# instr_sequencer

instr_sequencer, register map, names as in the netlist:
Scale: 4 px per micron.
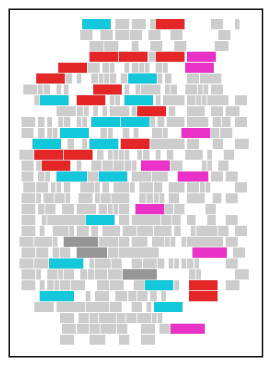
instr_sequencer, signal wires on met2:
Scale: 4 px per micron.
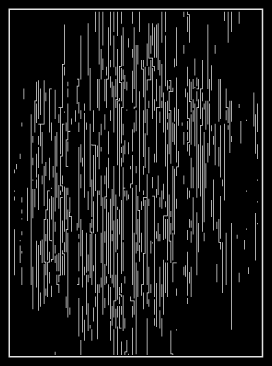
instr_sequencer, close-up of the layout:
Region (19, 31) to (44, 56) microns. Cells in gray, sequential cells in the stronger gray; small squares are vias.
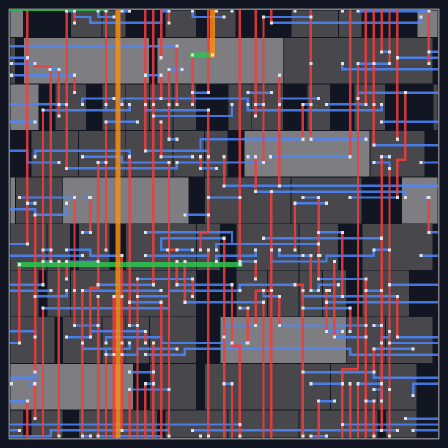
**src/rtl/instr_sequencer.sv**
```systemverilog
// instr_sequencer: fetch/issue controller for the 16-bit decoder.
// Resolves JMP/Bxx/HLT locally and issues ops 0-7 over valid/ready.
// Ports:
//   clk, reset (synchronous, active-low), start (leave IDLE/HALT)
//   mem_rd/mem_addr out, mem_valid/mem_data in : program memory read
//   wZa,wZb,wCa,wCb,wNa,wNb in                 : A/B datapath flags
//   wInstruction/issue_valid out, issue_ready in : decoder handshake
//   pc, halted out                              : status
module instr_sequencer #(
   parameter int                ADDR_W   = 8,
   parameter logic [ADDR_W-1:0] RESET_PC = '0
) (
   input  logic              clk,
   input  logic              reset,
   input  logic              start,
   output logic              mem_rd,
   output logic [ADDR_W-1:0] mem_addr,
   input  logic              mem_valid,
   input  logic [15:0]       mem_data,
   input  logic              wZa,
   input  logic              wZb,
   input  logic              wCa,
   input  logic              wCb,
   input  logic              wNa,
   input  logic              wNb,
   output logic [15:0]       wInstruction,
   output logic              issue_valid,
   input  logic              issue_ready,
   output logic [ADDR_W-1:0] pc,
   output logic              halted
);

   typedef enum logic [2:0] {
      S_IDLE,
      S_FETCH,
      S_DECODE,
      S_ISSUE,
      S_SETTLE,
      S_HALT
   } state_t;

   state_t            state, state_nxt;
   logic [ADDR_W-1:0] pc_q, pc_nxt, pc_inc;
   logic [15:0]       ir_q, ir_nxt;
   logic [15:0]       winstr_q, winstr_nxt;
   logic [3:0]        op;
   logic [ADDR_W-1:0] tgt;
   logic              is_hlt, is_br, is_dp;
   logic              take;

   assign op     = ir_q[15:12];
   assign tgt    = ir_q[ADDR_W-1:0];
   assign pc_inc = pc_q + ADDR_W'(1);

   // ops 8..E redirect the pc, F halts, 0..7 go to the datapath
   assign is_hlt = (op == 4'hF);
   assign is_br  = op[3] & ~is_hlt;
   assign is_dp  = ~op[3];

   always_comb begin
      take = 1'b0;
      case (op)
         4'h8:    take = 1'b1;
         4'h9:    take = wZa;
         4'hA:    take = wZb;
         4'hB:    take = wCa;
         4'hC:    take = wCb;
         4'hD:    take = wNa;
         4'hE:    take = wNb;
         default: take = 1'b0;
      endcase
   end

   always_comb begin
      state_nxt  = state;
      pc_nxt     = pc_q;
      ir_nxt     = ir_q;
      winstr_nxt = winstr_q;
      case (state)
         S_IDLE, S_HALT: begin
            if (start) state_nxt = S_FETCH;
         end
         S_FETCH: begin
            if (mem_valid) begin
               ir_nxt    = mem_data;
               state_nxt = S_DECODE;
            end
         end
         S_DECODE: begin
            unique case (1'b1)
               is_hlt: state_nxt = S_HALT;
               is_br: begin
                  pc_nxt    = take ? tgt : pc_inc;
                  state_nxt = S_FETCH;
               end
               is_dp: begin
                  winstr_nxt = ir_q;
                  state_nxt  = S_ISSUE;
               end
            endcase
         end
         S_ISSUE: begin
            if (issue_ready) begin
               pc_nxt    = pc_inc;
               state_nxt = S_SETTLE;
            end
         end
         // one bubble so the datapath flags reflect the issued op
         S_SETTLE: state_nxt = S_FETCH;
         default:  state_nxt = S_IDLE;
      endcase
   end

   always_ff @(posedge clk) begin
      if (!reset) begin
         state    <= S_IDLE;
         pc_q     <= RESET_PC;
         ir_q     <= '0;
         winstr_q <= '0;
      end else begin
         state    <= state_nxt;
         pc_q     <= pc_nxt;
         ir_q     <= ir_nxt;
         winstr_q <= winstr_nxt;
      end
   end

   assign mem_rd       = (state == S_FETCH);
   assign mem_addr     = pc_q;
   assign issue_valid  = (state == S_ISSUE);
   assign wInstruction = winstr_q;
   assign pc           = pc_q;
   assign halted       = (state == S_HALT);

endmodule
```
**config.mk**
```make
export PLATFORM = sky130hd
export DESIGN_NAME = instr_sequencer
export DESIGN_NICKNAME = d
export VERILOG_FILES = /design/src/rtl/instr_sequencer.sv
export SDC_FILE = /design/constraint.sdc
export NUM_CORES = 1
export LEC_CHECK = 0
export CAP_MARGIN = 30
export CORE_ASPECT_RATIO = 1.4
export CORE_MARGIN = 2
export CORE_UTILIZATION = 42
export DETAILED_ROUTE_END_ITERATION = 8
export MAX_ROUTING_LAYER = met4
export PLACE_DENSITY = 0.8
export SLEW_MARGIN = 5
export SYNTH_ARGS = -nofsm -noshare
export SYNTH_HDL_FRONTEND = slang
export SYNTH_SLANG_ARGS = --single-unit
```
**constraint.sdc**
```tcl
create_clock -name clk -period 1.4 [get_ports clk]
set_input_delay 0.21 -clock clk [delete_from_list [all_inputs] [get_ports clk]]
set_output_delay 0.21 -clock clk [all_outputs]
set_load 0.03 [all_outputs]
```
==> metrics.json <==
{
  "place_hpwl": {"value": 3860, "unit": "microns"},
  "ff_count": {"value": 42},
  "post-place-ws": {"value": -384, "unit": "ps"},
  "clock_buffer_count": {"value": 6},
  "crit_cells": {"value": 7},
  "port_buffers": {"value": 60},
  "crit_start": {"value": "state[2]"},
  "main_power_consuming_group": {"value": "sequential cells"},
  "final_max_slew_viol_count": {"value": 0},
  "yosys.area.top_type_share": {"value": 41.2, "unit": "%"},
  "share_clk_of_total_power": {"value": 21.9, "unit": "%"},
  "async_set_reset_flop_share_out_of_synthesis": {"value": 0, "unit": "%"},
  "period_used_share": {"value": 109, "unit": "%"},
  "post-route-worst-setup-slack": {"value": -129, "unit": "ps"},
  "max_cap_viol_count": {"value": 0},
  "yosys.stat.seqShare": {"value": 41.2, "unit": "%"},
  "fp_util": {"value": 42.8, "unit": "%"},
  "cp_data_arrival_time": {"value": 1700, "unit": "ps"},
  "route.met2.wl": {"value": 3150, "unit": "microns"},
  "post-route-util": {"value": 66.1, "unit": "%"},
  "nNetsFinal": {"value": 368},
  "design.core.area": {"value": 4770, "unit": "sq um"},
  "fill_cells": {"value": 423},
  "critical_path_buf_inv_count": {"value": 2},
  "grt_util_met1": {"value": 22.0, "unit": "%"},
  "outcome": {"value": "complete, but fails checks"},
  "netSwitchingPower": {"value": 1.23, "unit": "mW"},
  "report.final.setup_viol": {"value": 9},
  "tns": {"value": -882, "unit": "ps"},
  "rr_worst_depth": {"value": 7},
  "placed_area": {"value": 2820, "unit": "sq um"},
  "p_seq": {"value": 1.39, "unit": "mW"},
  "final.signal_buffer_count": {"value": 98},
  "yosys_warnings": {"value": 0},
  "synth-adder-area-share": {"value": 1.10, "unit": "%"},
  "route.detailed.vias_per_inst": {"value": 5.31},
  "critical_path.slowest_cell": {"value": "sky130_fd_sc_hd__dfxtp_4"},
  "fin_worst_hold_slack": {"value": 452, "unit": "ps"},
  "ys_chip_area": {"value": 2040, "unit": "sq um"},
  "tritoncts_num_sinks": {"value": 42},
  "compound_share_synth": {"value": 18.9, "unit": "%"},
  "floorplan.rows": {"value": 30},
  "p_clk": {"value": 0.765, "unit": "mW"},
  "critPathRequiredTime": {"value": 1570, "unit": "ps"},
  "total_leakage_power": {"value": 1.29, "unit": "nW"},
  "worstHoldPathType": {"value": "flip-flop to flip-flop"},
  "detailedRoute.firstPassIterationCount": {"value": 4},
  "numSynthFlops": {"value": 42},
  "comb.multi_input.count": {"value": 187},
  "drt_drc_violations_left": {"value": 0},
  "clockRootBuffer": {"value": "sky130_fd_sc_hd__clkbuf_8"},
  "yosys_cells": {"value": 263},
  "failed_checks": {"value": "negative setup slack"},
  "finish.instance_area": {"value": 3150, "unit": "sq um"},
  "setup.reg_to_reg.worst_slack": {"value": -130, "unit": "ps"},
  "unrepaired_setup_endpoints_after_global_routing": {"value": "yes"},
  "topCellsByArea": {"value": "sky130_fd_sc_hd__dfxtp_1, sky130_fd_sc_hd__nand2_1, sky130_fd_sc_hd__a21oi_1"},
  "antenna_violations_before_repair": {"value": 0},
  "synthXorXnorAreaFrac": {"value": 0, "unit": "%"},
  "met3_wirelength": {"value": 181, "unit": "microns"},
  "worst_setup_hold_path_clk_slew": {"value": 80, "unit": "ps"},
  "cts_hold_buffers": {"value": 0},
  "clkLatencyLatePin": {"value": 290, "unit": "ps"},
  "cts_tree": {"value": "done"},
  "multi_input_comb_area": {"value": 1200, "unit": "sq um"}
}
About 'register map, names as in the netlist' of instr_sequencer:
- mem_addr: magenta (placed flops 8)
- wInstruction: red (placed flops 15)
- ir_q: cyan (placed flops 16)

About 'signal wires on met2' of instr_sequencer:
- nets with wire on the layer: 321
- longest straight run: 42.5 microns
- main direction: vertical
- share of all routed wire: 55%
- wire length on this layer: 3,150 microns
Final Routed Wirelength: 5780 microns
via count: 2,150
GR Util met2: 36.6%

About 'close-up of the layout' of instr_sequencer:
- met1: blue
- met4: orange
- met3: green
- met2: red
- most frequent: nand2_1 (13), buf_4 (10), a21oi_1 (8)
- netlist names of flops here include: ir_q (3), mem_addr (2)
- cells with their middle in the window: 64
- sequential cells in the window: 6

## worst min path at each step
stage | endpoint | slack (ps) | depth (start not counted)
6_report | wInstruction[9] | 450 | 2
5_1_grt | wInstruction[8] | 470 | 2
4_1_cts | ir_q[9] | 450 | 3
3_5_place_dp | wInstruction[9] | 450 | 2
3_3_place_gp | wInstruction[11] | 440 | 2
2_1_floorplan | ir_q[13] | 340 | 2
## state kept, by name, indices dropped and copies added, names as in the netlist
register / count
state: 3
ir_q: 16
wInstruction: 15
mem_addr: 8

# sqrtlog_iter

sqrtlog_iter, close-up of the layout:
Region (55, 81) to (80, 106) microns. Cells in gray, sequential cells in the stronger gray; small squares are vias.
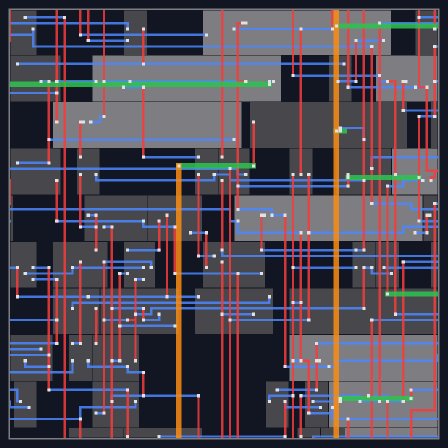
sqrtlog_iter, routing congestion map:
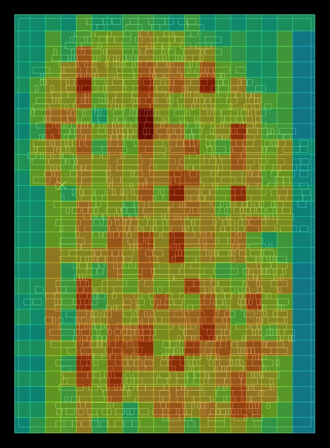
**src/rtl/sqrtlog_iter.sv**
```systemverilog
// Bit-serial fixed-point evaluator for sqrt, log2, log10 and ln of an unsigned Q operand.
// One result bit retires per cycle; start/busy/done handshake with an error flag for log(0).
module sqrtlog_iter #(
    parameter int NBITS = 16,
    parameter int FRAC  = 8
) (
    input  logic             i_clock,
    input  logic             i_reset,
    input  logic             i_start,
    input  logic [1:0]       i_op,
    input  logic [NBITS-1:0] i_data_in,
    output logic             o_busy,
    output logic             o_done,
    output logic             o_err,
    output logic [NBITS-1:0] o_data_out
);

    // state | meaning
    // IDLE  | waiting for start
    // NORM  | leading-one detect, mantissa normalise, zero check
    // SQRT  | one restoring root bit per cycle
    // LOGF  | one log2 fraction bit per cycle by repeated squaring
    // SCALE | log2 times base-conversion constant
    // FIN   | publish result, pulse done
    localparam logic [2:0] S_IDLE  = 3'd0;
    localparam logic [2:0] S_NORM  = 3'd1;
    localparam logic [2:0] S_SQRT  = 3'd2;
    localparam logic [2:0] S_LOGF  = 3'd3;
    localparam logic [2:0] S_SCALE = 3'd4;
    localparam logic [2:0] S_FIN   = 3'd5;

    localparam int SQ_IT = (NBITS + FRAC + 1) / 2;
    localparam int RAD_W = 2 * SQ_IT;
    localparam int REM_W = SQ_IT + 2;
    localparam int IW    = NBITS - FRAC;
    localparam int PW    = $clog2(NBITS);
    localparam int MAXC  = (SQ_IT > FRAC) ? SQ_IT : FRAC;
    localparam int CNT_W = $clog2(MAXC + 1);

    localparam logic [NBITS-1:0] MOST_NEG = {1'b1, {(NBITS-1){1'b0}}};

    // Base-conversion constants held as Q0.32 and rounded to FRAC bits at elaboration
    localparam logic [63:0] LOG10_2_Q32 = 64'd1292913986;
    localparam logic [63:0] LN_2_Q32    = 64'd2977044472;
    localparam logic [NBITS-1:0] K_LOG10 =
        NBITS'(((LOG10_2_Q32 << FRAC) + 64'h8000_0000) >> 32);
    localparam logic [NBITS-1:0] K_LN =
        NBITS'(((LN_2_Q32 << FRAC) + 64'h8000_0000) >> 32);

    logic [2:0]       r_state;
    logic [1:0]       r_op;
    logic [CNT_W-1:0] r_cnt;
    logic [RAD_W-1:0] r_rad;
    logic [SQ_IT-1:0] r_rem;
    logic [SQ_IT-1:0] r_root;
    logic [FRAC:0]    r_m;
    logic [FRAC-1:0]  r_frac;
    logic [IW-1:0]    r_int;
    logic [NBITS-1:0] r_res;
    logic             r_err_pend;

    logic [NBITS-1:0] w_data;
    logic [PW-1:0]    w_pos;
    logic [PW-1:0]    w_shamt;
    logic [NBITS-1:0] w_norm;
    logic [FRAC:0]    w_mant;
    logic [IW-1:0]    w_int;

    logic [REM_W-1:0] w_rem_sh;
    logic [REM_W-1:0] w_trial;
    logic             w_ge;
    logic [REM_W-1:0] w_rem_nx;
    logic [SQ_IT-1:0] w_root_nx;

    logic [2*FRAC+1:0] w_sq;
    logic [FRAC+1:0]   w_sq_t;
    logic              w_bit;
    logic [FRAC:0]     w_m_nx;
    logic [FRAC-1:0]   w_frac_nx;

    logic [NBITS-1:0]         w_k;
    logic signed [2*NBITS-1:0] w_l2_ext;
    logic signed [2*NBITS-1:0] w_k_ext;
    logic signed [2*NBITS-1:0] w_prod;
    logic [NBITS-1:0]         w_scaled;
    logic                     w_unused;

    // The operand stays in the radicand register, already shifted up by FRAC
    assign w_data = r_rad[FRAC +: NBITS];

    always_comb begin
        w_pos = '0;
        for (int i = 0; i < NBITS; i++) begin
            if (w_data[i]) begin
                w_pos = PW'(i);
            end
        end
    end

    assign w_shamt = PW'(NBITS - 1) - w_pos;
    assign w_norm  = w_data << w_shamt;
    assign w_mant  = w_norm[NBITS-1 -: FRAC+1];
    assign w_int   = IW'(w_pos) - IW'(FRAC);

    assign w_rem_sh  = {r_rem, r_rad[RAD_W-1 -: 2]};
    assign w_trial   = {r_root, 2'b01};
    assign w_ge      = (w_rem_sh >= w_trial);
    assign w_rem_nx  = w_ge ? (w_rem_sh - w_trial) : w_rem_sh;
    assign w_root_nx = {r_root[SQ_IT-2:0], w_ge};

    // Square in Q2.(2*FRAC), then drop back to FRAC fractional bits
    assign w_sq      = (2*FRAC+2)'(r_m) * (2*FRAC+2)'(r_m);
    assign w_sq_t    = w_sq[2*FRAC+1:FRAC];
    assign w_bit     = w_sq_t[FRAC+1];
    assign w_m_nx    = w_bit ? w_sq_t[FRAC+1:1] : w_sq_t[FRAC:0];
    assign w_frac_nx = (r_frac << 1) | FRAC'(w_bit);

    assign w_k      = (r_op == 2'd2) ? K_LOG10 : K_LN;
    assign w_l2_ext = {{NBITS{r_res[NBITS-1]}}, r_res};
    assign w_k_ext  = {{NBITS{1'b0}}, w_k};
    assign w_prod   = w_l2_ext * w_k_ext;
    // Taking bits from FRAC upward is the floor of the arithmetic shift
    assign w_scaled = w_prod[FRAC +: NBITS];

    assign w_unused = ^{w_sq[FRAC-1:0], w_norm[NBITS-FRAC-2:0],
                        w_prod[2*NBITS-1:FRAC+NBITS], w_prod[FRAC-1:0],
                        w_rem_nx[REM_W-1:SQ_IT]};

    always_ff @(posedge i_clock) begin
        if (i_reset) begin
            r_state    <= S_IDLE;
            o_busy     <= 1'b0;
            o_done     <= 1'b0;
            o_err      <= 1'b0;
            o_data_out <= '0;
            r_err_pend <= 1'b0;
        end else begin
            o_done <= 1'b0;
            case (r_state)
                S_IDLE: begin
                    if (i_start) begin
                        r_op       <= i_op;
                        r_rad      <= RAD_W'(i_data_in) << FRAC;
                        r_rem      <= '0;
                        r_root     <= '0;
                        r_cnt      <= CNT_W'(SQ_IT);
                        o_err      <= 1'b0;
                        r_err_pend <= 1'b0;
                        o_busy     <= 1'b1;
                        r_state    <= (i_op == 2'd0) ? S_SQRT : S_NORM;
                    end
                end
                S_NORM: begin
                    if (w_data == '0) begin
                        r_res      <= MOST_NEG;
                        r_err_pend <= 1'b1;
                        r_state    <= S_FIN;
                    end else begin
                        r_int   <= w_int;
                        r_m     <= w_mant;
                        r_frac  <= '0;
                        r_cnt   <= CNT_W'(FRAC);
                        r_state <= S_LOGF;
                    end
                end
                S_SQRT: begin
                    r_rem  <= w_rem_nx[SQ_IT-1:0];
                    r_root <= w_root_nx;
                    r_rad  <= r_rad << 2;
                    r_cnt  <= r_cnt - CNT_W'(1);
                    if (r_cnt == CNT_W'(1)) begin
                        r_res   <= NBITS'(w_root_nx);
                        r_state <= S_FIN;
                    end
                end
                S_LOGF: begin
                    r_m    <= w_m_nx;
                    r_frac <= w_frac_nx;
                    r_cnt  <= r_cnt - CNT_W'(1);
                    if (r_cnt == CNT_W'(1)) begin
                        r_res   <= {r_int, w_frac_nx};
                        r_state <= (r_op == 2'd1) ? S_FIN : S_SCALE;
                    end
                end
                S_SCALE: begin
                    r_res   <= w_scaled;
                    r_state <= S_FIN;
                end
                S_FIN: begin
                    o_data_out <= r_res;
                    o_err      <= r_err_pend;
                    o_done     <= 1'b1;
                    o_busy     <= 1'b0;
                    r_state    <= S_IDLE;
                end
                default: r_state <= S_IDLE;
            endcase
        end
    end

endmodule

```
**config.mk**
```make
export PLATFORM = sky130hd
export DESIGN_NAME = sqrtlog_iter
export DESIGN_NICKNAME = d
export VERILOG_FILES = /design/src/rtl/sqrtlog_iter.sv
export SDC_FILE = /design/constraint.sdc
export NUM_CORES = 1
export LEC_CHECK = 0
export CAP_MARGIN = 10
export CORE_ASPECT_RATIO = 1.4
export CORE_MARGIN = 1.5
export CORE_UTILIZATION = 45
export CTS_CLUSTER_SIZE = 10
export DETAILED_ROUTE_END_ITERATION = 6
export PLACE_DENSITY = 0.66
export SLEW_MARGIN = 20
export SYNTH_ARGS = -nofsm -noshare
export SYNTH_HDL_FRONTEND = slang
export SYNTH_SLANG_ARGS = --single-unit
```
**constraint.sdc**
```tcl
create_clock -name i_clock -period 14.35 [get_ports i_clock]
set_clock_uncertainty 0.2 [all_clocks]
set_input_delay 3.5875 -clock i_clock [delete_from_list [all_inputs] [get_ports i_clock]]
set_output_delay 3.5875 -clock i_clock [all_outputs]
set_load 0.01 [all_outputs]
```
==> metrics.json <==
{
  "async_set_reset_flop_share_out_of_synthesis": {"value": 0, "unit": "%"},
  "compound_share_synth": {"value": 14.0, "unit": "%"},
  "drt-initial-drc-count": {"value": 503},
  "final_max_slew_viol_count": {"value": 0},
  "critical_path_buf_inv_count": {"value": 3},
  "grt_use_total": {"value": 19.1, "unit": "%"},
  "crit_cells": {"value": 17},
  "synth_cell_types": {"value": 70},
  "combAreaFraction": {"value": 59.0, "unit": "%"},
  "synthXorXnorAreaFrac": {"value": 4.44, "unit": "%"},
  "timing_hold_violations_final": {"value": 0},
  "tritoncts_num_sinks": {"value": 105},
  "fill_cells": {"value": 2263},
  "tritoncts.num_buffers": {"value": 9},
  "p_clk": {"value": 0.276, "unit": "mW"},
  "ff_count": {"value": 105},
  "drt_wl_total": {"value": 22700, "unit": "microns"},
  "worstSetupEndpoint": {"value": "r_m[1]"},
  "numSynthFlops": {"value": 105},
  "total_combinational_power": {"value": 1.98, "unit": "mW"},
  "chipArea": {"value": 25000, "unit": "sq um"},
  "antenna_violations_before_repair": {"value": 0},
  "clkLatencyLatePin": {"value": 360, "unit": "ps"},
  "critical_path.max_stage_delay": {"value": 570, "unit": "ps"},
  "largest_net_degree_at_the_start_of_global_routing": {"value": 46},
  "timing.hold.worst_path_depth": {"value": 1},
  "synthesized_area_per_cell": {"value": 9.54, "unit": "sq um"},
  "outcome": {"value": "complete, but fails checks"},
  "clock_buffer_count": {"value": 14},
  "cp_data_arrival_time": {"value": 5910, "unit": "ps"},
  "timing.setup.critical_path_class": {"value": "flip-flop to flip-flop"},
  "nNonClkInverters": {"value": 206},
  "drt_drc_violations_left": {"value": 2},
  "antennaDiodeCount": {"value": 0},
  "power_per_cell_area": {"value": 226, "unit": "nW/um^2"},
  "yosys_cells": {"value": 1137},
  "report.final.setup_viol": {"value": 0},
  "multi_input_comb_area": {"value": 7040, "unit": "sq um"},
  "min_to": {"value": "o_busy"},
  "post_synth_main_logic_family": {"value": "adder cells"},
  "failed_checks": {"value": "design-rule violations"},
  "cts_hold_buffers": {"value": 0},
  "simple_gate_share": {"value": 12.6, "unit": "%"},
  "relative_slew_slack": {"value": 39.6, "unit": "%"}
}
## Picture notes: 'close-up of the layout' of sqrtlog_iter
- met4: orange
- met1: blue
- met2: red
- met3: green
- sequential cells in the window: 6
- cells with their middle in the window: 37
- most frequent: nor2_1 (7), edfxtp_1 (6), inv_1 (5)
- netlist names of flops here include: r_root (4), r_rem (2)

## Picture notes: 'routing congestion map' of sqrtlog_iter
met1 layer usage reported by global route: 25.2%
most crowded layer after global routing: met2
GR Util met2: 33.4%
wire per inst: 15.4 microns
utilization after layout: 50.1%

## routing by layer
metal	up-vias	wire length, microns	global-route usage (%)
met5	-	0	0
met4	0	229	4.67
met3	14	643	2.09
met1	3915	10300	25.2
met2	119	11600	33.4
li1	3867	-	-
## stage by stage
stage | cell area, sq um | setup WS (ps) | util, % | hold slack [ps]
finish | 11900 | 8420 | 50.1 | 263
detailed placement | 11500 | 8220 | 48.5 | 252
floorplan | 10900 | 8020 | - | 243
global route | 11900 | 8010 | 50.1 | 298
global placement | 11500 | 8310 | 48.5 | 246
CTS | 11900 | 8410 | 49.9 | 270

# interrupt_ack_sequencer

interrupt_ack_sequencer, signal wires on met2:
Scale: 8 px per micron.
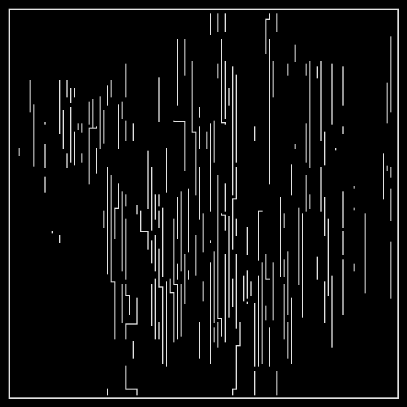
interrupt_ack_sequencer, register map, names as in the netlist:
Scale: 8 px per micron.
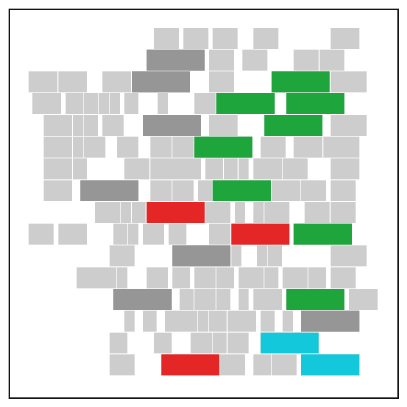
==> config.mk <==
export PLATFORM = sky130hd
export DESIGN_NAME = interrupt_ack_sequencer
export DESIGN_NICKNAME = d
export VERILOG_FILES = /design/src/rtl/interrupt_ack_sequencer.sv
export SDC_FILE = /design/constraint.sdc
export NUM_CORES = 1
export LEC_CHECK = 0
export CORE_MARGIN = 2
export CORE_UTILIZATION = 44
export CTS_BUF_LIST = sky130_fd_sc_hd__clkbuf_4
export CTS_CLUSTER_DIAMETER = 150
export CTS_CLUSTER_SIZE = 30
export DETAILED_ROUTE_END_ITERATION = 6
export GPL_TIMING_DRIVEN = 0
export PLACE_DENSITY = 0.91
export SETUP_SLACK_MARGIN = 0.1
export SLEW_MARGIN = 5
export SYNTH_ARGS = -nofsm -noshare
export SYNTH_HDL_FRONTEND = slang
export SYNTH_SLANG_ARGS = --single-unit
==> constraint.sdc <==
create_clock -name clk -period 1.69 [get_ports clk]
set_input_delay 0.338 -clock clk [delete_from_list [all_inputs] [get_ports clk]]
set_output_delay 0.338 -clock clk [all_outputs]
set_load 0.02 [all_outputs]
==> src/rtl/interrupt_ack_sequencer.sv <==
// -----------------------------------------------------------------------------
// interrupt_ack_sequencer
//
// Runs the 8259-style INTA handshake. It raises int_out for a pending request
// and counts the two INTA pulses from the CPU. On the first falling edge it
// latches the winning IR index. On the second falling edge it drives the vector
// {vector_base, irq_id} onto the data bus. The block then waits in SERVICE for
// a non-specific EOI. All outputs are registered.
//
// Optional feature: define PIC_AEOI_EN to enable automatic EOI. When it is
// enabled and aeoi_mode is 1, the INTA rising edge that ends the second pulse
// issues eoi and returns straight to IDLE. SERVICE is skipped in that case.
//
// Ports
//   clk              in   system clock, rising-edge active
//   reset            in   synchronous active-high reset
//   irq_pending      in   priority resolver has an unmasked request
//   highest_priority in   [7:0] one-hot winning IR line
//   inta_n           in   CPU interrupt acknowledge, active-low, clk-synchronous
//   eoi_cmd          in   one-cycle non-specific EOI command strobe
//   vector_base      in   [4:0] ICW2 T7..T3
//   aeoi_mode        in   ICW4 automatic-EOI bit (used only with PIC_AEOI_EN)
//   int_out          out  interrupt request to CPU
//   inta_count       out  [1:0] acknowledge phase: 0 idle, 1 first, 2 second
//   eoi              out  one-cycle end-of-interrupt pulse
//   vector_out       out  [7:0] vector; zero whenever vector_oe is low
//   vector_oe        out  data-bus drive enable for vector_out
//   irq_id           out  [2:0] index of the IR line being acknowledged
// -----------------------------------------------------------------------------
module interrupt_ack_sequencer (
    input  logic       clk,
    input  logic       reset,
    input  logic       irq_pending,
    input  logic [7:0] highest_priority,
    input  logic       inta_n,
    input  logic       eoi_cmd,
    input  logic [4:0] vector_base,
    input  logic       aeoi_mode,
    output logic       int_out,
    output logic [1:0] inta_count,
    output logic       eoi,
    output logic [7:0] vector_out,
    output logic       vector_oe,
    output logic [2:0] irq_id
);

    typedef enum logic [2:0] {
        StIdle,
        StReq,
        StAck1,
        StAck2,
        StService
    } state_t;

    state_t     state;
    logic       inta_n_q;
    logic       inta_fall;
    logic       inta_rise;
    logic [2:0] enc_id;
    logic       auto_eoi;

    assign inta_fall = inta_n_q & ~inta_n;
    assign inta_rise = ~inta_n_q & inta_n;

`ifdef PIC_AEOI_EN
    assign auto_eoi = aeoi_mode;
`else
    // aeoi_mode has no effect in this build.
    assign auto_eoi = 1'b0;
    logic unused_aeoi;
    assign unused_aeoi = aeoi_mode;
`endif

    // The lowest set bit wins if several bits are set. An empty vector is a
    // spurious request and resolves to IR7.
    always_comb begin
        enc_id = 3'd7;
        for (int i = 7; i >= 0; i--) begin
            if (highest_priority[i]) begin
                enc_id = 3'(i);
            end
        end
    end

    always_ff @(posedge clk) begin
        if (reset) begin
            state      <= StIdle;
            // Held high in reset. If INTA is low when reset releases, the edge
            // detector sees a fall in IDLE, and IDLE ignores it.
            inta_n_q   <= 1'b1;
            int_out    <= 1'b0;
            inta_count <= 2'd0;
            eoi        <= 1'b0;
            vector_out <= 8'h00;
            vector_oe  <= 1'b0;
            irq_id     <= 3'd0;
        end else begin
            inta_n_q <= inta_n;
            // The in-service register clears on any EOI command, in any state.
            eoi      <= eoi_cmd;

            unique case (state)
                StIdle: begin
                    if (irq_pending) begin
                        state   <= StReq;
                        int_out <= 1'b1;
                    end
                end

                StReq: begin
                    if (inta_fall) begin
                        state      <= StAck1;
                        int_out    <= 1'b0;
                        inta_count <= 2'd1;
                        irq_id     <= enc_id;
                    end else if (!irq_pending) begin
                        state   <= StIdle;
                        int_out <= 1'b0;
                    end
                end

                StAck1: begin
                    // The rising edge between the two pulses is ignored.
                    if (inta_fall) begin
                        state      <= StAck2;
                        inta_count <= 2'd2;
                        vector_oe  <= 1'b1;
                        vector_out <= {vector_base, irq_id};
                    end
                end

                StAck2: begin
                    if (inta_rise) begin
                        inta_count <= 2'd0;
                        vector_oe  <= 1'b0;
                        vector_out <= 8'h00;
                        if (auto_eoi) begin
                            state <= StIdle;
                            eoi   <= 1'b1;
                        end else begin
                            state <= StService;
                        end
                    end
                end

                StService: begin
                    // int_out stays low until the handler signals EOI.
                    if (eoi_cmd) begin
                        state <= StIdle;
                    end
                end

                default: begin
                    state <= StIdle;
                end
            endcase
        end
    end

endmodule
==> metrics.json <==
{
  "outcome": {"value": "completed"},
  "fmaxAchievable": {"value": 691, "unit": "MHz"},
  "cts_tree": {"value": "done"},
  "post-place-ws": {"value": -284, "unit": "ps"},
  "netSwitchingPower": {"value": 0.269, "unit": "mW"},
  "nNonClkInverters": {"value": 5},
  "warning_count": {"value": 28},
  "critPathMaxFanout": {"value": 6},
  "place_hpwl": {"value": 1430, "unit": "microns"},
  "worst_slew_pin_slew": {"value": 397, "unit": "ps"},
  "startpoint_type": {"value": "flip-flop"},
  "floorplan.die.width": {"value": 48.4, "unit": "microns"},
  "n_tap_cell": {"value": 27},
  "share_clk_of_total_power": {"value": 25.1, "unit": "%"},
  "yosys_cells": {"value": 91},
  "largestRegisters": {"value": "vector_out x8, irq_id x3, state x3"},
  "synth_top_cell_by_count": {"value": "sky130_fd_sc_hd__dfxtp_1"},
  "main_power_consuming_group": {"value": "sequential cells"},
  "synthXorXnorAreaFrac": {"value": 1.01, "unit": "%"},
  "critical_path.max_stage_delay": {"value": 480, "unit": "ps"},
  "post-route-util": {"value": 66.1, "unit": "%"},
  "cts_hold_buffers": {"value": 0},
  "critPathRequiredTime": {"value": 1940, "unit": "ps"},
  "multi_input_comb_area": {"value": 424, "unit": "sq um"},
  "p_clk": {"value": 0.239, "unit": "mW"},
  "power_per_cell_area": {"value": 758, "unit": "nW/um^2"},
  "largest_net_degree_at_the_start_of_global_routing": {"value": 12},
  "simple_gate_share": {"value": 22.0, "unit": "%"},
  "synth.cells.most_frequent": {"value": "sky130_fd_sc_hd__dfxtp_1, sky130_fd_sc_hd__a21oi_1, sky130_fd_sc_hd__a22o_1, sky130_fd_sc_hd__nor2_1, sky130_fd_sc_hd__inv_1"},
  "comb.multi_input.count": {"value": 62},
  "post_synth_main_logic_family": {"value": "AND-OR/OR-AND gates"},
  "startpoint_of_the_lowest_slack_hold_path": {"value": "vector_out[0]"},
  "p_seq": {"value": 0.511, "unit": "mW"},
  "total_combinational_power": {"value": 0.203, "unit": "mW"},
  "yosys.stat.seqShare": {"value": 46.1, "unit": "%"},
  "post_synth_inst_count": {"value": 91},
  "post_synth_instance_area": {"value": 868, "unit": "sq um"},
  "detailedRoute.firstPassIterationCount": {"value": 4},
  "worst_setup_hold_path_clk_slew": {"value": 110, "unit": "ps"},
  "fp_util": {"value": 45.7, "unit": "%"},
  "drt_drc_violations_left": {"value": 0},
  "timing_hold_violations_final": {"value": 0},
  "final.signal_buffer_count": {"value": 38},
  "setup.reg_to_reg.worst_slack": {"value": 240, "unit": "ps"},
  "period_minus_slack": {"value": 1450, "unit": "ps"},
  "pwr-share-comb": {"value": 21.3, "unit": "%"},
  "synth.area.mux_share": {"value": 2.31, "unit": "%"},
  "grt_pass1_vias": {"value": 764},
  "timing.hold.worst_path_depth": {"value": 1},
  "end_kind": {"value": "flip-flop"},
  "dominant_logic_cell_type_in_the_layout": {"value": "sky130_fd_sc_hd__dfxtp_1"},
  "numSynthFlops": {"value": 20},
  "sequentialPowerShare": {"value": 53.6, "unit": "%"},
  "rr_worst_depth": {"value": 4},
  "antennaDiodeCount": {"value": 0},
  "rr_startpoint": {"value": "inta_n_q"},
  "dp_cells": {"value": 150},
  "critical_path.reg2reg.endpoint": {"value": "irq_id[1]"},
  "most-common-layout-cells": {"value": "sky130_fd_sc_hd__dfxtp_1, sky130_fd_sc_hd__clkdlybuf4s50_1, sky130_fd_sc_hd__dlygate4sd2_1"},
  "report.final.setup_viol": {"value": 0}
}
About 'signal wires on met2' of interrupt_ack_sequencer:
- nets with wire on the layer: 127
- main direction: vertical
- share of all routed wire: 45%
- wire length on this layer: 913 microns
Final Routed Wirelength: 2010 microns
via count: 805
GR Util met2: 30.6%

About 'register map, names as in the netlist' of interrupt_ack_sequencer:
- vector_out: green (placed flops 8)
- inta_count: cyan (placed flops 2)
- state: red (placed flops 3)

==> routing by layer <==
metal,global-route usage (%),vias up,wire (microns)
li1,-,410,-
met1,21.9,358,936
met2,30.6,32,912
met3,3.09,5,117
met4,10.5,0,42
met5,0,-,0
==> how the worst max path moves through the flow <==
stage | from | to | slack [ps] | depth (start not counted)
after floorplan | state[1] | irq_id[1] | 360 | 5
after global placement | inta_n | irq_id[1] | -250 | 5
after detailed placement | inta_n | vector_out[1] | -280 | 5
after CTS | vector_out[4] | vector_out[4] | 100 | 1
after global routing | inta_n_q | irq_id[1] | 120 | 4
final | inta_n_q | irq_id[1] | 240 | 4

# antidroop_seq_ctrl

antidroop_seq_ctrl, close-up of the layout:
Region (21, 21) to (46, 46) microns. Cells in gray, sequential cells in the stronger gray; small squares are vias.
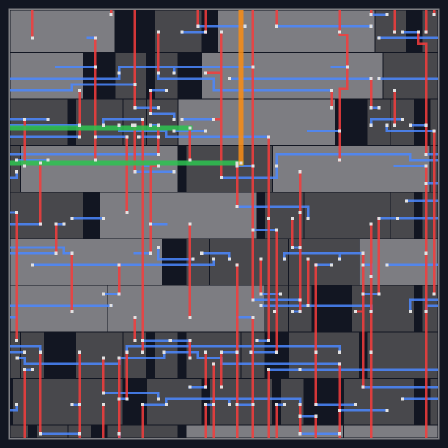
`config.mk`:
```
export PLATFORM = sky130hd
export DESIGN_NAME = antidroop_seq_ctrl
export DESIGN_NICKNAME = d
export VERILOG_FILES = /design/src/rtl/antidroop_ctrl_pkg.sv /design/src/rtl/antidroop_trig_sync.sv /design/src/rtl/antidroop_seq_ctrl.sv
export SDC_FILE = /design/constraint.sdc
export NUM_CORES = 1
export LEC_CHECK = 0
export ABC_AREA = 1
export CAP_MARGIN = 25
export CORE_MARGIN = 3
export CORE_UTILIZATION = 55
export CTS_BUF_LIST = sky130_fd_sc_hd__clkbuf_8
export CTS_CLUSTER_SIZE = 20
export DETAILED_ROUTE_END_ITERATION = 6
export GPL_TIMING_DRIVEN = 0
export MAX_ROUTING_LAYER = met4
export PLACE_DENSITY = 0.82
export SETUP_SLACK_MARGIN = 0.2
export SKIP_LAST_GASP = 1
export SYNTH_ARGS = -nofsm -noshare
export SYNTH_HDL_FRONTEND = slang
export SYNTH_SLANG_ARGS = --single-unit
```
`constraint.sdc`:
```
create_clock -name clk -period 1.7 [get_ports clk]
set_input_delay 0.425 -clock clk [delete_from_list [all_inputs] [get_ports clk]]
set_output_delay 0.425 -clock clk [all_outputs]
set_load 0.1 [all_outputs]
```
`src/rtl/antidroop_ctrl_pkg.sv`:
```
// Shared types and constants for the anti-droop IIR channel controllers.
package antidroop_ctrl_pkg;

  localparam int unsigned TAPW_W      = 7;
  localparam int unsigned DEF_WIN_LEN = 1024;

  typedef enum logic [1:0] {
    IDLE   = 2'd0,
    ACTIVE = 2'd1,
    UPDATE = 2'd2
  } ctrl_state_e;

  typedef logic signed [TAPW_W-1:0] tapw_t;

  typedef struct packed {
    tapw_t weight;
    logic  clr_en;
  } shadow_t;

  // One LSB toward zero; zero is a fixed point.
  function automatic tapw_t step_toward_zero(input tapw_t w);
    tapw_t r;
    r = w;
    if (w[TAPW_W-1]) begin
      r = w + tapw_t'(1);
    end else if (w != '0) begin
      r = w - tapw_t'(1);
    end
    return r;
  endfunction

endpackage

```
`src/rtl/antidroop_trig_sync.sv`:
```
// Three-flop synchronizer for an asynchronous trigger with rising-edge detect.
module antidroop_trig_sync (
  input  logic clk,
  input  logic rst_n,
  input  logic trig_i,
  output logic rise_o
);

  logic s1_q;
  logic s2_q;
  logic s3_q;

  always_ff @(posedge clk or negedge rst_n) begin
    if (!rst_n) begin
      s1_q <= 1'b0;
      s2_q <= 1'b0;
      s3_q <= 1'b0;
    end else begin
      s1_q <= trig_i;
      s2_q <= s1_q;
      s3_q <= s2_q;
    end
  end

  assign rise_o = s2_q & ~s3_q;

endmodule

```
`src/rtl/antidroop_seq_ctrl.sv`:
```
// Pulse-window sequencer, between-pulse config commit and overflow latch for one IIR channel.
// Optional: define ANTIDROOP_AUTO_BACKOFF_EN for automatic tap-weight back-off on overflow.
module antidroop_seq_ctrl
  import antidroop_ctrl_pkg::*;
#(
  parameter int unsigned WIN_LEN = DEF_WIN_LEN,
  parameter int unsigned CNT_W   = 11,
  parameter int unsigned OCNT_W  = 8
) (
  input  logic                     clk,
  input  logic                     rst_n,
  input  logic                     trig,
  input  logic                     wr_en,
  input  logic signed [TAPW_W-1:0] wr_weight,
  input  logic                     wr_clr_en,
  output logic                     wr_ack,
  output logic signed [TAPW_W-1:0] tap_weight,
  output logic                     acc_clr_en,
  input  logic                     oflow_in,
  input  logic                     oflow_clr,
  output logic                     oflow_sticky,
  output logic [OCNT_W-1:0]        oflow_count,
  output logic                     pulse_active,
  output logic                     backoff_evt
);

  localparam logic [CNT_W-1:0] LAST_CNT = CNT_W'(WIN_LEN - 1);

  logic trig_rise;

  ctrl_state_e       state_q, state_d;
  logic [CNT_W-1:0]  cnt_q, cnt_d;
  logic              pend_q, pend_d;
  shadow_t           shadow_q, shadow_d;
  tapw_t             tapw_q, tapw_d;
  logic              clren_q, clren_d;
  logic              ack_q, ack_d;
  logic              flag_q, flag_d;
  logic              sticky_q, sticky_d;
  logic [OCNT_W-1:0] ocnt_q, ocnt_d;
  logic              pa_q, pa_d;
  logic              bo_q, bo_d;

  logic commit;
  logic ovf_set;
  logic ovf_inc;

  antidroop_trig_sync u_trig_sync (
    .clk    (clk),
    .rst_n  (rst_n),
    .trig_i (trig),
    .rise_o (trig_rise)
  );

  always_comb begin
    state_d  = state_q;
    cnt_d    = cnt_q;
    pend_d   = pend_q;
    shadow_d = shadow_q;
    tapw_d   = tapw_q;
    clren_d  = clren_q;
    flag_d   = flag_q;
    sticky_d = sticky_q;
    ocnt_d   = ocnt_q;

    unique case (state_q)
      IDLE: begin
        if (trig_rise) begin
          state_d = ACTIVE;
          cnt_d   = '0;
        end
      end
      ACTIVE: begin
        if (cnt_q == LAST_CNT) begin
          state_d = UPDATE;
        end else begin
          cnt_d = cnt_q + 1'b1;
        end
      end
      UPDATE:  state_d = IDLE;
      default: state_d = IDLE;
    endcase
    pa_d = (state_d == ACTIVE);

    // Commit uses the shadow as it stood before this cycle's write, so a
    // simultaneous write stays pending for the next opportunity.
    commit = pend_q && (state_q != ACTIVE);
    ack_d  = commit;
    if (commit) begin
      tapw_d  = shadow_q.weight;
      clren_d = shadow_q.clr_en;
      pend_d  = 1'b0;
    end
    if (wr_en) begin
      shadow_d = '{weight: wr_weight, clr_en: wr_clr_en};
      pend_d   = 1'b1;
    end

    ovf_set = (state_q == ACTIVE) && oflow_in;
    ovf_inc = (state_q == UPDATE) && flag_q;

`ifdef ANTIDROOP_AUTO_BACKOFF_EN
    bo_d = ovf_inc && !pend_q;
    if (bo_d) begin
      tapw_d = step_toward_zero(tapw_q);
    end
`else
    bo_d = 1'b0;
`endif

    if (ovf_set) begin
      flag_d = 1'b1;
    end else if (ovf_inc) begin
      flag_d = 1'b0;
    end

    // Set/increment outrank a concurrent clear.
    if (ovf_inc) begin
      if (oflow_clr) begin
        ocnt_d = OCNT_W'(1);
      end else if (ocnt_q != '1) begin
        ocnt_d = ocnt_q + 1'b1;
      end
    end else if (oflow_clr) begin
      ocnt_d = '0;
    end

    if (ovf_set || ovf_inc) begin
      sticky_d = 1'b1;
    end else if (oflow_clr) begin
      sticky_d = 1'b0;
    end
  end

  always_ff @(posedge clk or negedge rst_n) begin
    if (!rst_n) begin
      state_q  <= IDLE;
      cnt_q    <= '0;
      pend_q   <= 1'b0;
      shadow_q <= '0;
      tapw_q   <= '0;
      clren_q  <= 1'b0;
      ack_q    <= 1'b0;
      flag_q   <= 1'b0;
      sticky_q <= 1'b0;
      ocnt_q   <= '0;
      pa_q     <= 1'b0;
      bo_q     <= 1'b0;
    end else begin
      state_q  <= state_d;
      cnt_q    <= cnt_d;
      pend_q   <= pend_d;
      shadow_q <= shadow_d;
      tapw_q   <= tapw_d;
      clren_q  <= clren_d;
      ack_q    <= ack_d;
      flag_q   <= flag_d;
      sticky_q <= sticky_d;
      ocnt_q   <= ocnt_d;
      pa_q     <= pa_d;
      bo_q     <= bo_d;
    end
  end

  assign wr_ack       = ack_q;
  assign tap_weight   = tapw_q;
  assign acc_clr_en   = clren_q;
  assign oflow_sticky = sticky_q;
  assign oflow_count  = ocnt_q;
  assign pulse_active = pa_q;
  assign backoff_evt  = bo_q;

endmodule
```
==> metrics.json <==
{
  "tritoncts_num_sinks": {"value": 45},
  "period_minus_slack": {"value": 1460, "unit": "ps"},
  "warning_count": {"value": 27},
  "ioPinCount": {"value": 34},
  "grt_overflow_total": {"value": 0},
  "clock_tree.buffer_depth": {"value": 2},
  "yosys.stat.seqShare": {"value": 53.4, "unit": "%"},
  "worstSetupEndpoint": {"value": "oflow_count[4]"},
  "max_cap_viol_count": {"value": 0},
  "drt-initial-drc-count": {"value": 140},
  "finish.instance_area": {"value": 2630, "unit": "sq um"},
  "syn2layout_area_growth": {"value": 24.9, "unit": "%"},
  "floorplan.nets": {"value": 247},
  "fin_worst_hold_slack": {"value": 355, "unit": "ps"},
  "n_tap_cell": {"value": 46},
  "outcome": {"value": "completed"},
  "antenna_violations_before_repair": {"value": 0},
  "timing.critical_path.cells": {"value": "buf_4"},
  "clkCellAreaFrac": {"value": 3.42, "unit": "%"},
  "clkLatencyLatePin": {"value": 290, "unit": "ps"},
  "total_leakage_power": {"value": 1.27, "unit": "nW"},
  "antennaDiodeCount": {"value": 0},
  "simple_gate_share": {"value": 26.1, "unit": "%"},
  "topCellsByArea": {"value": "sky130_fd_sc_hd__dfrtp_1, sky130_fd_sc_hd__nand2_1, sky130_fd_sc_hd__inv_1"},
  "die_height": {"value": 67.9, "unit": "microns"},
  "synth_top_cell_by_count": {"value": "sky130_fd_sc_hd__nand2_1"},
  "critPathMaxFanout": {"value": 5}
}
Notes on 'close-up of the layout' of antidroop_seq_ctrl above:
- met2: red
- met3: green
- met1: blue
- met4: orange
- cells with their middle in the window: 45
- netlist names of flops here include: shadow_q (2), tap_weight (2)
- sequential cells in the window: 10
- most frequent: dfrtp_1 (9), inv_1 (6)

report_power, final:
| group | internal, mW | leakage [nW] | total (mW) | switching, mW |
|---|---|---|---|---|
| logic | 0.321 | 0.663 | 1.24 | 0.915 |
| registers | 1.23 | 0.552 | 1.36 | 0.127 |
| clock network | 0.320 | 0.0538 | 0.650 | 0.330 |
per-layer routing:
metal	global-route usage (%)	share of wire (%)	routed length, microns	vias up
met4	7.20	0.92	37	0
met5	-	0	0	-
met2	32.8	49	1970	38
li1	-	-	-	837
met3	3.94	4.7	190	4
met1	25.7	45	1830	784

# seq_mult_core

File: config.mk
export PLATFORM = sky130hd
export DESIGN_NAME = seq_mult_core
export DESIGN_NICKNAME = d
export VERILOG_FILES = /design/src/rtl/seq_mult_pkg.sv /design/src/rtl/seq_mult_datapath.sv /design/src/rtl/seq_mult_core.sv
export SDC_FILE = /design/constraint.sdc
export NUM_CORES = 1
export LEC_CHECK = 0
export ABC_AREA = 1
export CORE_AREA = 4 4 64 90
export CTS_BUF_LIST = sky130_fd_sc_hd__clkbuf_4 sky130_fd_sc_hd__clkbuf_8
export DETAILED_ROUTE_END_ITERATION = 6
export DIE_AREA = 0 0 68 94
export GPL_TIMING_DRIVEN = 1
export MAX_ROUTING_LAYER = met4
export PLACE_DENSITY = 0.77
export SLEW_MARGIN = 20
export SYNTH_ARGS = -nofsm -noshare
export SYNTH_HDL_FRONTEND = slang
export SYNTH_SLANG_ARGS = --single-unit
File: constraint.sdc
create_clock -name clk -period 1.4 [get_ports clk]
set_input_delay 0.21 -clock clk [delete_from_list [all_inputs] [get_ports clk]]
set_output_delay 0.21 -clock clk [all_outputs]
set_load 0.1 [all_outputs]
File: src/rtl/seq_mult_pkg.sv
// Shared types and constants for the sequential shift-and-add multiplier.
package seq_mult_pkg;

  localparam int unsigned SEQ_MULT_WIDTH = 8;
  localparam int unsigned SEQ_MULT_CNT_W = $clog2(SEQ_MULT_WIDTH);

  typedef enum logic [1:0] {
    IDLE,
    CALC,
    DONE
  } state_e;

  // Step counter must stay at least one bit wide for degenerate widths
  function automatic int unsigned cnt_width(input int unsigned w);
    return (w > 1) ? $clog2(w) : 1;
  endfunction

endpackage

File: src/rtl/seq_mult_datapath.sv
// Accumulator, multiplicand latch and one add/shift step per enabled cycle.
module seq_mult_datapath
  import seq_mult_pkg::*;
#(
  parameter int unsigned WIDTH = SEQ_MULT_WIDTH
) (
  input  logic               clk,
  input  logic               reset_a_n,
  input  logic               i_load,
  input  logic               i_step,
  input  logic [WIDTH-1:0]   i_mcand,
  input  logic [WIDTH-1:0]   i_mplier,
  output logic [2*WIDTH-1:0] o_acc_next
);

  logic [2*WIDTH:0] r_acc;
  logic [WIDTH-1:0] r_mcand;
  logic [WIDTH:0]   w_sum;

  // Upper half plus carry bit; the carry bit is always zero here after a shift
  always_comb begin
    w_sum = r_acc[2*WIDTH:WIDTH];
    if (r_acc[0]) begin
      w_sum = r_acc[2*WIDTH:WIDTH] + {1'b0, r_mcand};
    end
  end

  // Shifted accumulator without its always-zero top bit
  assign o_acc_next = {w_sum, r_acc[WIDTH-1:1]};

  always_ff @(posedge clk or negedge reset_a_n) begin
    if (!reset_a_n) begin
      r_acc   <= '0;
      r_mcand <= '0;
    end else if (i_load) begin
      r_acc   <= {{(WIDTH + 1){1'b0}}, i_mplier};
      r_mcand <= i_mcand;
    end else if (i_step) begin
      r_acc   <= {1'b0, o_acc_next};
    end
  end

endmodule

File: src/rtl/seq_mult_core.sv
// Sequential multiplier control: FSM, step counter and registered outputs that
// drive the downstream product register (datain, clock-enable, sync clear).
module seq_mult_core
  import seq_mult_pkg::*;
#(
  parameter int unsigned WIDTH = SEQ_MULT_WIDTH
) (
  input  logic               clk,
  input  logic               reset_a_n,
  input  logic               start,
  input  logic               clr_req,
  input  logic [WIDTH-1:0]   dataa,
  input  logic [WIDTH-1:0]   datab,
  output logic [2*WIDTH-1:0] product,
  output logic               reg_clk_ena,
  output logic               reg_sclr_n,
  output logic               busy,
  output logic               done
);

  localparam int unsigned CntW = cnt_width(WIDTH);
  localparam logic [CntW-1:0] LastCnt = CntW'(WIDTH - 1);

  state_e                r_state;
  logic [CntW-1:0]       r_cnt;
  logic [2*WIDTH-1:0]    r_product;
  logic                  r_clk_ena;
  logic                  r_sclr_n;
  logic                  r_done;
  logic                  w_load;
  logic                  w_step;
  logic [2*WIDTH-1:0]    w_acc_next;

  // Clear requests win over start in IDLE and abort an in-flight CALC
  assign w_load = (r_state == IDLE) && start && !clr_req;
  assign w_step = (r_state == CALC) && !clr_req;

  seq_mult_datapath #(
    .WIDTH (WIDTH)
  ) u_datapath (
    .clk        (clk),
    .reset_a_n  (reset_a_n),
    .i_load     (w_load),
    .i_step     (w_step),
    .i_mcand    (dataa),
    .i_mplier   (datab),
    .o_acc_next (w_acc_next)
  );

  always_ff @(posedge clk or negedge reset_a_n) begin
    if (!reset_a_n) begin
      r_state   <= IDLE;
      r_cnt     <= '0;
      r_product <= '0;
      r_clk_ena <= 1'b0;
      r_sclr_n  <= 1'b1;
      r_done    <= 1'b0;
    end else begin
      r_clk_ena <= 1'b0;
      r_sclr_n  <= 1'b1;
      r_done    <= 1'b0;
      unique case (r_state)
        IDLE: begin
          if (clr_req) begin
            r_clk_ena <= 1'b1;
            r_sclr_n  <= 1'b0;
          end else if (start) begin
            r_cnt   <= '0;
            r_state <= CALC;
          end
        end
        CALC: begin
          if (clr_req) begin
            r_clk_ena <= 1'b1;
            r_sclr_n  <= 1'b0;
            r_state   <= IDLE;
          end else begin
            r_cnt <= r_cnt + 1'b1;
            if (r_cnt == LastCnt) begin
              r_product <= w_acc_next;
              r_state   <= DONE;
            end
          end
        end
        DONE: begin
          r_done    <= 1'b1;
          r_clk_ena <= 1'b1;
          r_state   <= IDLE;
        end
        default: r_state <= IDLE;
      endcase
    end
  end

  assign product     = r_product;
  assign reg_clk_ena = r_clk_ena;
  assign reg_sclr_n  = r_sclr_n;
  assign done        = r_done;
  assign busy        = (r_state == CALC) || (r_state == DONE);

endmodule

seq_mult_core, close-up of the layout:
Region (22, 34) to (47, 59) microns. Cells in gray, sequential cells in the stronger gray; small squares are vias.
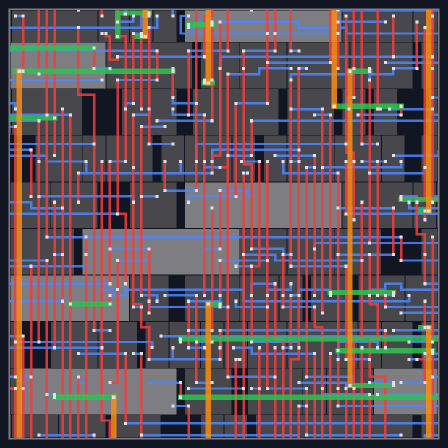
- met1: blue
- met3: green
- met4: orange
- met2: red
- netlist names of flops here include: u_datapath.r_acc (5), r_cnt (1)
- cells with their middle in the window: 71
- sequential cells in the window: 6
- most frequent: buf_4 (17), nand2_1 (12), dfrtp_1 (6)

seq_mult_core, register map, names as in the netlist:
Scale: 4 px per micron.
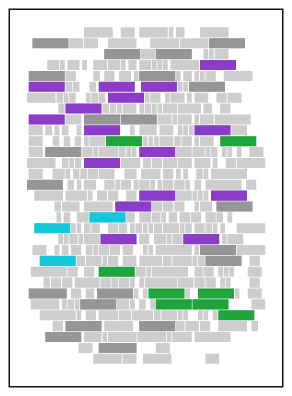
- u_datapath.r_acc: purple (placed flops 16)
- u_datapath.r_mcand: green (placed flops 8)
- r_cnt: cyan (placed flops 3)
- not colored: 21

==> metrics.json <==
{
  "relative_slew_slack": {"value": 76.1, "unit": "%"},
  "wire_per_inst": {"value": 16.0, "unit": "microns"},
  "ys_chip_area": {"value": 2420, "unit": "sq um"},
  "multi_input_comb_area": {"value": 1360, "unit": "sq um"},
  "topCellsByArea": {"value": "sky130_fd_sc_hd__dfrtp_1, sky130_fd_sc_hd__nand2_1, sky130_fd_sc_hd__ha_1"},
  "post-route-util": {"value": 77.0, "unit": "%"},
  "dp_cells": {"value": 412},
  "route.layer.met1.wl": {"value": 2600, "unit": "microns"},
  "yosys.area.top_type_share": {"value": 48.5, "unit": "%"},
  "sequentialPowerShare": {"value": 30.1, "unit": "%"},
  "critical_path.max_stage_delay": {"value": 380, "unit": "ps"},
  "route.detailed.vias_per_inst": {"value": 5.40},
  "globalRouteMet3Util": {"value": 3.35, "unit": "%"},
  "p_clk": {"value": 0.903, "unit": "mW"},
  "post-route-worst-setup-slack": {"value": -331, "unit": "ps"},
  "outcome": {"value": "complete, but fails checks"},
  "ioPinCount": {"value": 40},
  "failed_checks": {"value": "negative setup slack"},
  "rr_startpoint": {"value": "u_datapath.r_acc[8]"},
  "worstHoldPathType": {"value": "input port to asynchronous set/reset pin"},
  "worstSetupEndpoint": {"value": "product[15]"},
  "cts_post_setup_buffers_inserted": {"value": 3},
  "die_height": {"value": 94, "unit": "microns"},
  "synthXorXnorAreaFrac": {"value": 0, "unit": "%"},
  "yosys.area.top_type": {"value": "sky130_fd_sc_hd__dfrtp_1"},
  "crit_cells": {"value": 12},
  "clock_buffer_count": {"value": 8},
  "yosys_warnings": {"value": 0},
  "fp_util": {"value": 48.1, "unit": "%"},
  "highest_routing_layer_actually_used": {"value": "met4"},
  "simple_gate_share": {"value": 22.3, "unit": "%"},
  "worst_case_clock_skew": {"value": 10.6, "unit": "ps"},
  "clock_tree.buffer_depth": {"value": 2},
  "nNonClkInverters": {"value": 32},
  "fill_cells": {"value": 309},
  "placed_area": {"value": 3300, "unit": "sq um"},
  "area.share.sequential": {"value": 31.0, "unit": "%"},
  "post_synth_inst_count": {"value": 283},
  "end_kind": {"value": "flip-flop"},
  "met3_wirelength": {"value": 328, "unit": "microns"},
  "cts_tree": {"value": "done"},
  "critical_path.slowest_cell": {"value": "sky130_fd_sc_hd__dfrtp_1"},
  "nNetsFinal": {"value": 408},
  "final_max_slew_viol_count": {"value": 0},
  "cts_htree_levels": {"value": 2},
  "ir_worst_vdd": {"value": 1.56, "unit": "mV"},
  "layout.nonclk_buf_share": {"value": 25.9, "unit": "%"},
  "floorplan.nets": {"value": 317},
  "drt_drc_violations_left": {"value": 0},
  "post_route_cells_drive_above_1_share": {"value": 40.3, "unit": "%"},
  "pwr-share-comb": {"value": 56.7, "unit": "%"},
  "warning_count": {"value": 31},
  "critPathTopFamily": {"value": "simple AND/OR/NAND/NOR gates"},
  "ff_latch_area": {"value": 1200, "unit": "sq um"},
  "port_buffers": {"value": 39},
  "total_leakage_power": {"value": 1.89, "unit": "nW"},
  "postCtsResizedCells": {"value": 34},
  "grt_pass1_vias": {"value": 2345},
  "antennaDiodeCount": {"value": 0},
  "final.signal_buffer_count": {"value": 90},
  "power_per_cell_area": {"value": 1760, "unit": "nW/um^2"},
  "worst_slew_pin_slew": {"value": 358, "unit": "ps"},
  "report.final.setup_viol": {"value": 16},
  "grt_use_total": {"value": 21.4, "unit": "%"},
  "timing.critical_path.cells": {"value": "ha_2 > inv_2 > fa_2 > inv_2 > nand2_2 > nand2_2 > nand3b_1 > nand2_1 > nand2_1 > nand3_2 > nand3_2 > nand2_2"},
  "tns": {"value": -3080, "unit": "ps"},
  "clockRootBuffer": {"value": "sky130_fd_sc_hd__clkbuf_8"},
  "synth-adder-area-share": {"value": 7.53, "unit": "%"},
  "unrepaired_setup_endpoints_after_global_routing": {"value": "yes"}
}
## state kept, by name, indices dropped and copies added, names as in the netlist
signal,cells
done,1
product,16
r_cnt,3
r_state,2
reg_clk_ena,1
reg_sclr_n,1
u_datapath.r_acc,16
u_datapath.r_mcand,8
## cells in the mapped netlist, drive strengths merged
cell type,n
buf,8
clkinv,1
o22ai,3
dfrtp,47
ha,13
o21ai,42
nor2,9
fa,1
dfstp,1
o211ai,2
o221ai,1
or2,5
nand2,87
mux2i,1
nand3b,4
a21oi,6
nand3,22
inv,30

# bomb_countdown_ctrl

bomb_countdown_ctrl, cells by drive strength:
Scale: 8 px per micron.
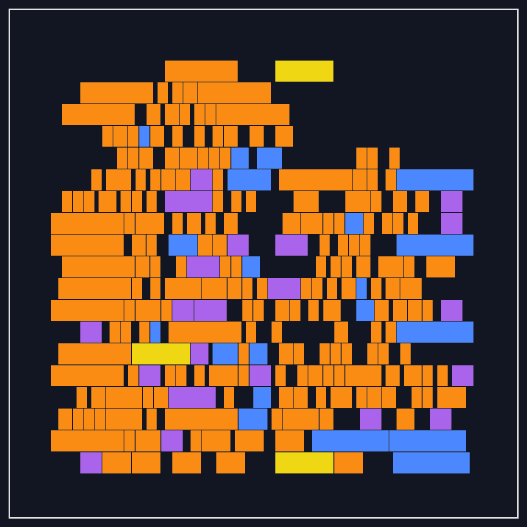
bomb_countdown_ctrl, close-up of the layout:
Region (19, 19) to (44, 44) microns. Cells in gray, sequential cells in the stronger gray; small squares are vias.
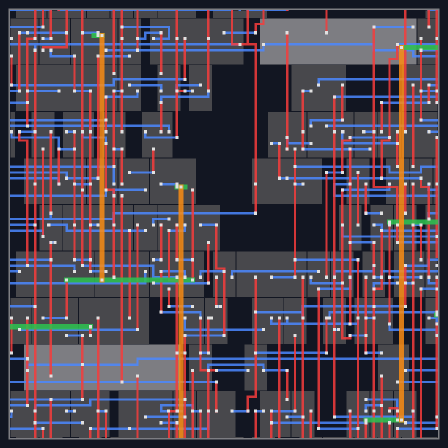
--- src/rtl/bomb_pkg.sv ---
`default_nettype none
// ============================================================
// bomb_pkg : shared states, widths and defaults for the bomb game
// Revision : 1.0
// ============================================================
package bomb_pkg;

   typedef enum logic [1:0] {
      IDLE     = 2'd0,
      ARMED    = 2'd1,
      DEFUSED  = 2'd2,
      EXPLODED = 2'd3
   } state_t;

   localparam int SEC_W    = 7;
   localparam int STRIKE_W = 3;

   localparam int DEF_CLK_PER_SEC = 1000;
   localparam int DEF_START_SEC   = 60;
   localparam int DEF_WARN_SEC    = 10;
   localparam int DEF_PENALTY_SEC = 5;
   localparam int DEF_MAX_STRIKES = 3;

endpackage
`default_nettype wire

--- src/rtl/bomb_sec_tick.sv ---
`default_nettype none
// ============================================================
// bomb_sec_tick : clock prescaler giving a once-per-second wrap and half-second phase
// Revision : 1.0
// ============================================================
module bomb_sec_tick #(
   parameter int CLK_PER_SEC = 1000
) (
   input  logic clk,
   input  logic rst,
   input  logic en,
   input  logic clear,
   output logic wrap,
   output logic phase
);

   localparam int PW = (CLK_PER_SEC > 2) ? $clog2(CLK_PER_SEC) : 1;
   localparam logic [PW-1:0] LAST = PW'(CLK_PER_SEC - 1);
   localparam logic [PW-1:0] HALF = PW'(CLK_PER_SEC / 2);

   logic [PW-1:0] count;

   // clear wins over en so the counter can be parked at zero
   always_ff @(posedge clk or negedge rst) begin
      if (!rst) begin
         count <= '0;
      end else if (clear) begin
         count <= '0;
      end else if (en) begin
         count <= (count == LAST) ? '0 : count + PW'(1);
      end
   end

   assign wrap  = en && (count == LAST);
   assign phase = (count < HALF);

endmodule
`default_nettype wire

--- src/rtl/bomb_countdown_ctrl.sv ---
`default_nettype none
// ============================================================
// bomb_countdown_ctrl : arm / countdown / penalty / defuse game-state controller
// Revision : 1.0
// ============================================================
module bomb_countdown_ctrl
   import bomb_pkg::*;
#(
   parameter int CLK_PER_SEC = DEF_CLK_PER_SEC,
   parameter int START_SEC   = DEF_START_SEC,
   parameter int WARN_SEC    = DEF_WARN_SEC,
   parameter int PENALTY_SEC = DEF_PENALTY_SEC,
   parameter int MAX_STRIKES = DEF_MAX_STRIKES
) (
   input  logic                clk,
   input  logic                rst,
   input  logic                start,
   input  logic                code_ok,
   input  logic                code_bad,
   output logic                bomb,
   output logic                defused,
   output logic                u10,
   output logic                LSB,
   output logic                sec,
   output logic [SEC_W-1:0]    remaining,
   output logic [STRIKE_W-1:0] strikes
);

   localparam logic [SEC_W-1:0]    START_V = SEC_W'(START_SEC);
   localparam logic [SEC_W-1:0]    WARN_V  = SEC_W'(WARN_SEC);
   localparam logic [7:0]          PEN_V   = 8'(PENALTY_SEC);
   localparam logic [STRIKE_W-1:0] MAX_V   = STRIKE_W'(MAX_STRIKES);

   state_t              state, state_next;
   logic [SEC_W-1:0]    rem_next;
   logic [STRIKE_W-1:0] str_next;
   logic [STRIKE_W-1:0] str_inc;
   logic [7:0]          rem_wide;
   logic [SEC_W-1:0]    penalized;
   logic                tick_wrap;
   logic                tick_phase;

   bomb_sec_tick #(
      .CLK_PER_SEC (CLK_PER_SEC)
   ) u_tick (
      .clk   (clk),
      .rst   (rst),
      .en    (state == ARMED),
      .clear (state_next != ARMED),
      .wrap  (tick_wrap),
      .phase (tick_phase)
   );

   // penalty saturates at zero; 8-bit headroom keeps the subtraction from wrapping
   assign rem_wide  = {1'b0, remaining};
   assign penalized = (rem_wide > PEN_V) ? SEC_W'(rem_wide - PEN_V) : '0;
   assign str_inc   = strikes + STRIKE_W'(1);

   always_ff @(posedge clk or negedge rst) begin
      if (!rst) begin
         state     <= IDLE;
         remaining <= START_V;
         strikes   <= '0;
      end else begin
         state     <= state_next;
         remaining <= rem_next;
         strikes   <= str_next;
      end
   end

   always_comb begin
      state_next = state;
      rem_next   = remaining;
      str_next   = strikes;
      case (state)
         IDLE: begin
            if (start) begin
               state_next = ARMED;
               rem_next   = START_V;
               str_next   = '0;
            end
         end
         ARMED: begin
            if (code_ok) begin
               state_next = DEFUSED;
            end else if (code_bad) begin
               str_next = str_inc;
               rem_next = penalized;
               if ((penalized == '0) || (str_inc == MAX_V)) begin
                  state_next = EXPLODED;
               end
            end else if (tick_wrap) begin
               if (remaining <= SEC_W'(1)) begin
                  rem_next   = '0;
                  state_next = EXPLODED;
               end else begin
                  rem_next = remaining - SEC_W'(1);
               end
            end
         end
         default: begin
            state_next = state;
         end
      endcase
   end

   assign bomb    = (state == EXPLODED);
   assign defused = (state == DEFUSED);
   assign u10     = (state == ARMED) && (remaining < WARN_V);
   assign LSB     = remaining[0];
   assign sec     = (state == ARMED) && tick_phase;

endmodule
`default_nettype wire

--- config.mk ---
export PLATFORM = sky130hd
export DESIGN_NAME = bomb_countdown_ctrl
export DESIGN_NICKNAME = d
export VERILOG_FILES = /design/src/rtl/bomb_pkg.sv /design/src/rtl/bomb_sec_tick.sv /design/src/rtl/bomb_countdown_ctrl.sv
export SDC_FILE = /design/constraint.sdc
export NUM_CORES = 1
export LEC_CHECK = 0
export ABC_AREA = 1
export CORE_MARGIN = 5
export CORE_UTILIZATION = 55
export CTS_CLUSTER_SIZE = 28
export DETAILED_ROUTE_END_ITERATION = 12
export PLACE_DENSITY = 0.84
export SYNTH_ARGS = -nofsm -noshare
export SYNTH_HDL_FRONTEND = slang
export SYNTH_SLANG_ARGS = --single-unit
export TNS_END_PERCENT = 50
--- constraint.sdc ---
create_clock -name clk -period 2 [get_ports clk]
set_input_delay 0.3 -clock clk [delete_from_list [all_inputs] [get_ports clk]]
set_output_delay 0.3 -clock clk [all_outputs]
set_load 0.05 [all_outputs]
==> metrics.json <==
{
  "unrepaired_setup_endpoints_after_global_routing": {"value": "no"},
  "ir_worst_vdd": {"value": 1.22, "unit": "mV"},
  "ff_count": {"value": 22},
  "fin_worst_hold_slack": {"value": 320, "unit": "ps"},
  "largestRegisters": {"value": "u_tick.count x10, remaining x7, strikes x3"},
  "worst_case_clock_skew": {"value": 12.7, "unit": "ps"},
  "numSynthFlops": {"value": 22},
  "combAreaFraction": {"value": 47.6, "unit": "%"},
  "startpoint_type": {"value": "flip-flop"},
  "post_synth_main_logic_family": {"value": "simple AND/OR/NAND/NOR gates"},
  "worst_setup_hold_path_clk_slew": {"value": 130, "unit": "ps"},
  "max_flop_register": {"value": "u_tick.count"},
  "fp_util": {"value": 57.3, "unit": "%"},
  "nNetsFinal": {"value": 256},
  "cp_data_arrival_time": {"value": 1550, "unit": "ps"},
  "setup.reg_to_reg.worst_slack": {"value": 200, "unit": "ps"},
  "timing.critical_path.cells": {"value": "inv_1 > nor2_1 > nor3_2 > buf_12"},
  "outcome": {"value": "completed"},
  "simple_gate_share": {"value": 35.4, "unit": "%"},
  "grt_overflow_total": {"value": 0},
  "cts_post_setup_buffers_inserted": {"value": 0},
  "floorplan.rows": {"value": 19},
  "chipArea": {"value": 4020, "unit": "sq um"},
  "clkLatencyLatePin": {"value": 310, "unit": "ps"},
  "post-place-ws": {"value": 184, "unit": "ps"},
  "rr_startpoint": {"value": "remaining[0]"},
  "globalRouteMet3Util": {"value": 2.31, "unit": "%"},
  "grt_pass1_vias": {"value": 1431},
  "route.layer.met1.wl": {"value": 1660, "unit": "microns"},
  "period_minus_slack": {"value": 1850, "unit": "ps"},
  "port_buffers": {"value": 19},
  "fmaxAchievable": {"value": 539, "unit": "MHz"},
  "grt_util_met1": {"value": 25.5, "unit": "%"},
  "globalRoute.busiestLayer": {"value": "met2"},
  "wire_per_inst": {"value": 12.6, "unit": "microns"},
  "clock_buffer_count": {"value": 4},
  "synth_cell_types": {"value": 35},
  "clock_tree.buffer_depth": {"value": 2},
  "ff_latch_area": {"value": 558, "unit": "sq um"},
  "largestClassByArea": {"value": "logic gates"},
  "final_max_slew_viol_count": {"value": 0},
  "worst_slew_pin_slew": {"value": 496, "unit": "ps"},
  "route.detailed.vias_per_inst": {"value": 5.40},
  "cts_tree": {"value": "done"},
  "synth-edff-count": {"value": 0},
  "yosys_warnings": {"value": 0}
}
About 'cells by drive strength' of bomb_countdown_ctrl:
- drive 3 to 4: purple (cells 21; share 8.6%)
- drive 6 and up: yellow (cells 3; share 1.2%)
- drive 2: blue (cells 20; share 8.2%)
- drive 1 or less: orange (cells 201; share 82%)
Syn-to-layout area delta: 19.6%
count of buffers not belonging to the clock network in the layout: 24
PnR worst setup slack: 145 ps
area of all placed cells without fillers: 1870 sq um

About 'close-up of the layout' of bomb_countdown_ctrl:
- met3: green
- met4: orange
- met1: blue
- met2: red
- most frequent: nand2_1 (24), nand3_1 (6), nor2_1 (6)
- sequential cells in the window: 2
- cells with their middle in the window: 71
- netlist names of flops here include: remaining (1), state (1)

-- cells by family (layout without fill, tap and decap cells) --
kind of cell | after synthesis | count (layout)
AOI/OAI and AO/OA | 33 | 33
xor gates and xnor gates | 6 | 6
adders and majority gates | 5 | 5
buffers and inverters | 34 | 61
DFF | 22 | 22
and+or+nand+nor | 118 | 118
-- power by group --
group | internal (mW) | switching [mW] | leakage, nW
Clock | 0.0779 | 0.137 | 0.0150
Sequential | 0.551 | 0.126 | 0.283
Combinational | 0.398 | 0.889 | 0.610

# aes_byte_loader

==> config.mk <==
export PLATFORM = sky130hd
export DESIGN_NAME = aes_byte_loader
export DESIGN_NICKNAME = d
export VERILOG_FILES = /design/src/rtl/aes_byte_loader.sv
export SDC_FILE = /design/constraint.sdc
export NUM_CORES = 1
export LEC_CHECK = 0
export CORE_MARGIN = 2
export CORE_UTILIZATION = 44
export DETAILED_ROUTE_END_ITERATION = 7
export MAX_ROUTING_LAYER = met4
export PLACE_DENSITY_LB_ADDON = 0.15
export SYNTH_ARGS = -nofsm -noshare
export SYNTH_HDL_FRONTEND = slang
export SYNTH_SLANG_ARGS = --single-unit
==> constraint.sdc <==
create_clock -name clk -period 21.4 [get_ports clk]
set_clock_uncertainty 0.1 [all_clocks]
set_input_delay 2.14 -clock clk [delete_from_list [all_inputs] [get_ports clk]]
set_output_delay 2.14 -clock clk [all_outputs]
set_load 0.05 [all_outputs]
==> src/rtl/aes_byte_loader.sv <==
// Upstream feeder for the byte-serial AES-128 core: accepts a key/plaintext pair,
// pulses the core reset, streams 16 bytes of each operand, then waits for completion.
module aes_byte_loader #(
    parameter int RST_CYCLES = 1,
    parameter int TIMEOUT    = 200
) (
    input  logic         clk,
    input  logic         rst,
    input  logic         in_valid,
    output logic         in_ready,
    input  logic [127:0] key_in,
    input  logic [127:0] data_in,
    output logic         core_rst,
    output logic [7:0]   keyin,
    output logic [7:0]   datain,
    input  logic         core_valid,
    output logic         busy,
    output logic         done,
    output logic         err
);

    // One counter serves RST, LOAD and WAIT, so it must hold the largest terminal value.
    localparam int CW_T = ($clog2(TIMEOUT + 1) > 4) ? $clog2(TIMEOUT + 1) : 4;
    localparam int CW   = ($clog2(RST_CYCLES + 1) > CW_T) ? $clog2(RST_CYCLES + 1) : CW_T;

    localparam logic [CW-1:0] RST_LAST  = CW'(RST_CYCLES - 1);
    localparam logic [CW-1:0] LOAD_LAST = CW'(15);
    localparam logic [CW-1:0] WAIT_LAST = CW'(TIMEOUT);

    typedef enum logic [1:0] {
        S_IDLE,
        S_RST,
        S_LOAD,
        S_WAIT
    } state_e;

    state_e         state_q;
    logic [127:0]   key_q;
    logic [127:0]   data_q;
    logic [CW-1:0]  cnt_q;
    logic           in_ready_q;
    logic           done_q;
    logic           err_q;

    // NOTE: every register below is updated with <= so all branches see the
    // pre-edge values; blocking assignments here would create ordering races.
    always_ff @(posedge clk or posedge rst) begin
        if (rst) begin
            state_q    <= S_IDLE;
            key_q      <= '0;
            data_q     <= '0;
            cnt_q      <= '0;
            in_ready_q <= 1'b0;
            done_q     <= 1'b0;
            err_q      <= 1'b0;
        end else begin
            done_q <= 1'b0;
            err_q  <= 1'b0;
            unique case (state_q)
                S_IDLE: begin
                    in_ready_q <= 1'b1;
                    if (in_valid && in_ready_q) begin
                        key_q      <= key_in;
                        data_q     <= data_in;
                        cnt_q      <= '0;
                        in_ready_q <= 1'b0;
                        state_q    <= S_RST;
                    end
                end
                S_RST: begin
                    if (cnt_q == RST_LAST) begin
                        cnt_q   <= '0;
                        state_q <= S_LOAD;
                    end else begin
                        cnt_q <= cnt_q + 1'b1;
                    end
                end
                S_LOAD: begin
                    key_q  <= {key_q[119:0], 8'h00};
                    data_q <= {data_q[119:0], 8'h00};
                    if (cnt_q == LOAD_LAST) begin
                        cnt_q   <= '0;
                        state_q <= S_WAIT;
                    end else begin
                        cnt_q <= cnt_q + 1'b1;
                    end
                end
                S_WAIT: begin
                    // Completion is checked first so a coincident timeout never raises err.
                    if (core_valid) begin
                        done_q     <= 1'b1;
                        in_ready_q <= 1'b1;
                        state_q    <= S_IDLE;
                    end else if (cnt_q == WAIT_LAST) begin
                        err_q      <= 1'b1;
                        in_ready_q <= 1'b1;
                        state_q    <= S_IDLE;
                    end else begin
                        cnt_q <= cnt_q + 1'b1;
                    end
                end
                default: state_q <= S_IDLE;
            endcase
        end
    end

    // Byte lanes are gated by state so they read zero outside LOAD, including during reset.
    assign keyin    = (state_q == S_LOAD) ? key_q[127:120]  : 8'h00;
    assign datain   = (state_q == S_LOAD) ? data_q[127:120] : 8'h00;
    assign core_rst = (state_q == S_IDLE) || (state_q == S_RST);
    assign busy     = (state_q != S_IDLE);
    assign in_ready = in_ready_q;
    assign done     = done_q;
    assign err      = err_q;

endmodule

aes_byte_loader, register map, names as in the netlist:
Scale: 2 px per micron.
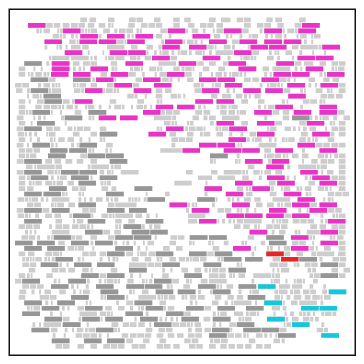
- state_q: red (placed flops 2)
- key_q: magenta (placed flops 128)
- cnt_q: cyan (placed flops 8; where bottom right)
- not colored: 131
flop share of the area: 40.8%
power in sequential cells: 0.881 mW
utilization after layout: 59.3%
Sequential Area: 6730 sq um

aes_byte_loader, close-up of the layout:
Region (74, 74) to (99, 99) microns. Cells in gray, sequential cells in the stronger gray; small squares are vias.
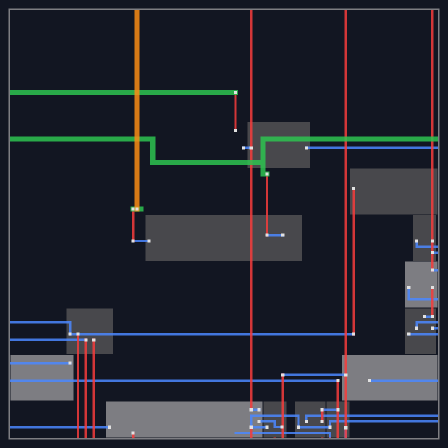
- met2: red
- met3: green
- met1: blue
- met4: orange
- netlist names of flops here include: data_q (1), key_q (1)
- most frequent: nand2_1 (3), o21ai_0 (2), dfrtp_1 (2)
- sequential cells in the window: 2
- cells with their middle in the window: 11

aes_byte_loader, signal wires on met2:
Scale: 2 px per micron.
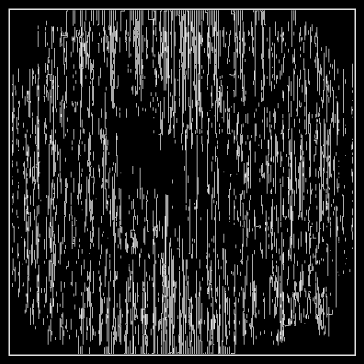
- share of all routed wire: 45%
- nets with wire on the layer: 1,324

==> metrics.json <==
{
  "cts_tree": {"value": "done"},
  "pwr-share-comb": {"value": 42.1, "unit": "%"},
  "critPathMaxFanout": {"value": 139},
  "tritoncts.num_buffers": {"value": 30},
  "rr_worst_depth": {"value": 7},
  "compound_share_synth": {"value": 11.7, "unit": "%"},
  "cts_hold_buffers": {"value": 0},
  "netSwitchingPower": {"value": 0.937, "unit": "mW"},
  "synthXorXnorAreaFrac": {"value": 0, "unit": "%"},
  "warning_count": {"value": 42},
  "worst_slew_pin_slew": {"value": 1150, "unit": "ps"},
  "final_max_slew_viol_count": {"value": 0},
  "wire_per_inst": {"value": 16.1, "unit": "microns"},
  "floorplan.rows": {"value": 61},
  "most-common-layout-cells": {"value": "sky130_fd_sc_hd__clkdlybuf4s50_1, sky130_fd_sc_hd__nand2_1, sky130_fd_sc_hd__dfrtp_1, sky130_fd_sc_hd__o21ai_0, sky130_fd_sc_hd__mux2i_1"},
  "comb.multi_input.count": {"value": 849},
  "timing.critical_path.cells": {"value": "inv_1 > ha_4 > buf_12 > and2_1 > clkdlybuf4s50_1"},
  "tritoncts_num_sinks": {"value": 269},
  "postCtsResizedCells": {"value": 0},
  "sequentialPowerShare": {"value": 36.2, "unit": "%"},
  "min_to": {"value": "data_q[123]"},
  "timing_hold_violations_final": {"value": 0},
  "yosys.area.top_type_share": {"value": 54.0, "unit": "%"},
  "tns": {"value": 0, "unit": "ps"},
  "ys.flop_type": {"value": "sky130_fd_sc_hd__dfrtp_1"},
  "critPathTopFamily": {"value": "buffers and inverters"},
  "topCellsByArea": {"value": "sky130_fd_sc_hd__dfrtp_1, sky130_fd_sc_hd__mux2i_1, sky130_fd_sc_hd__o21ai_0"},
  "yosys_warnings": {"value": 0},
  "ff_count": {"value": 269},
  "design.core.area": {"value": 27900, "unit": "sq um"},
  "ioPinCount": {"value": 281},
  "layout.cells.non_filler": {"value": 1858},
  "unrepaired_setup_endpoints_after_global_routing": {"value": "no"},
  "dp_cells": {"value": 1794},
  "power_per_cell_area": {"value": 147, "unit": "nW/um^2"},
  "yosys.area.top_type": {"value": "sky130_fd_sc_hd__dfrtp_1"},
  "routabilityCongestion": {"value": 0.771},
  "post-layout-total-power": {"value": 2.43, "unit": "mW"},
  "largestClassByArea": {"value": "flip-flops and latches"},
  "synth_cell_types": {"value": 45},
  "vias": {"value": 9082},
  "ys_chip_area": {"value": 12500, "unit": "sq um"},
  "synthesized_area_per_cell": {"value": 10.3, "unit": "sq um"},
  "outcome": {"value": "completed"},
  "simple_gate_share": {"value": 11.0, "unit": "%"},
  "crit_cells": {"value": 5},
  "synth_top_cell_by_count": {"value": "sky130_fd_sc_hd__nand2_1"},
  "detailedRoute.firstPassIterationCount": {"value": 6},
  "p_int": {"value": 1.50, "unit": "mW"},
  "route.detailed.vias_per_inst": {"value": 4.89}
}
## worst register-to-register path, delay by kind of cell, from the launching register on
family                   cells  cell delay, ps
AND-OR/OR-AND                2             750
adder cells (fa/ha/maj)      1             330
buffers and inverters        4            2450
flip-flops                   1             400
## per-stage QoR
stage / setup WS (ps) / hold slack [ps]
final: 15590 / 370
after global routing: 15430 / 388
after CTS: 15580 / 375
after detailed placement: 15970 / 362
after global placement: 16080 / 353
after floorplan: 11750 / 342
## layer usage
layer | track usage, % | wire length (microns)
met5 | - | 0
met4 | 5.26 | 634
met3 | 5.93 | 2150
met2 | 31.7 | 13400
met1 | 27.6 | 13700

# imem_dmem_arbiter

## config.mk

```make
export PLATFORM = sky130hd
export DESIGN_NAME = imem_dmem_arbiter
export DESIGN_NICKNAME = d
export VERILOG_FILES = /design/src/rtl/imem_dmem_arb_pkg.sv /design/src/rtl/imem_dmem_arbiter_rr_arbiter2.sv /design/src/rtl/imem_dmem_arbiter.sv
export SDC_FILE = /design/constraint.sdc
export NUM_CORES = 1
export LEC_CHECK = 0
export CORE_AREA = 2 2 287 289
export CTS_CLUSTER_DIAMETER = 120
export DETAILED_ROUTE_END_ITERATION = 8
export DIE_AREA = 0 0 289 291
export SYNTH_ARGS = -nofsm -noshare
export SYNTH_HDL_FRONTEND = slang
export SYNTH_SLANG_ARGS = --single-unit
```

## constraint.sdc

```tcl
create_clock -name clock -period 2.6 [get_ports clock]
set_input_delay 0.39 -clock clock [delete_from_list [all_inputs] [get_ports clock]]
set_output_delay 0.39 -clock clock [all_outputs]
set_load 0.01 [all_outputs]
```

## src/rtl/imem_dmem_arb_pkg.sv

```systemverilog
// Shared types and defaults for the I-cache / D-cache block-memory arbiter.
package imem_dmem_arb_pkg;

   localparam int unsigned DEF_ADDR_W         = 32;
   localparam int unsigned DEF_BLOCK_W        = 128;
   localparam int unsigned DEF_TIMEOUT_CYCLES = 32;

   typedef enum logic [1:0] {
      IDLE  = 2'd0,
      ISSUE = 2'd1,
      WAIT  = 2'd2,
      RESP  = 2'd3
   } arb_state_t;

   typedef enum logic {
      GRANT_IC = 1'b0,
      GRANT_DC = 1'b1
   } grant_t;

endpackage

```

## src/rtl/imem_dmem_arbiter_rr_arbiter2.sv

```systemverilog
// Two-input round-robin grant: combinational winner, remembered on accept.
module rr_arbiter2
   import imem_dmem_arb_pkg::*;
(
   input  logic   clock,
   input  logic   reset,
   input  logic   req_ic,
   input  logic   req_dc,
   input  logic   accept,
   output logic   grant_valid,
   output grant_t grant
);

   grant_t last_grant;

   // Pick the single requester, or on a tie the one that did not win last time.
   always_comb begin
      grant_valid = req_ic | req_dc;
      grant       = GRANT_IC;
      if (req_ic && req_dc) begin
         grant = (last_grant == GRANT_IC) ? GRANT_DC : GRANT_IC;
      end else if (req_dc) begin
         grant = GRANT_DC;
      end
   end

   // Remember the winner once the grant is actually taken; IC after reset so DC wins the first tie.
   always_ff @(posedge clock) begin
      if (reset) begin
         last_grant <= GRANT_IC;
      end else if (accept && grant_valid) begin
         last_grant <= grant;
      end
   end

endmodule

```

## src/rtl/imem_dmem_arbiter.sv

```systemverilog
// Shares one slow block-memory port between I-cache refill and D-cache refill/writeback.
module imem_dmem_arbiter
   import imem_dmem_arb_pkg::*;
#(
   parameter int unsigned ADDR_W         = DEF_ADDR_W,
   parameter int unsigned BLOCK_W        = DEF_BLOCK_W,
   parameter int unsigned TIMEOUT_CYCLES = DEF_TIMEOUT_CYCLES
) (
   input  logic               clock,
   input  logic               reset,
   input  logic               ic_req,
   input  logic [ADDR_W-1:0]  ic_addr,
   output logic               ic_ready,
   output logic [BLOCK_W-1:0] ic_rdata,
   input  logic               dc_req,
   input  logic               dc_we,
   input  logic [ADDR_W-1:0]  dc_addr,
   input  logic [BLOCK_W-1:0] dc_wdata,
   output logic               dc_ready,
   output logic [BLOCK_W-1:0] dc_rdata,
   output logic               mem_enable,
   output logic               mem_we,
   output logic [ADDR_W-1:0]  mem_address,
   output logic [BLOCK_W-1:0] mem_wdata,
   input  logic [BLOCK_W-1:0] mem_rdata,
   input  logic               mem_valid,
   output logic               timeout_err
);

   localparam int unsigned CNT_W = $clog2(TIMEOUT_CYCLES + 1);
   localparam logic [CNT_W-1:0] CNT_LIMIT = CNT_W'(TIMEOUT_CYCLES);
   localparam logic [CNT_W-1:0] CNT_ONE   = CNT_W'(1);

   arb_state_t       state;
   grant_t           grantee;
   logic [CNT_W-1:0] wd_cnt;

   logic   arb_valid;
   logic   arb_accept;
   grant_t arb_grant;

   // Grants are only taken while idle; requests arriving mid-access simply wait.
   always_comb begin
      arb_accept = (state == IDLE);
   end

   rr_arbiter2 u_rr (
      .clock       (clock),
      .reset       (reset),
      .req_ic      (ic_req),
      .req_dc      (dc_req),
      .accept      (arb_accept),
      .grant_valid (arb_valid),
      .grant       (arb_grant)
   );

   // Access sequencer: every output is a register updated alongside the state.
   always_ff @(posedge clock) begin
      if (reset) begin
         state       <= IDLE;
         grantee     <= GRANT_IC;
         wd_cnt      <= '0;
         ic_ready    <= 1'b0;
         ic_rdata    <= '0;
         dc_ready    <= 1'b0;
         dc_rdata    <= '0;
         mem_enable  <= 1'b0;
         mem_we      <= 1'b0;
         mem_address <= '0;
         mem_wdata   <= '0;
         timeout_err <= 1'b0;
      end else begin
         ic_ready <= 1'b0;
         dc_ready <= 1'b0;
         case (state)
            IDLE: begin
               mem_enable <= 1'b0;
               if (arb_valid) begin
                  grantee <= arb_grant;
                  if (arb_grant == GRANT_DC) begin
                     mem_address <= dc_addr;
                     mem_we      <= dc_we;
                     mem_wdata   <= dc_wdata;
                  end else begin
                     mem_address <= ic_addr;
                     mem_we      <= 1'b0;
                     mem_wdata   <= '0;
                  end
                  // Enable rises together with ISSUE so memory sees the edge in that cycle.
                  mem_enable <= 1'b1;
                  state      <= ISSUE;
               end
            end
            ISSUE: begin
               wd_cnt <= '0;
               state  <= WAIT;
            end
            WAIT: begin
               if (mem_valid) begin
                  if (grantee == GRANT_IC) begin
                     ic_rdata <= mem_rdata;
                     ic_ready <= 1'b1;
                  end else begin
                     if (!mem_we) begin
                        dc_rdata <= mem_rdata;
                     end
                     dc_ready <= 1'b1;
                  end
                  mem_enable <= 1'b0;
                  state      <= RESP;
               end else if (wd_cnt == CNT_LIMIT) begin
                  if (grantee == GRANT_IC) begin
                     ic_rdata <= '0;
                     ic_ready <= 1'b1;
                  end else begin
                     dc_rdata <= '0;
                     dc_ready <= 1'b1;
                  end
                  timeout_err <= 1'b1;
                  mem_enable  <= 1'b0;
                  state       <= RESP;
               end else begin
                  wd_cnt <= wd_cnt + CNT_ONE;
               end
            end
            RESP: begin
               mem_enable <= 1'b0;
               state      <= IDLE;
            end
            default: begin
               mem_enable <= 1'b0;
               state      <= IDLE;
            end
         endcase
      end
   end

endmodule

```

imem_dmem_arbiter, cells by drive strength:
Scale: 1.5 px per micron.
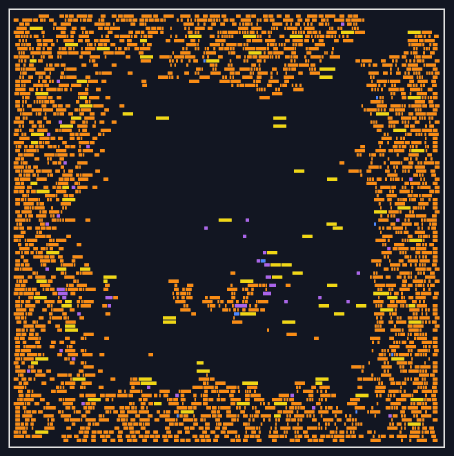
- drive 2: blue (cells 8; share 0.32%)
- drive 6 and up: yellow (cells 95; share 3.8%)
- drive 3 to 4: purple (cells 42; share 1.7%)
- drive 1 or less: orange (cells 2,364; share 94%)

[registers in the layout (all words and copies together) (netlist names), 2 cells and up]
signal and count:
dc_rdata 128, ic_rdata 128, mem_wdata 128, mem_address 32, wd_cnt 6, state 2
[layout make-up]
type                    count  area, sq um
clock inverters            14          204
repair buffers            800         8170
well taps                1070         1340
flip-flops and latches    430         8610
inverters                   5         18.8
multi-input cells        1186         6150
fillers                  8511        55200
diodes                      1         2.50
clock buffers              74         1530
==> metrics.json <==
{
  "outcome": {"value": "completed"},
  "fp_util": {"value": 19.1, "unit": "%"},
  "pwr-share-comb": {"value": 27.0, "unit": "%"},
  "synth-edff-count": {"value": 0},
  "ant_nets": {"value": 0},
  "numSynthFlops": {"value": 430},
  "total_combinational_power": {"value": 5.70, "unit": "mW"},
  "crit_cells": {"value": 1},
  "share_clk_of_total_power": {"value": 35.3, "unit": "%"},
  "timing.critical_path.cells": {"value": "clkdlybuf4s50_1"},
  "post_synth_main_logic_family": {"value": "AND-OR/OR-AND gates"},
  "yosys.area.top_type": {"value": "sky130_fd_sc_hd__dfxtp_1"},
  "timing_hold_violations_final": {"value": 0},
  "unrepaired_setup_endpoints_after_global_routing": {"value": "no"},
  "finish.instance_area": {"value": 26000, "unit": "sq um"},
  "total_leakage_power": {"value": 8.91, "unit": "nW"},
  "postCtsResizedCells": {"value": 0},
  "synth.cells.most_frequent": {"value": "sky130_fd_sc_hd__dfxtp_1, sky130_fd_sc_hd__a21oi_1, sky130_fd_sc_hd__nand2_1, sky130_fd_sc_hd__nor2_1, sky130_fd_sc_hd__nand3_1"},
  "period_used_share": {"value": 83.2, "unit": "%"},
  "report.final.setup_viol": {"value": 0},
  "port_buffers": {"value": 746},
  "floorplan.die.width": {"value": 289, "unit": "microns"},
  "syn2layout_area_growth": {"value": 68.0, "unit": "%"},
  "floorplan.nets": {"value": 2125},
  "vias": {"value": 15700},
  "clkLatencyLatePin": {"value": 590, "unit": "ps"},
  "grt_util_met1": {"value": 18.5, "unit": "%"},
  "synth_cell_types": {"value": 33},
  "dp_cells": {"value": 3491},
  "route.layer.met1.wl": {"value": 28100, "unit": "microns"},
  "min_to": {"value": "mem_wdata[21]"},
  "most-common-layout-cells": {"value": "sky130_fd_sc_hd__clkdlybuf4s50_1, sky130_fd_sc_hd__dfxtp_1, sky130_fd_sc_hd__a21oi_1, sky130_fd_sc_hd__nand2_1, sky130_fd_sc_hd__nor2_1"},
  "critPathMaxFanout": {"value": 4},
  "cts_hold_buffers": {"value": 0},
  "clockRootBuffer": {"value": "sky130_fd_sc_hd__clkbuf_16"},
  "place_hpwl": {"value": 51500, "unit": "microns"},
  "worstHoldPathType": {"value": "input port to flip-flop"},
  "timing.hold.worst_path_depth": {"value": 2},
  "chipArea": {"value": 84100, "unit": "sq um"},
  "relative_slew_slack": {"value": 46.3, "unit": "%"},
  "dominant_logic_cell_type_in_the_layout": {"value": "sky130_fd_sc_hd__clkdlybuf4s50_1"},
  "grt_overflow_total": {"value": 0},
  "ys.flop_type": {"value": "sky130_fd_sc_hd__dfxtp_1"},
  "post_synth_instance_area": {"value": 15500, "unit": "sq um"},
  "sequentialPowerShare": {"value": 37.7, "unit": "%"},
  "route.met2.wl": {"value": 33700, "unit": "microns"},
  "ys_chip_area": {"value": 15500, "unit": "sq um"},
  "simple_gate_share": {"value": 15.7, "unit": "%"},
  "async_set_reset_flop_share_out_of_synthesis": {"value": 0, "unit": "%"},
  "grt_pass1_wl": {"value": 101000, "unit": "microns"},
  "timing.setup.critical_path_class": {"value": "flip-flop to output port"},
  "worst_slew_pin_slew": {"value": 806, "unit": "ps"},
  "ir_worst_vdd": {"value": 0.502, "unit": "mV"},
  "rr_startpoint": {"value": "state[0]"},
  "crit_start": {"value": "mem_we"},
  "critPathTopFamily": {"value": "buffers and inverters"},
  "startpoint_type": {"value": "flip-flop"},
  "critical_path_buf_inv_count": {"value": 1},
  "synth.area.mux_share": {"value": 2.28, "unit": "%"},
  "grt_pass1_vias": {"value": 15100},
  "post-route-util": {"value": 32.0, "unit": "%"},
  "wire_per_inst": {"value": 19.6, "unit": "microns"},
  "fmaxAchievable": {"value": 462, "unit": "MHz"},
  "route.detailed.vias_per_inst": {"value": 4.38},
  "post_route_cells_drive_above_1_share": {"value": 5.78, "unit": "%"},
  "worst_setup_hold_path_clk_slew": {"value": 60, "unit": "ps"},
  "p_int": {"value": 14.8, "unit": "mW"},
  "cp_data_arrival_time": {"value": 1770, "unit": "ps"}
}

# speed_tick_select

--- src/rtl/game_pkg.sv ---
// Shared types and constants for the speed-tick selector.
package game_pkg;

    typedef enum logic [1:0] {IDLE, RUN, PAUSED} tick_state_t;

    localparam int LEVEL_W    = 2;
    localparam int NUM_SPEEDS = 4;

endpackage

--- src/rtl/speed_tick_select_edge_sync.sv ---
// One divided clock brought into the clk domain, with a rising-edge strobe.
module edge_sync (
    input  logic clk,
    input  logic reset,
    input  logic d,
    output logic rise
);

    logic sync1_q, sync1_d;
    logic sync2_q, sync2_d;
    logic hist_q,  hist_d;

    always_comb begin
        sync1_d = d;
        sync2_d = sync1_q;
        hist_d  = sync2_q;
    end

    always_ff @(posedge clk) begin
        if (reset) begin
            sync1_q <= 1'b0;
            sync2_q <= 1'b0;
            hist_q  <= 1'b0;
        end else begin
            sync1_q <= sync1_d;
            sync2_q <= sync2_d;
            hist_q  <= hist_d;
        end
    end

    assign rise = sync2_q & ~hist_q;

endmodule

--- src/rtl/speed_tick_select.sv ---
// Picks one divided-clock rate by game level and emits a registered move_tick;
// owns the game FSM, the per-level move counter and the level register.
module speed_tick_select
    import game_pkg::*;
#(
    parameter int TICKS_PER_LEVEL = 16,
    parameter int MAX_LEVEL       = 3
) (
    input  logic                  clk,
    input  logic                  reset,
    input  logic [NUM_SPEEDS-1:0] speed,
    input  logic                  start,
    input  logic                  pause,
    input  logic                  level_up,
    output logic                  move_tick,
    output logic [LEVEL_W-1:0]    level,
    output logic                  running
);

    localparam int                   CNT_W    = $clog2(TICKS_PER_LEVEL);
    localparam logic [CNT_W-1:0]     CNT_LAST = CNT_W'(TICKS_PER_LEVEL - 1);
    localparam logic [LEVEL_W-1:0]   LVL_MAX  = LEVEL_W'(MAX_LEVEL);

    logic [NUM_SPEEDS-1:0] rise;

    for (genvar i = 0; i < NUM_SPEEDS; i++) begin : g_sync
        edge_sync u_sync (
            .clk   (clk),
            .reset (reset),
            .d     (speed[i]),
            .rise  (rise[i])
        );
    end

    tick_state_t          state_q, state_d;
    logic                 move_tick_q, move_tick_d;
    logic                 running_q, running_d;
    logic [LEVEL_W-1:0]   level_q, level_d;
    logic [CNT_W-1:0]     cnt_q, cnt_d;

    logic [LEVEL_W-1:0]   sel_idx;
    logic                 sel_rise;
    logic                 auto_inc;
    logic                 bump;

    // Level 0 follows the slowest clock, the top level the fastest.
    assign sel_idx  = LEVEL_W'(NUM_SPEEDS - 1) - level_q;
    assign sel_rise = rise[sel_idx];

    always_comb begin
        state_d     = state_q;
        level_d     = level_q;
        cnt_d       = cnt_q;
        move_tick_d = (state_q == RUN) && !pause && sel_rise;
        auto_inc    = move_tick_q && (cnt_q == CNT_LAST) && (level_q != LVL_MAX);
        bump        = auto_inc || (level_up && (state_q != IDLE));

        if (start) begin
            state_d = RUN;
            level_d = '0;
            cnt_d   = '0;
        end else begin
            case (state_q)
                IDLE:    state_d = IDLE;
                RUN:     if (pause)  state_d = PAUSED;
                PAUSED:  if (!pause) state_d = RUN;
                default: state_d = IDLE;
            endcase

            // A forced level-up landing on the wrapping tick still moves one level.
            if (bump) begin
                level_d = (level_q == LVL_MAX) ? level_q : level_q + LEVEL_W'(1);
                cnt_d   = '0;
            end else if (move_tick_q) begin
                cnt_d = (level_q == LVL_MAX) ? '0 : cnt_q + CNT_W'(1);
            end
        end

        running_d = (state_d == RUN);
    end

    always_ff @(posedge clk) begin
        if (reset) begin
            state_q     <= IDLE;
            move_tick_q <= 1'b0;
            running_q   <= 1'b0;
            level_q     <= '0;
            cnt_q       <= '0;
        end else begin
            state_q     <= state_d;
            move_tick_q <= move_tick_d;
            running_q   <= running_d;
            level_q     <= level_d;
            cnt_q       <= cnt_d;
        end
    end

    assign move_tick = move_tick_q;
    assign level     = level_q;
    assign running   = running_q;

endmodule

--- config.mk ---
export PLATFORM = sky130hd
export DESIGN_NAME = speed_tick_select
export DESIGN_NICKNAME = d
export VERILOG_FILES = /design/src/rtl/game_pkg.sv /design/src/rtl/speed_tick_select_edge_sync.sv /design/src/rtl/speed_tick_select.sv
export SDC_FILE = /design/constraint.sdc
export NUM_CORES = 1
export LEC_CHECK = 0
export CORE_UTILIZATION = 50
export DETAILED_ROUTE_END_ITERATION = 8
export HOLD_SLACK_MARGIN = 0.15
export PLACE_DENSITY = 0.75
export RECOVER_POWER = 50
export SLEW_MARGIN = 20
export SYNTH_ARGS = -nofsm -noshare
export SYNTH_HDL_FRONTEND = slang
export SYNTH_SLANG_ARGS = --single-unit
export TNS_END_PERCENT = 5
--- constraint.sdc ---
create_clock -name clk -period 1.9 [get_ports clk]
set_input_delay 0.38 -clock clk [delete_from_list [all_inputs] [get_ports clk]]
set_output_delay 0.38 -clock clk [all_outputs]
set_load 0.01 [all_outputs]
==> metrics.json <==
{
  "drt_drc_violations_left": {"value": 2},
  "syn2layout_area_growth": {"value": 22.1, "unit": "%"},
  "fill_cells": {"value": 142},
  "synthesized_area_per_cell": {"value": 9.68, "unit": "sq um"},
  "n_tap_cell": {"value": 16},
  "cp_data_arrival_time": {"value": 1350, "unit": "ps"},
  "floorplan.die.width": {"value": 43.7, "unit": "microns"},
  "postCtsResizedCells": {"value": 0},
  "area.share.sequential": {"value": 41.4, "unit": "%"},
  "ff_count": {"value": 22},
  "nNonClkInverters": {"value": 5},
  "nNetsFinal": {"value": 121},
  "synth-adder-area-share": {"value": 7.18, "unit": "%"},
  "clkCellAreaFrac": {"value": 4.94, "unit": "%"},
  "tritoncts.num_buffers": {"value": 3},
  "synth_cell_types": {"value": 27},
  "power_per_cell_area": {"value": 839, "unit": "nW/um^2"},
  "ff_latch_area": {"value": 440, "unit": "sq um"},
  "comb.multi_input.count": {"value": 62},
  "pwr-share-comb": {"value": 6.5, "unit": "%"},
  "die_height": {"value": 43.7, "unit": "microns"},
  "period_minus_slack": {"value": 1730, "unit": "ps"},
  "post_synth_main_logic_family": {"value": "simple AND/OR/NAND/NOR gates"},
  "failed_checks": {"value": "design-rule violations"},
  "post_synth_inst_count": {"value": 90},
  "clock_buffer_count": {"value": 3},
  "multi_input_comb_area": {"value": 408, "unit": "sq um"},
  "grt_pass1_vias": {"value": 608},
  "fmaxAchievable": {"value": 578, "unit": "MHz"},
  "synth.cells.most_frequent": {"value": "sky130_fd_sc_hd__dfxtp_1, sky130_fd_sc_hd__nor2b_1"},
  "worst_slew_pin_slew": {"value": 632, "unit": "ps"},
  "cts_tree": {"value": "done"},
  "layout.nonclk_buf_share": {"value": 11.6, "unit": "%"},
  "main_power_consuming_group": {"value": "sequential cells"},
  "antenna_violations_before_repair": {"value": 0},
  "largestClassByArea": {"value": "flip-flops and latches"},
  "yosys.area.top_type": {"value": "sky130_fd_sc_hd__dfxtp_1"},
  "wire_per_inst": {"value": 11.5, "unit": "microns"},
  "place_hpwl": {"value": 1050, "unit": "microns"},
  "clock_tree.buffer_depth": {"value": 2},
  "final_max_slew_viol_count": {"value": 0},
  "numSynthFlops": {"value": 22},
  "timing_hold_violations_final": {"value": 0},
  "critPathMaxFanout": {"value": 7},
  "design.core.area": {"value": 1560, "unit": "sq um"},
  "worstHoldPathType": {"value": "flip-flop to flip-flop"},
  "min_to": {"value": "g_sync[0].u_sync.hist_d"},
  "worst_setup_hold_path_clk_slew": {"value": 120, "unit": "ps"},
  "setup.reg_to_reg.worst_slack": {"value": 320, "unit": "ps"},
  "timing.hold.worst_path_depth": {"value": 1},
  "floorplan.rows": {"value": 14},
  "total_combinational_power": {"value": 0.0578, "unit": "mW"},
  "grt_util_met1": {"value": 19.6, "unit": "%"},
  "p_int": {"value": 0.721, "unit": "mW"},
  "timing.setup.critical_path_class": {"value": "flip-flop to output port"},
  "critical_path.reg2reg.endpoint": {"value": "running"},
  "simple_gate_share": {"value": 25.7, "unit": "%"},
  "post_route_cells_drive_above_1_share": {"value": 4.72, "unit": "%"},
  "route.layer.met1.wl": {"value": 691, "unit": "microns"},
  "period_used_share": {"value": 91.1, "unit": "%"},
  "post-layout-total-power": {"value": 0.893, "unit": "mW"},
  "outcome": {"value": "complete, but fails checks"},
  "post_synth_instance_area": {"value": 871, "unit": "sq um"},
  "highest_routing_layer_actually_used": {"value": "met4"},
  "unrepaired_setup_endpoints_after_global_routing": {"value": "no"},
  "ir_worst_vdd": {"value": 0.552, "unit": "mV"},
  "post-route-worst-setup-slack": {"value": 169, "unit": "ps"},
  "final.signal_buffer_count": {"value": 13},
  "dp_cells": {"value": 118}
}
[layout by cell type (no fill, tap or decap), drive strengths merged]
cell and n:
dfxtp 22, nor2b 14, clkdlybuf4s50 11, nand2 5
nor2 5, a21oi 5, ha 5, inv 5
nand2b 4, clkbuf 4, nand3b 3, nand3 3
o211ai 2, o22ai 2, o21ai 2, nor3b 1
or3 1, mux2i 1, and4b 1, a311oi 1
a32oi 1, a221oi 1, a2111oi 1, nor3 1
o21a 1, or4 1, a31oi 1, bufinv 1
dlygate4sd3 1
speed_tick_select, register map, names as in the netlist:
Scale: 8 px per micron.
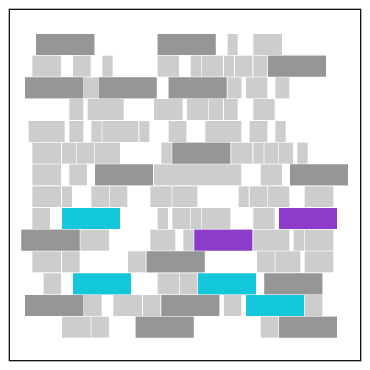
- level: purple (placed flops 2)
- g_sync.u_sync.hist_d: cyan (placed flops 4)
- not colored: 16

speed_tick_select, close-up of the layout:
Region (9, 9) to (34, 34) microns. Cells in gray, sequential cells in the stronger gray; small squares are vias.
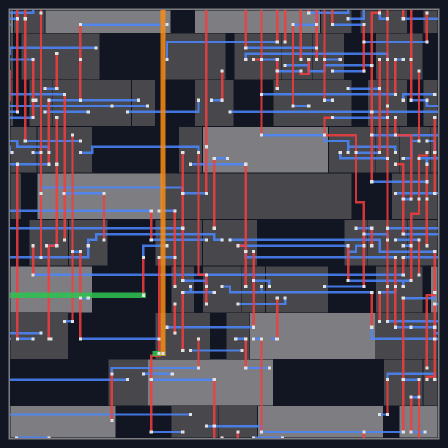
- met1: blue
- met3: green
- met4: orange
- met2: red
- most frequent: dfxtp_1 (7)
- netlist names of flops here include: g_sync.u_sync.hist_d (3), g_sync.u_sync.hist_q (2)
- cells with their middle in the window: 48
- sequential cells in the window: 7


# fetch_unit

fetch_unit, signal wires on met2:
Scale: 4 px per micron.
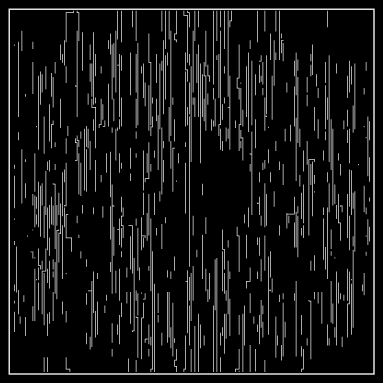
==> src/rtl/fetch_pkg.sv <==
// rtl/fetch_pkg.sv - shared types, constants and JAL decode helpers for the fetch unit
//
// Contents:
//   ADDR_W, INSTR_W   : word-address and instruction widths
//   OPC_JAL           : RISC-V JAL major opcode
//   fetch_state_t     : RUN / REDIR fetch states
//   fetch_entry_t     : buffered instruction word plus its fetch address
//   imm_j()           : J-type immediate (byte offset, 21 bits, bit 0 always 0)
//   jal_word_offset() : J-type immediate as a word offset, modulo the address space

package fetch_pkg;

  localparam int ADDR_W  = 6;
  localparam int INSTR_W = 32;

  localparam logic [6:0] OPC_JAL = 7'b1101111;

  typedef enum logic {
    ST_RUN   = 1'b0,
    ST_REDIR = 1'b1
  } fetch_state_t;

  typedef struct packed {
    logic [INSTR_W-1:0] instr;
    logic [ADDR_W-1:0]  pc;
  } fetch_entry_t;

  function automatic logic [20:0] imm_j(input logic [INSTR_W-1:0] instr);
    return {instr[31], instr[19:12], instr[20], instr[30:21], 1'b0};
  endfunction

  // Memory is word addressed, so the byte offset drops its two low bits and
  // wraps to the address width.
  function automatic logic [ADDR_W-1:0] jal_word_offset(input logic [INSTR_W-1:0] instr);
    return ADDR_W'(imm_j(instr) >> 2);
  endfunction

endpackage

==> src/rtl/fetch_buffer.sv <==
// rtl/fetch_buffer.sv - two-entry in-order buffer between instruction memory and decode
//
// Ports:
//   clk, reset  : clock, asynchronous active-high reset
//   push        : write push_data at the tail
//   push_data   : instruction word plus fetch address
//   pop         : release the head entry (ignored when empty)
//   data        : head entry, stable until popped
//   count       : number of valid entries (0..2)
//   valid       : count != 0

module fetch_buffer
  import fetch_pkg::*;
(
  input  logic         clk,
  input  logic         reset,
  input  logic         push,
  input  fetch_entry_t push_data,
  input  logic         pop,
  output fetch_entry_t data,
  output logic [1:0]   count,
  output logic         valid
);

  fetch_entry_t mem [2];
  logic         wr_ptr;
  logic         rd_ptr;
  logic         do_pop;

  assign valid  = (count != 2'd0);
  assign do_pop = pop && valid;
  assign data   = mem[rd_ptr];

  always_ff @(posedge clk or posedge reset) begin
    if (reset) begin
      wr_ptr <= 1'b0;
      rd_ptr <= 1'b0;
      count  <= 2'd0;
      mem[0] <= '0;
      mem[1] <= '0;
    end else begin
      if (push) begin
        mem[wr_ptr] <= push_data;
        wr_ptr      <= ~wr_ptr;
      end
      if (do_pop) begin
        rd_ptr <= ~rd_ptr;
      end
      case ({push, do_pop})
        2'b10:   count <= count + 2'd1;
        2'b01:   count <= count - 2'd1;
        default: count <= count;
      endcase
    end
  end

  // Space is reserved when the read is issued, so a push into a full buffer
  // means the issue throttle is broken.
  a_no_overflow: assert property (@(posedge clk) disable iff (reset) push |-> (count != 2'd2));

endmodule

==> src/rtl/fetch_unit.sv <==
// rtl/fetch_unit.sv - instruction fetch: PC steering, imem read issue, buffered stream to decode
//
// Build option: FETCH_JAL_REDIRECT_EN enables JAL redirect (state REDIR, squash of the
// wrong-path read); without it fetch is strictly sequential and pc_jump is 0.
//
// Ports:
//   clk, reset       : clock, asynchronous active-high reset
//   pc_next_address  : current fetch address F from the PC register
//   pc_address       : base returned to the PC (next = base + jump, or base + 1 if jump == 0)
//   pc_jump          : offset returned to the PC
//   imem_en          : read strobe, imem_addr = F
//   imem_rdata       : read data, valid the cycle after imem_en
//   instr_valid/instr_ready/instr_data/instr_pc : in-order stream to decode

module fetch_unit
  import fetch_pkg::*;
(
  input  logic               clk,
  input  logic               reset,
  input  logic [ADDR_W-1:0]  pc_next_address,
  output logic [ADDR_W-1:0]  pc_address,
  output logic [ADDR_W-1:0]  pc_jump,
  output logic               imem_en,
  output logic [ADDR_W-1:0]  imem_addr,
  input  logic [INSTR_W-1:0] imem_rdata,
  output logic               instr_valid,
  input  logic               instr_ready,
  output logic [INSTR_W-1:0] instr_data,
  output logic [ADDR_W-1:0]  instr_pc
);

  logic              inflight;
  logic [ADDR_W-1:0] resp_pc;
  logic              issue;
  logic              capture;
  logic              deliver;
  logic [1:0]        buf_count;
  logic              buf_valid;
  fetch_entry_t      push_entry;
  fetch_entry_t      head_entry;

  // A read is only issued when the buffer already has room for its response,
  // counting the read still in flight.
  assign issue     = !reset && (({1'b0, buf_count} + {2'b00, inflight}) < 3'd2);
  assign imem_en   = issue;
  assign imem_addr = pc_next_address;

  assign push_entry  = '{instr: imem_rdata, pc: resp_pc};
  assign deliver     = buf_valid && instr_ready;
  assign instr_valid = buf_valid;
  assign instr_data  = head_entry.instr;
  assign instr_pc    = head_entry.pc;

  always_ff @(posedge clk or posedge reset) begin
    if (reset) begin
      inflight <= 1'b0;
      resp_pc  <= '0;
    end else begin
      inflight <= issue;
      if (issue) begin
        resp_pc <= pc_next_address;
      end
    end
  end

`ifdef FETCH_JAL_REDIRECT_EN
  fetch_state_t      state;
  fetch_state_t      state_next;
  logic              squash;
  logic              squash_next;
  logic              discard;
  logic              redirect;
  logic [ADDR_W-1:0] jal_off;

  // The only read that can be on the wrong path is the one issued in the
  // redirect cycle itself; its response arrives during REDIR.
  assign discard  = inflight && (state == ST_REDIR) && squash;
  assign capture  = inflight && !discard;
  assign redirect = capture && (imem_rdata[6:0] == OPC_JAL);
  assign jal_off  = jal_word_offset(imem_rdata);

  always_ff @(posedge clk or posedge reset) begin
    if (reset) begin
      state  <= ST_RUN;
      squash <= 1'b0;
    end else begin
      state  <= state_next;
      squash <= squash_next;
    end
  end

  always_comb begin
    state_next  = state;
    squash_next = squash;
    case (state)
      ST_RUN: begin
        if (redirect) begin
          state_next  = ST_REDIR;
          squash_next = issue;
        end
      end
      ST_REDIR: begin
        if (redirect) begin
          state_next  = ST_REDIR;
          squash_next = issue;
        end else begin
          state_next  = ST_RUN;
          squash_next = 1'b0;
        end
      end
      default: begin
        state_next  = ST_RUN;
        squash_next = 1'b0;
      end
    endcase
  end
`else
  assign capture = inflight;
`endif

  // PC steering. The PC adds 1 when jump is 0, so "stay at X" is expressed as
  // base X-1, and a zero-offset JAL uses the same trick to land on itself.
  always_comb begin
    pc_address = pc_next_address - ADDR_W'(1);
    pc_jump    = '0;
    if (reset) begin
      pc_address = '1;
    end
`ifdef FETCH_JAL_REDIRECT_EN
    else if (redirect) begin
      if (jal_off != '0) begin
        pc_address = resp_pc;
        pc_jump    = jal_off;
      end else begin
        pc_address = resp_pc - ADDR_W'(1);
      end
    end
`endif
    else if (issue) begin
      pc_address = pc_next_address;
    end
  end

  fetch_buffer u_buffer (
    .clk       (clk),
    .reset     (reset),
    .push      (capture),
    .push_data (push_entry),
    .pop       (deliver),
    .data      (head_entry),
    .count     (buf_count),
    .valid     (buf_valid)
  );

endmodule

==> config.mk <==
export PLATFORM = sky130hd
export DESIGN_NAME = fetch_unit
export DESIGN_NICKNAME = d
export VERILOG_FILES = /design/src/rtl/fetch_pkg.sv /design/src/rtl/fetch_buffer.sv /design/src/rtl/fetch_unit.sv
export SDC_FILE = /design/constraint.sdc
export NUM_CORES = 1
export LEC_CHECK = 0
export CAP_MARGIN = 20
export CORE_MARGIN = 1.5
export CORE_UTILIZATION = 54
export DETAILED_ROUTE_END_ITERATION = 12
export PLACE_DENSITY_LB_ADDON = 0.2
export SLEW_MARGIN = 10
export SYNTH_ARGS = -nofsm -noshare
export SYNTH_HDL_FRONTEND = slang
export SYNTH_SLANG_ARGS = --single-unit
==> constraint.sdc <==
create_clock -name clk -period 12.4 [get_ports clk]
set_input_delay 3.72 -clock clk [delete_from_list [all_inputs] [get_ports clk]]
set_output_delay 3.72 -clock clk [all_outputs]
set_load 0.005 [all_outputs]
==> metrics.json <==
{
  "outcome": {"value": "completed"},
  "finish.instance_area": {"value": 5270, "unit": "sq um"},
  "largest_register_ff_count": {"value": 76},
  "post_route_cells_drive_above_1_share": {"value": 40.2, "unit": "%"},
  "chipArea": {"value": 8240, "unit": "sq um"},
  "cts_htree_levels": {"value": 3},
  "p_int": {"value": 1.01, "unit": "mW"},
  "grt_pass1_wl": {"value": 12400, "unit": "microns"},
  "worst_setup_hold_path_clk_slew": {"value": 80, "unit": "ps"},
  "ir_worst_vdd": {"value": 0.125, "unit": "mV"},
  "rr_worst_depth": {"value": 4},
  "timing.hold.worst_path_depth": {"value": 1},
  "relative_slew_slack": {"value": 34.6, "unit": "%"},
  "placed_area": {"value": 5030, "unit": "sq um"},
  "port_buffers": {"value": 92},
  "syn2layout_area_growth": {"value": 26.7, "unit": "%"},
  "startpoint_of_the_lowest_slack_hold_path": {"value": "u_buffer.mem[31]"},
  "fp_util": {"value": 56.5, "unit": "%"},
  "most-common-layout-cells": {"value": "sky130_fd_sc_hd__clkdlybuf4s50_1, sky130_fd_sc_hd__dfrtp_1, sky130_fd_sc_hd__mux2_2, sky130_fd_sc_hd__mux2_4, sky130_fd_sc_hd__clkbuf_8"},
  "routabilityCongestion": {"value": 0.685},
  "crit_top_cell": {"value": "sky130_fd_sc_hd__clkdlybuf4s50_1"},
  "drt_drc_violations_left": {"value": 0},
  "unrepaired_setup_endpoints_after_global_routing": {"value": "no"},
  "post-place-ws": {"value": 2870, "unit": "ps"},
  "clkLatencyLatePin": {"value": 350, "unit": "ps"},
  "synth.cells.most_frequent": {"value": "sky130_fd_sc_hd__dfrtp_1, sky130_fd_sc_hd__mux2_2, sky130_fd_sc_hd__mux2_4, sky130_fd_sc_hd__buf_4"},
  "ff_latch_area": {"value": 2180, "unit": "sq um"},
  "period_used_share": {"value": 77.0, "unit": "%"},
  "antenna_violations_before_repair": {"value": 0},
  "p_seq": {"value": 0.541, "unit": "mW"},
  "synth-adder-area-share": {"value": 0.601, "unit": "%"},
  "grt_pass1_vias": {"value": 2545},
  "clock_tree.buffer_depth": {"value": 2},
  "tritoncts.num_buffers": {"value": 9},
  "critical_path_buf_inv_count": {"value": 2},
  "critical_path.slowest_cell": {"value": "sky130_fd_sc_hd__a211oi_4"},
  "period_minus_slack": {"value": 9550, "unit": "ps"}
}
About 'signal wires on met2' of fetch_unit:
- nets with wire on the layer: 373
- share of all routed wire: 49%
- main direction: vertical
- longest straight run: 37.4 microns
Final Routed Wirelength: 7520 microns
GR Util met2: 30.9%
via count: 2,390

-- cell type report --
type / count / share of cell area, %
well taps: 99 / 2.35
repair buffers: 96 / 18.4
multi-input cells: 158 / 33.5
inverters: 5 / 0.380
flip-flops and latches: 87 / 41.3
clock inverters: 3 / 1.28
clock buffers: 12 / 2.75
-- routing by layer --
layer	GRT usage, %	vias up	share of wire, %
li1	-	1110	-
met1	25.3	1209	46
met2	30.9	62	49
met3	4.46	9	4.2
met4	8.07	0	1.4
met5	0	-	0

# trng_com_rx

trng_com_rx, signal wires on met2:
Scale: 4 px per micron.
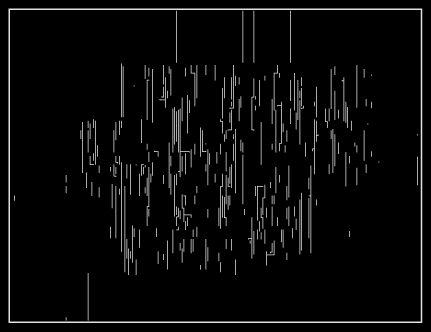
trng_com_rx, cells by drive strength:
Scale: 4 px per micron.
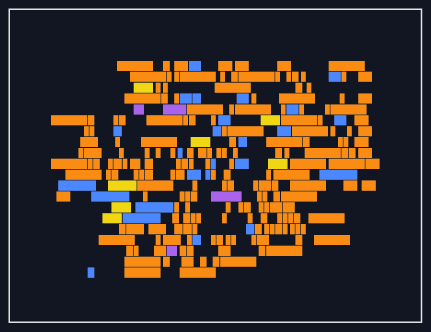
## src/rtl/trng_com_rx.sv

```systemverilog
`default_nettype none
// ============================================================================
// Module   : trng_com_rx
// Purpose  : 8N1 asynchronous serial receiver for the host-to-board direction
//            of the TRNG serial link. Each received byte is held in a
//            one-entry valid/read buffer for the command logic. Framing
//            errors are pulsed, dropped bytes are flagged sticky, and a
//            registered active-low clear-to-send tells the host to hold off
//            while the buffer is occupied.
// Revision : 1.0 - initial release
// ----------------------------------------------------------------------------
// Parameters
//   CLKS_PER_BIT    clock cycles per serial bit (8..65535)
// Ports
//   i_clk           system clock, rising edge
//   i_reset_n       asynchronous active-low reset
//   i_serial_data   serial line from host, idles high
//   i_read          consumer takes o_dat this cycle (ignored when !o_valid)
//   o_dat           last received byte
//   o_valid         o_dat holds an unread byte
//   o_frame_err     one-cycle pulse: stop bit sampled low
//   o_overrun       sticky: a byte was dropped because the buffer was full
//   o_serial_cts_n  flow control to host, 1 = hold off, 0 = may send
// ============================================================================
module trng_com_rx #(
  parameter int CLKS_PER_BIT = 868
) (
  input  logic       i_clk,
  input  logic       i_reset_n,
  input  logic       i_serial_data,
  input  logic       i_read,
  output logic [7:0] o_dat,
  output logic       o_valid,
  output logic       o_frame_err,
  output logic       o_overrun,
  output logic       o_serial_cts_n
);

  // --------------------------------------------------------------------------
  // Constants
  // --------------------------------------------------------------------------
  localparam int BCNT_W = $clog2(CLKS_PER_BIT);
  localparam int HALF   = CLKS_PER_BIT / 2;

  // Sample points around mid-bit; the bit is decided at the last of them.
  localparam logic [BCNT_W-1:0] SAMP_EARLY = BCNT_W'(HALF - 1);
  localparam logic [BCNT_W-1:0] SAMP_MID   = BCNT_W'(HALF);
  localparam logic [BCNT_W-1:0] SAMP_LATE  = BCNT_W'(HALF + 1);
  localparam logic [BCNT_W-1:0] BIT_LAST   = BCNT_W'(CLKS_PER_BIT - 1);
  localparam logic [BCNT_W-1:0] BCNT_ONE   = BCNT_W'(1);

  localparam logic [2:0] ST_IDLE  = 3'd0;
  localparam logic [2:0] ST_START = 3'd1;
  localparam logic [2:0] ST_DATA  = 3'd2;
  localparam logic [2:0] ST_STOP  = 3'd3;
  localparam logic [2:0] ST_BREAK = 3'd4;

  // --------------------------------------------------------------------------
  // Signals
  // --------------------------------------------------------------------------
  logic              sync_meta;
  logic              rx;

  logic [2:0]        state;
  logic [2:0]        state_next;
  logic [BCNT_W-1:0] bcnt;
  logic [BCNT_W-1:0] bcnt_next;
  logic [2:0]        bidx;
  logic [2:0]        bidx_next;

  logic [1:0]        vote;       // [1] = sample at H-1, [0] = sample at H
  logic              vote_bit;
  logic              decide;
  logic              wrap;

  logic [7:0]        shreg;

  logic              shift_en;
  logic              byte_done;
  logic              frame_bad;
  logic              take;
  logic              load;
  logic              drop;
  logic              valid_next;
  logic              overrun_next;

  // --------------------------------------------------------------------------
  // Two-flop synchroniser; idles high so a reset never looks like a start bit
  // --------------------------------------------------------------------------
  always_ff @(posedge i_clk or negedge i_reset_n) begin
    if (!i_reset_n) begin
      sync_meta <= 1'b1;
      rx        <= 1'b1;
    end else begin
      sync_meta <= i_serial_data;
      rx        <= sync_meta;
    end
  end

  // --------------------------------------------------------------------------
  // Bit-timing decodes and majority vote
  // --------------------------------------------------------------------------
  // The third sample of the vote is the live rx value at the decision point,
  // so only the first two samples need storage.
  assign decide   = (bcnt == SAMP_LATE);
  assign wrap     = (bcnt == BIT_LAST);
  assign vote_bit = (vote[1] & vote[0]) | (vote[1] & rx) | (vote[0] & rx);

  always_ff @(posedge i_clk or negedge i_reset_n) begin
    if (!i_reset_n) begin
      vote <= 2'b11;
    end else begin
      if (bcnt == SAMP_EARLY) begin
        vote[1] <= rx;
      end
      if (bcnt == SAMP_MID) begin
        vote[0] <= rx;
      end
    end
  end

  // --------------------------------------------------------------------------
  // FSM: state register (also holds the bit counter and bit index)
  // --------------------------------------------------------------------------
  always_ff @(posedge i_clk or negedge i_reset_n) begin
    if (!i_reset_n) begin
      state <= ST_IDLE;
      bcnt  <= '0;
      bidx  <= 3'd0;
    end else begin
      state <= state_next;
      bcnt  <= bcnt_next;
      bidx  <= bidx_next;
    end
  end

  // --------------------------------------------------------------------------
  // FSM: next-state logic
  // --------------------------------------------------------------------------
  always_comb begin
    state_next = state;
    bcnt_next  = bcnt;
    bidx_next  = bidx;

    case (state)
      ST_IDLE: begin
        bcnt_next = '0;
        bidx_next = 3'd0;
        if (!rx) begin
          state_next = ST_START;
        end
      end

      ST_START: begin
        if (decide && vote_bit) begin
          // Start bit did not survive the vote: treat it as a glitch.
          state_next = ST_IDLE;
          bcnt_next  = '0;
        end else if (wrap) begin
          state_next = ST_DATA;
          bcnt_next  = '0;
          bidx_next  = 3'd0;
        end else begin
          bcnt_next = bcnt + BCNT_ONE;
        end
      end

      ST_DATA: begin
        if (wrap) begin
          bcnt_next = '0;
          bidx_next = bidx + 3'd1;
          if (bidx == 3'd7) begin
            state_next = ST_STOP;
          end
        end else begin
          bcnt_next = bcnt + BCNT_ONE;
        end
      end

      ST_STOP: begin
        // Leave at mid-stop-bit so a slightly fast host can start the next
        // frame before our notion of the stop bit has ended.
        if (decide) begin
          bcnt_next  = '0;
          state_next = vote_bit ? ST_IDLE : ST_BREAK;
        end else begin
          bcnt_next = bcnt + BCNT_ONE;
        end
      end

      ST_BREAK: begin
        // A line held low must return high before a new start is armed.
        bcnt_next = '0;
        if (rx) begin
          state_next = ST_IDLE;
        end
      end

      default: begin
        state_next = ST_IDLE;
        bcnt_next  = '0;
        bidx_next  = 3'd0;
      end
    endcase
  end

  // --------------------------------------------------------------------------
  // FSM: output decode and buffer handshake
  // --------------------------------------------------------------------------
  always_comb begin
    shift_en     = 1'b0;
    byte_done    = 1'b0;
    frame_bad    = 1'b0;

    if (decide) begin
      case (state)
        ST_DATA: shift_en = 1'b1;
        ST_STOP: begin
          byte_done = vote_bit;
          frame_bad = ~vote_bit;
        end
        default: begin
          shift_en = 1'b0;
        end
      endcase
    end

    // A read in the same cycle as a completing byte frees the slot in time
    // for the new byte, so only an unread full buffer drops data.
    take = i_read & o_valid;
    load = byte_done & (~o_valid | i_read);
    drop = byte_done & o_valid & ~i_read;

    if (load) begin
      valid_next = 1'b1;
    end else if (take) begin
      valid_next = 1'b0;
    end else begin
      valid_next = o_valid;
    end

    // Setting has priority over the clear caused by a read.
    if (drop) begin
      overrun_next = 1'b1;
    end else if (take) begin
      overrun_next = 1'b0;
    end else begin
      overrun_next = o_overrun;
    end
  end

  // --------------------------------------------------------------------------
  // Data path: shift register (LSB first) and output buffer
  // --------------------------------------------------------------------------
  always_ff @(posedge i_clk or negedge i_reset_n) begin
    if (!i_reset_n) begin
      shreg <= 8'h00;
    end else if (shift_en) begin
      shreg <= {vote_bit, shreg[7:1]};
    end
  end

  always_ff @(posedge i_clk or negedge i_reset_n) begin
    if (!i_reset_n) begin
      o_dat          <= 8'h00;
      o_valid        <= 1'b0;
      o_frame_err    <= 1'b0;
      o_overrun      <= 1'b0;
      o_serial_cts_n <= 1'b1;
    end else begin
      if (load) begin
        o_dat <= shreg;
      end
      o_valid        <= valid_next;
      o_frame_err    <= frame_bad;
      o_overrun      <= overrun_next;
      // Tracks the buffer so the host is told to hold off on the same edge
      // the byte becomes visible.
      o_serial_cts_n <= valid_next;
    end
  end

endmodule
`default_nettype wire

```

## config.mk

```make
export PLATFORM = sky130hd
export DESIGN_NAME = trng_com_rx
export DESIGN_NICKNAME = d
export VERILOG_FILES = /design/src/rtl/trng_com_rx.sv
export SDC_FILE = /design/constraint.sdc
export NUM_CORES = 1
export LEC_CHECK = 0
export ABC_AREA = 1
export CAP_MARGIN = 0
export CORE_ASPECT_RATIO = 0.7
export CORE_MARGIN = 10
export CORE_UTILIZATION = 40
export CTS_CLUSTER_SIZE = 20
export DETAILED_ROUTE_END_ITERATION = 6
export PLACE_DENSITY = 0.63
export SYNTH_ARGS = -nofsm -noshare
export SYNTH_HDL_FRONTEND = slang
export SYNTH_SLANG_ARGS = --single-unit
```

## constraint.sdc

```tcl
create_clock -name i_clk -period 1.98 [get_ports i_clk]
set_input_delay 0.495 -clock i_clk [delete_from_list [all_inputs] [get_ports i_clk]]
set_output_delay 0.495 -clock i_clk [all_outputs]
set_load 0.01 [all_outputs]
```

==> metrics.json <==
{
  "outcome": {"value": "completed"},
  "tritoncts.num_buffers": {"value": 5},
  "rr_worst_depth": {"value": 6},
  "most-common-layout-cells": {"value": "sky130_fd_sc_hd__nand2_1, sky130_fd_sc_hd__dfrtp_1, sky130_fd_sc_hd__inv_1, sky130_fd_sc_hd__clkdlybuf4s50_1, sky130_fd_sc_hd__a21oi_1"},
  "critical_path_buf_inv_count": {"value": 1},
  "post_synth_main_logic_family": {"value": "simple AND/OR/NAND/NOR gates"},
  "globalRoute.busiestLayer": {"value": "met1"},
  "unrepaired_setup_endpoints_after_global_routing": {"value": "no"},
  "post-place-ws": {"value": 125, "unit": "ps"},
  "met3_wirelength": {"value": 168, "unit": "microns"},
  "cts_htree_levels": {"value": 2},
  "clockRootBuffer": {"value": "sky130_fd_sc_hd__clkbuf_8"},
  "synth-adder-area-share": {"value": 3.27, "unit": "%"},
  "end_kind": {"value": "output port"},
  "synth.cells.most_frequent": {"value": "sky130_fd_sc_hd__nand2_1, sky130_fd_sc_hd__dfrtp_1, sky130_fd_sc_hd__inv_1, sky130_fd_sc_hd__a21oi_1"},
  "fmaxAchievable": {"value": 548, "unit": "MHz"},
  "place_hpwl": {"value": 2640, "unit": "microns"},
  "cts_tree": {"value": "done"}
}
## Picture notes: 'signal wires on met2' of trng_com_rx
- longest straight run: 22.3 microns
- nets with wire on the layer: 177
- wire length on this layer: 1,330 microns

## Picture notes: 'cells by drive strength' of trng_com_rx
- drive 3 to 4: purple (cells 4; share 1.7%)
- drive 1 or less: orange (cells 195; share 84%)
- drive 6 and up: yellow (cells 7; share 3.0%)
- drive 2: blue (cells 25; share 11%)
PnR worst setup slack: 156 ps
count of buffers not belonging to the clock network in the layout: 17
area of all placed cells without fillers: 2210 sq um

==> power breakdown <==
part           switching [mW]  internal [mW]
Sequential            0.00134          0.820
Combinational          0.0177        0.00838
Clock                   0.270          0.283
==> final cells by class <==
| cell class | instances | area [sq um] | area share, % |
|---|---|---|---|
| timing repair buffer | 17 | 173 | 7.80 |
| sequential | 40 | 1010 | 45.5 |
| multi-input combinational | 139 | 769 | 34.8 |
| inverter | 27 | 101 | 4.58 |
| clock inverter | 1 | 7.51 | 0.339 |
| tap | 55 | 68.8 | 3.11 |
| clock buffer | 7 | 86.3 | 3.90 |


==> notes/layouts.md <==
Pictures saved along the way, in no particular order.

Register map, names as in the netlist.
picture 1
Scale: 6 px per micron.
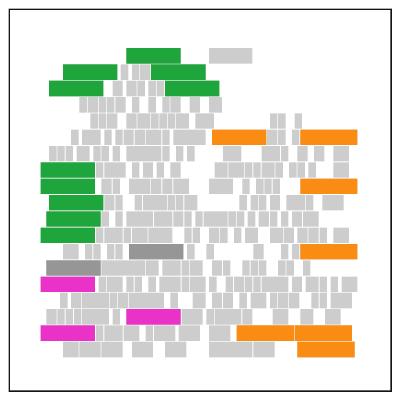
picture 2
Scale: 4 px per micron.
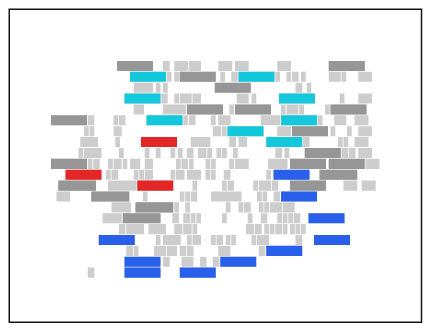
picture 3
Scale: 2 px per micron.
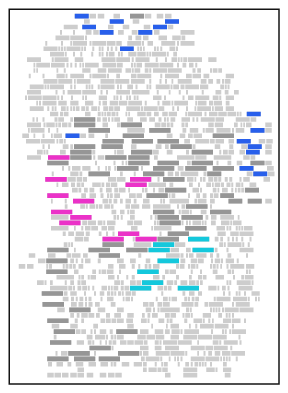
picture 4
Scale: 1 px per micron.
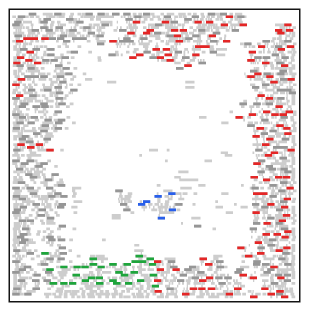
picture 5
Scale: 4 px per micron.
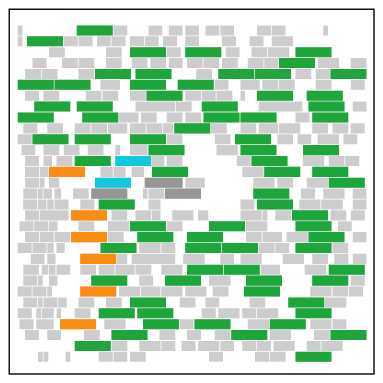
picture 6
Scale: 6 px per micron.
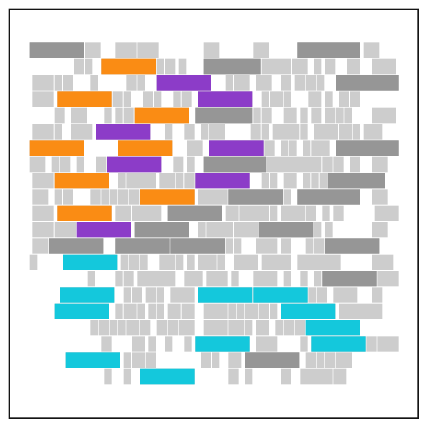
antidroop_seq_ctrl: picture 6
bomb_countdown_ctrl: picture 1
fetch_unit: picture 5
imem_dmem_arbiter: picture 4
trng_com_rx: picture 2
sqrtlog_iter: picture 3

Key to picture 2:
- state: red (placed flops 3)
- shreg: cyan (placed flops 8)
- bcnt: blue (placed flops 10)


## Gallery

Routing congestion map.
(a)
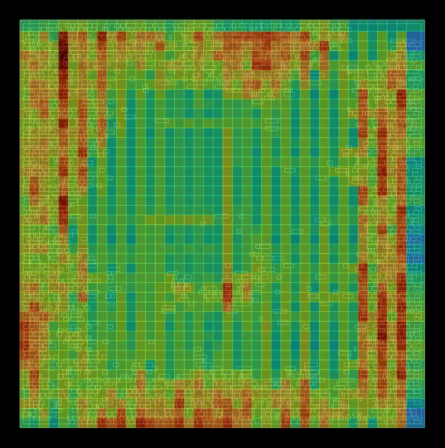
(b)
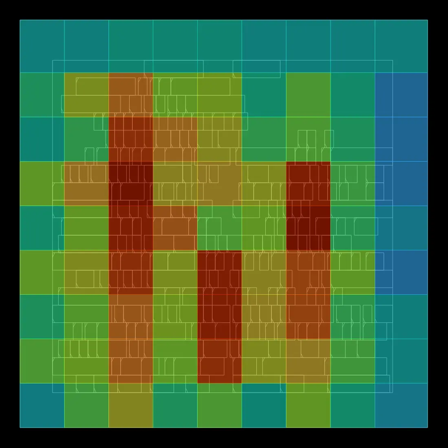
(c)
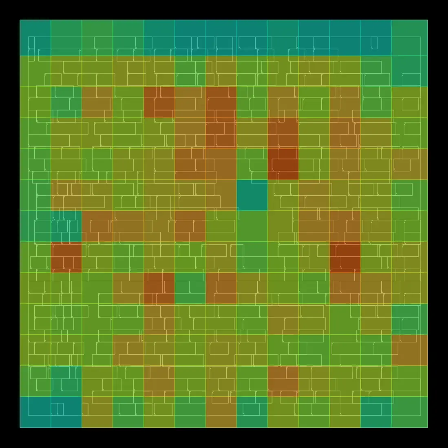
(d)
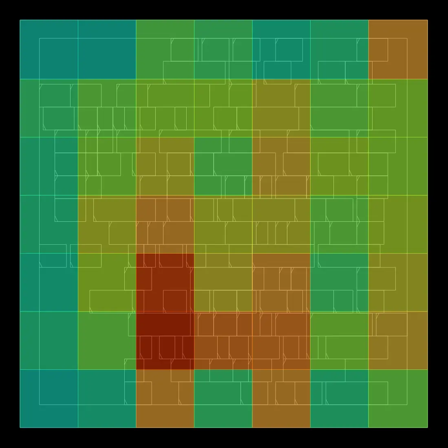
(e)
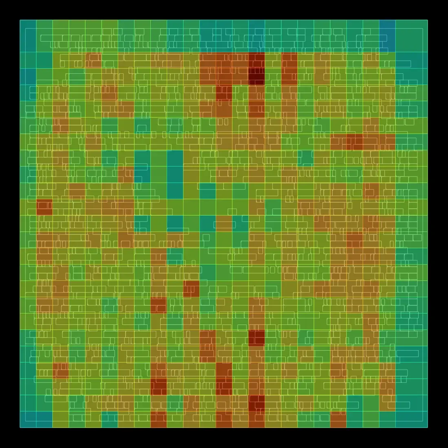
(f)
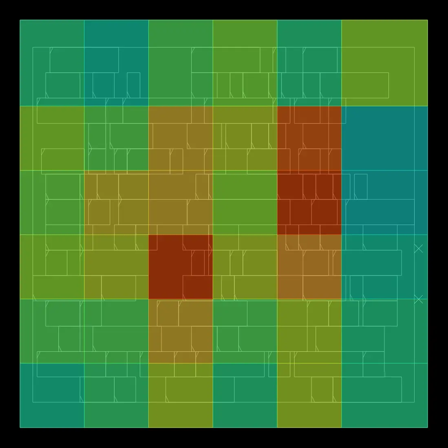
| picture | from |
|---|---|
| (f) | speed_tick_select |
| (d) | interrupt_ack_sequencer |
| (e) | aes_byte_loader |
| (c) | fetch_unit |
| (b) | bomb_countdown_ctrl |
| (a) | imem_dmem_arbiter |

Power and IR drop assume default switching activity.
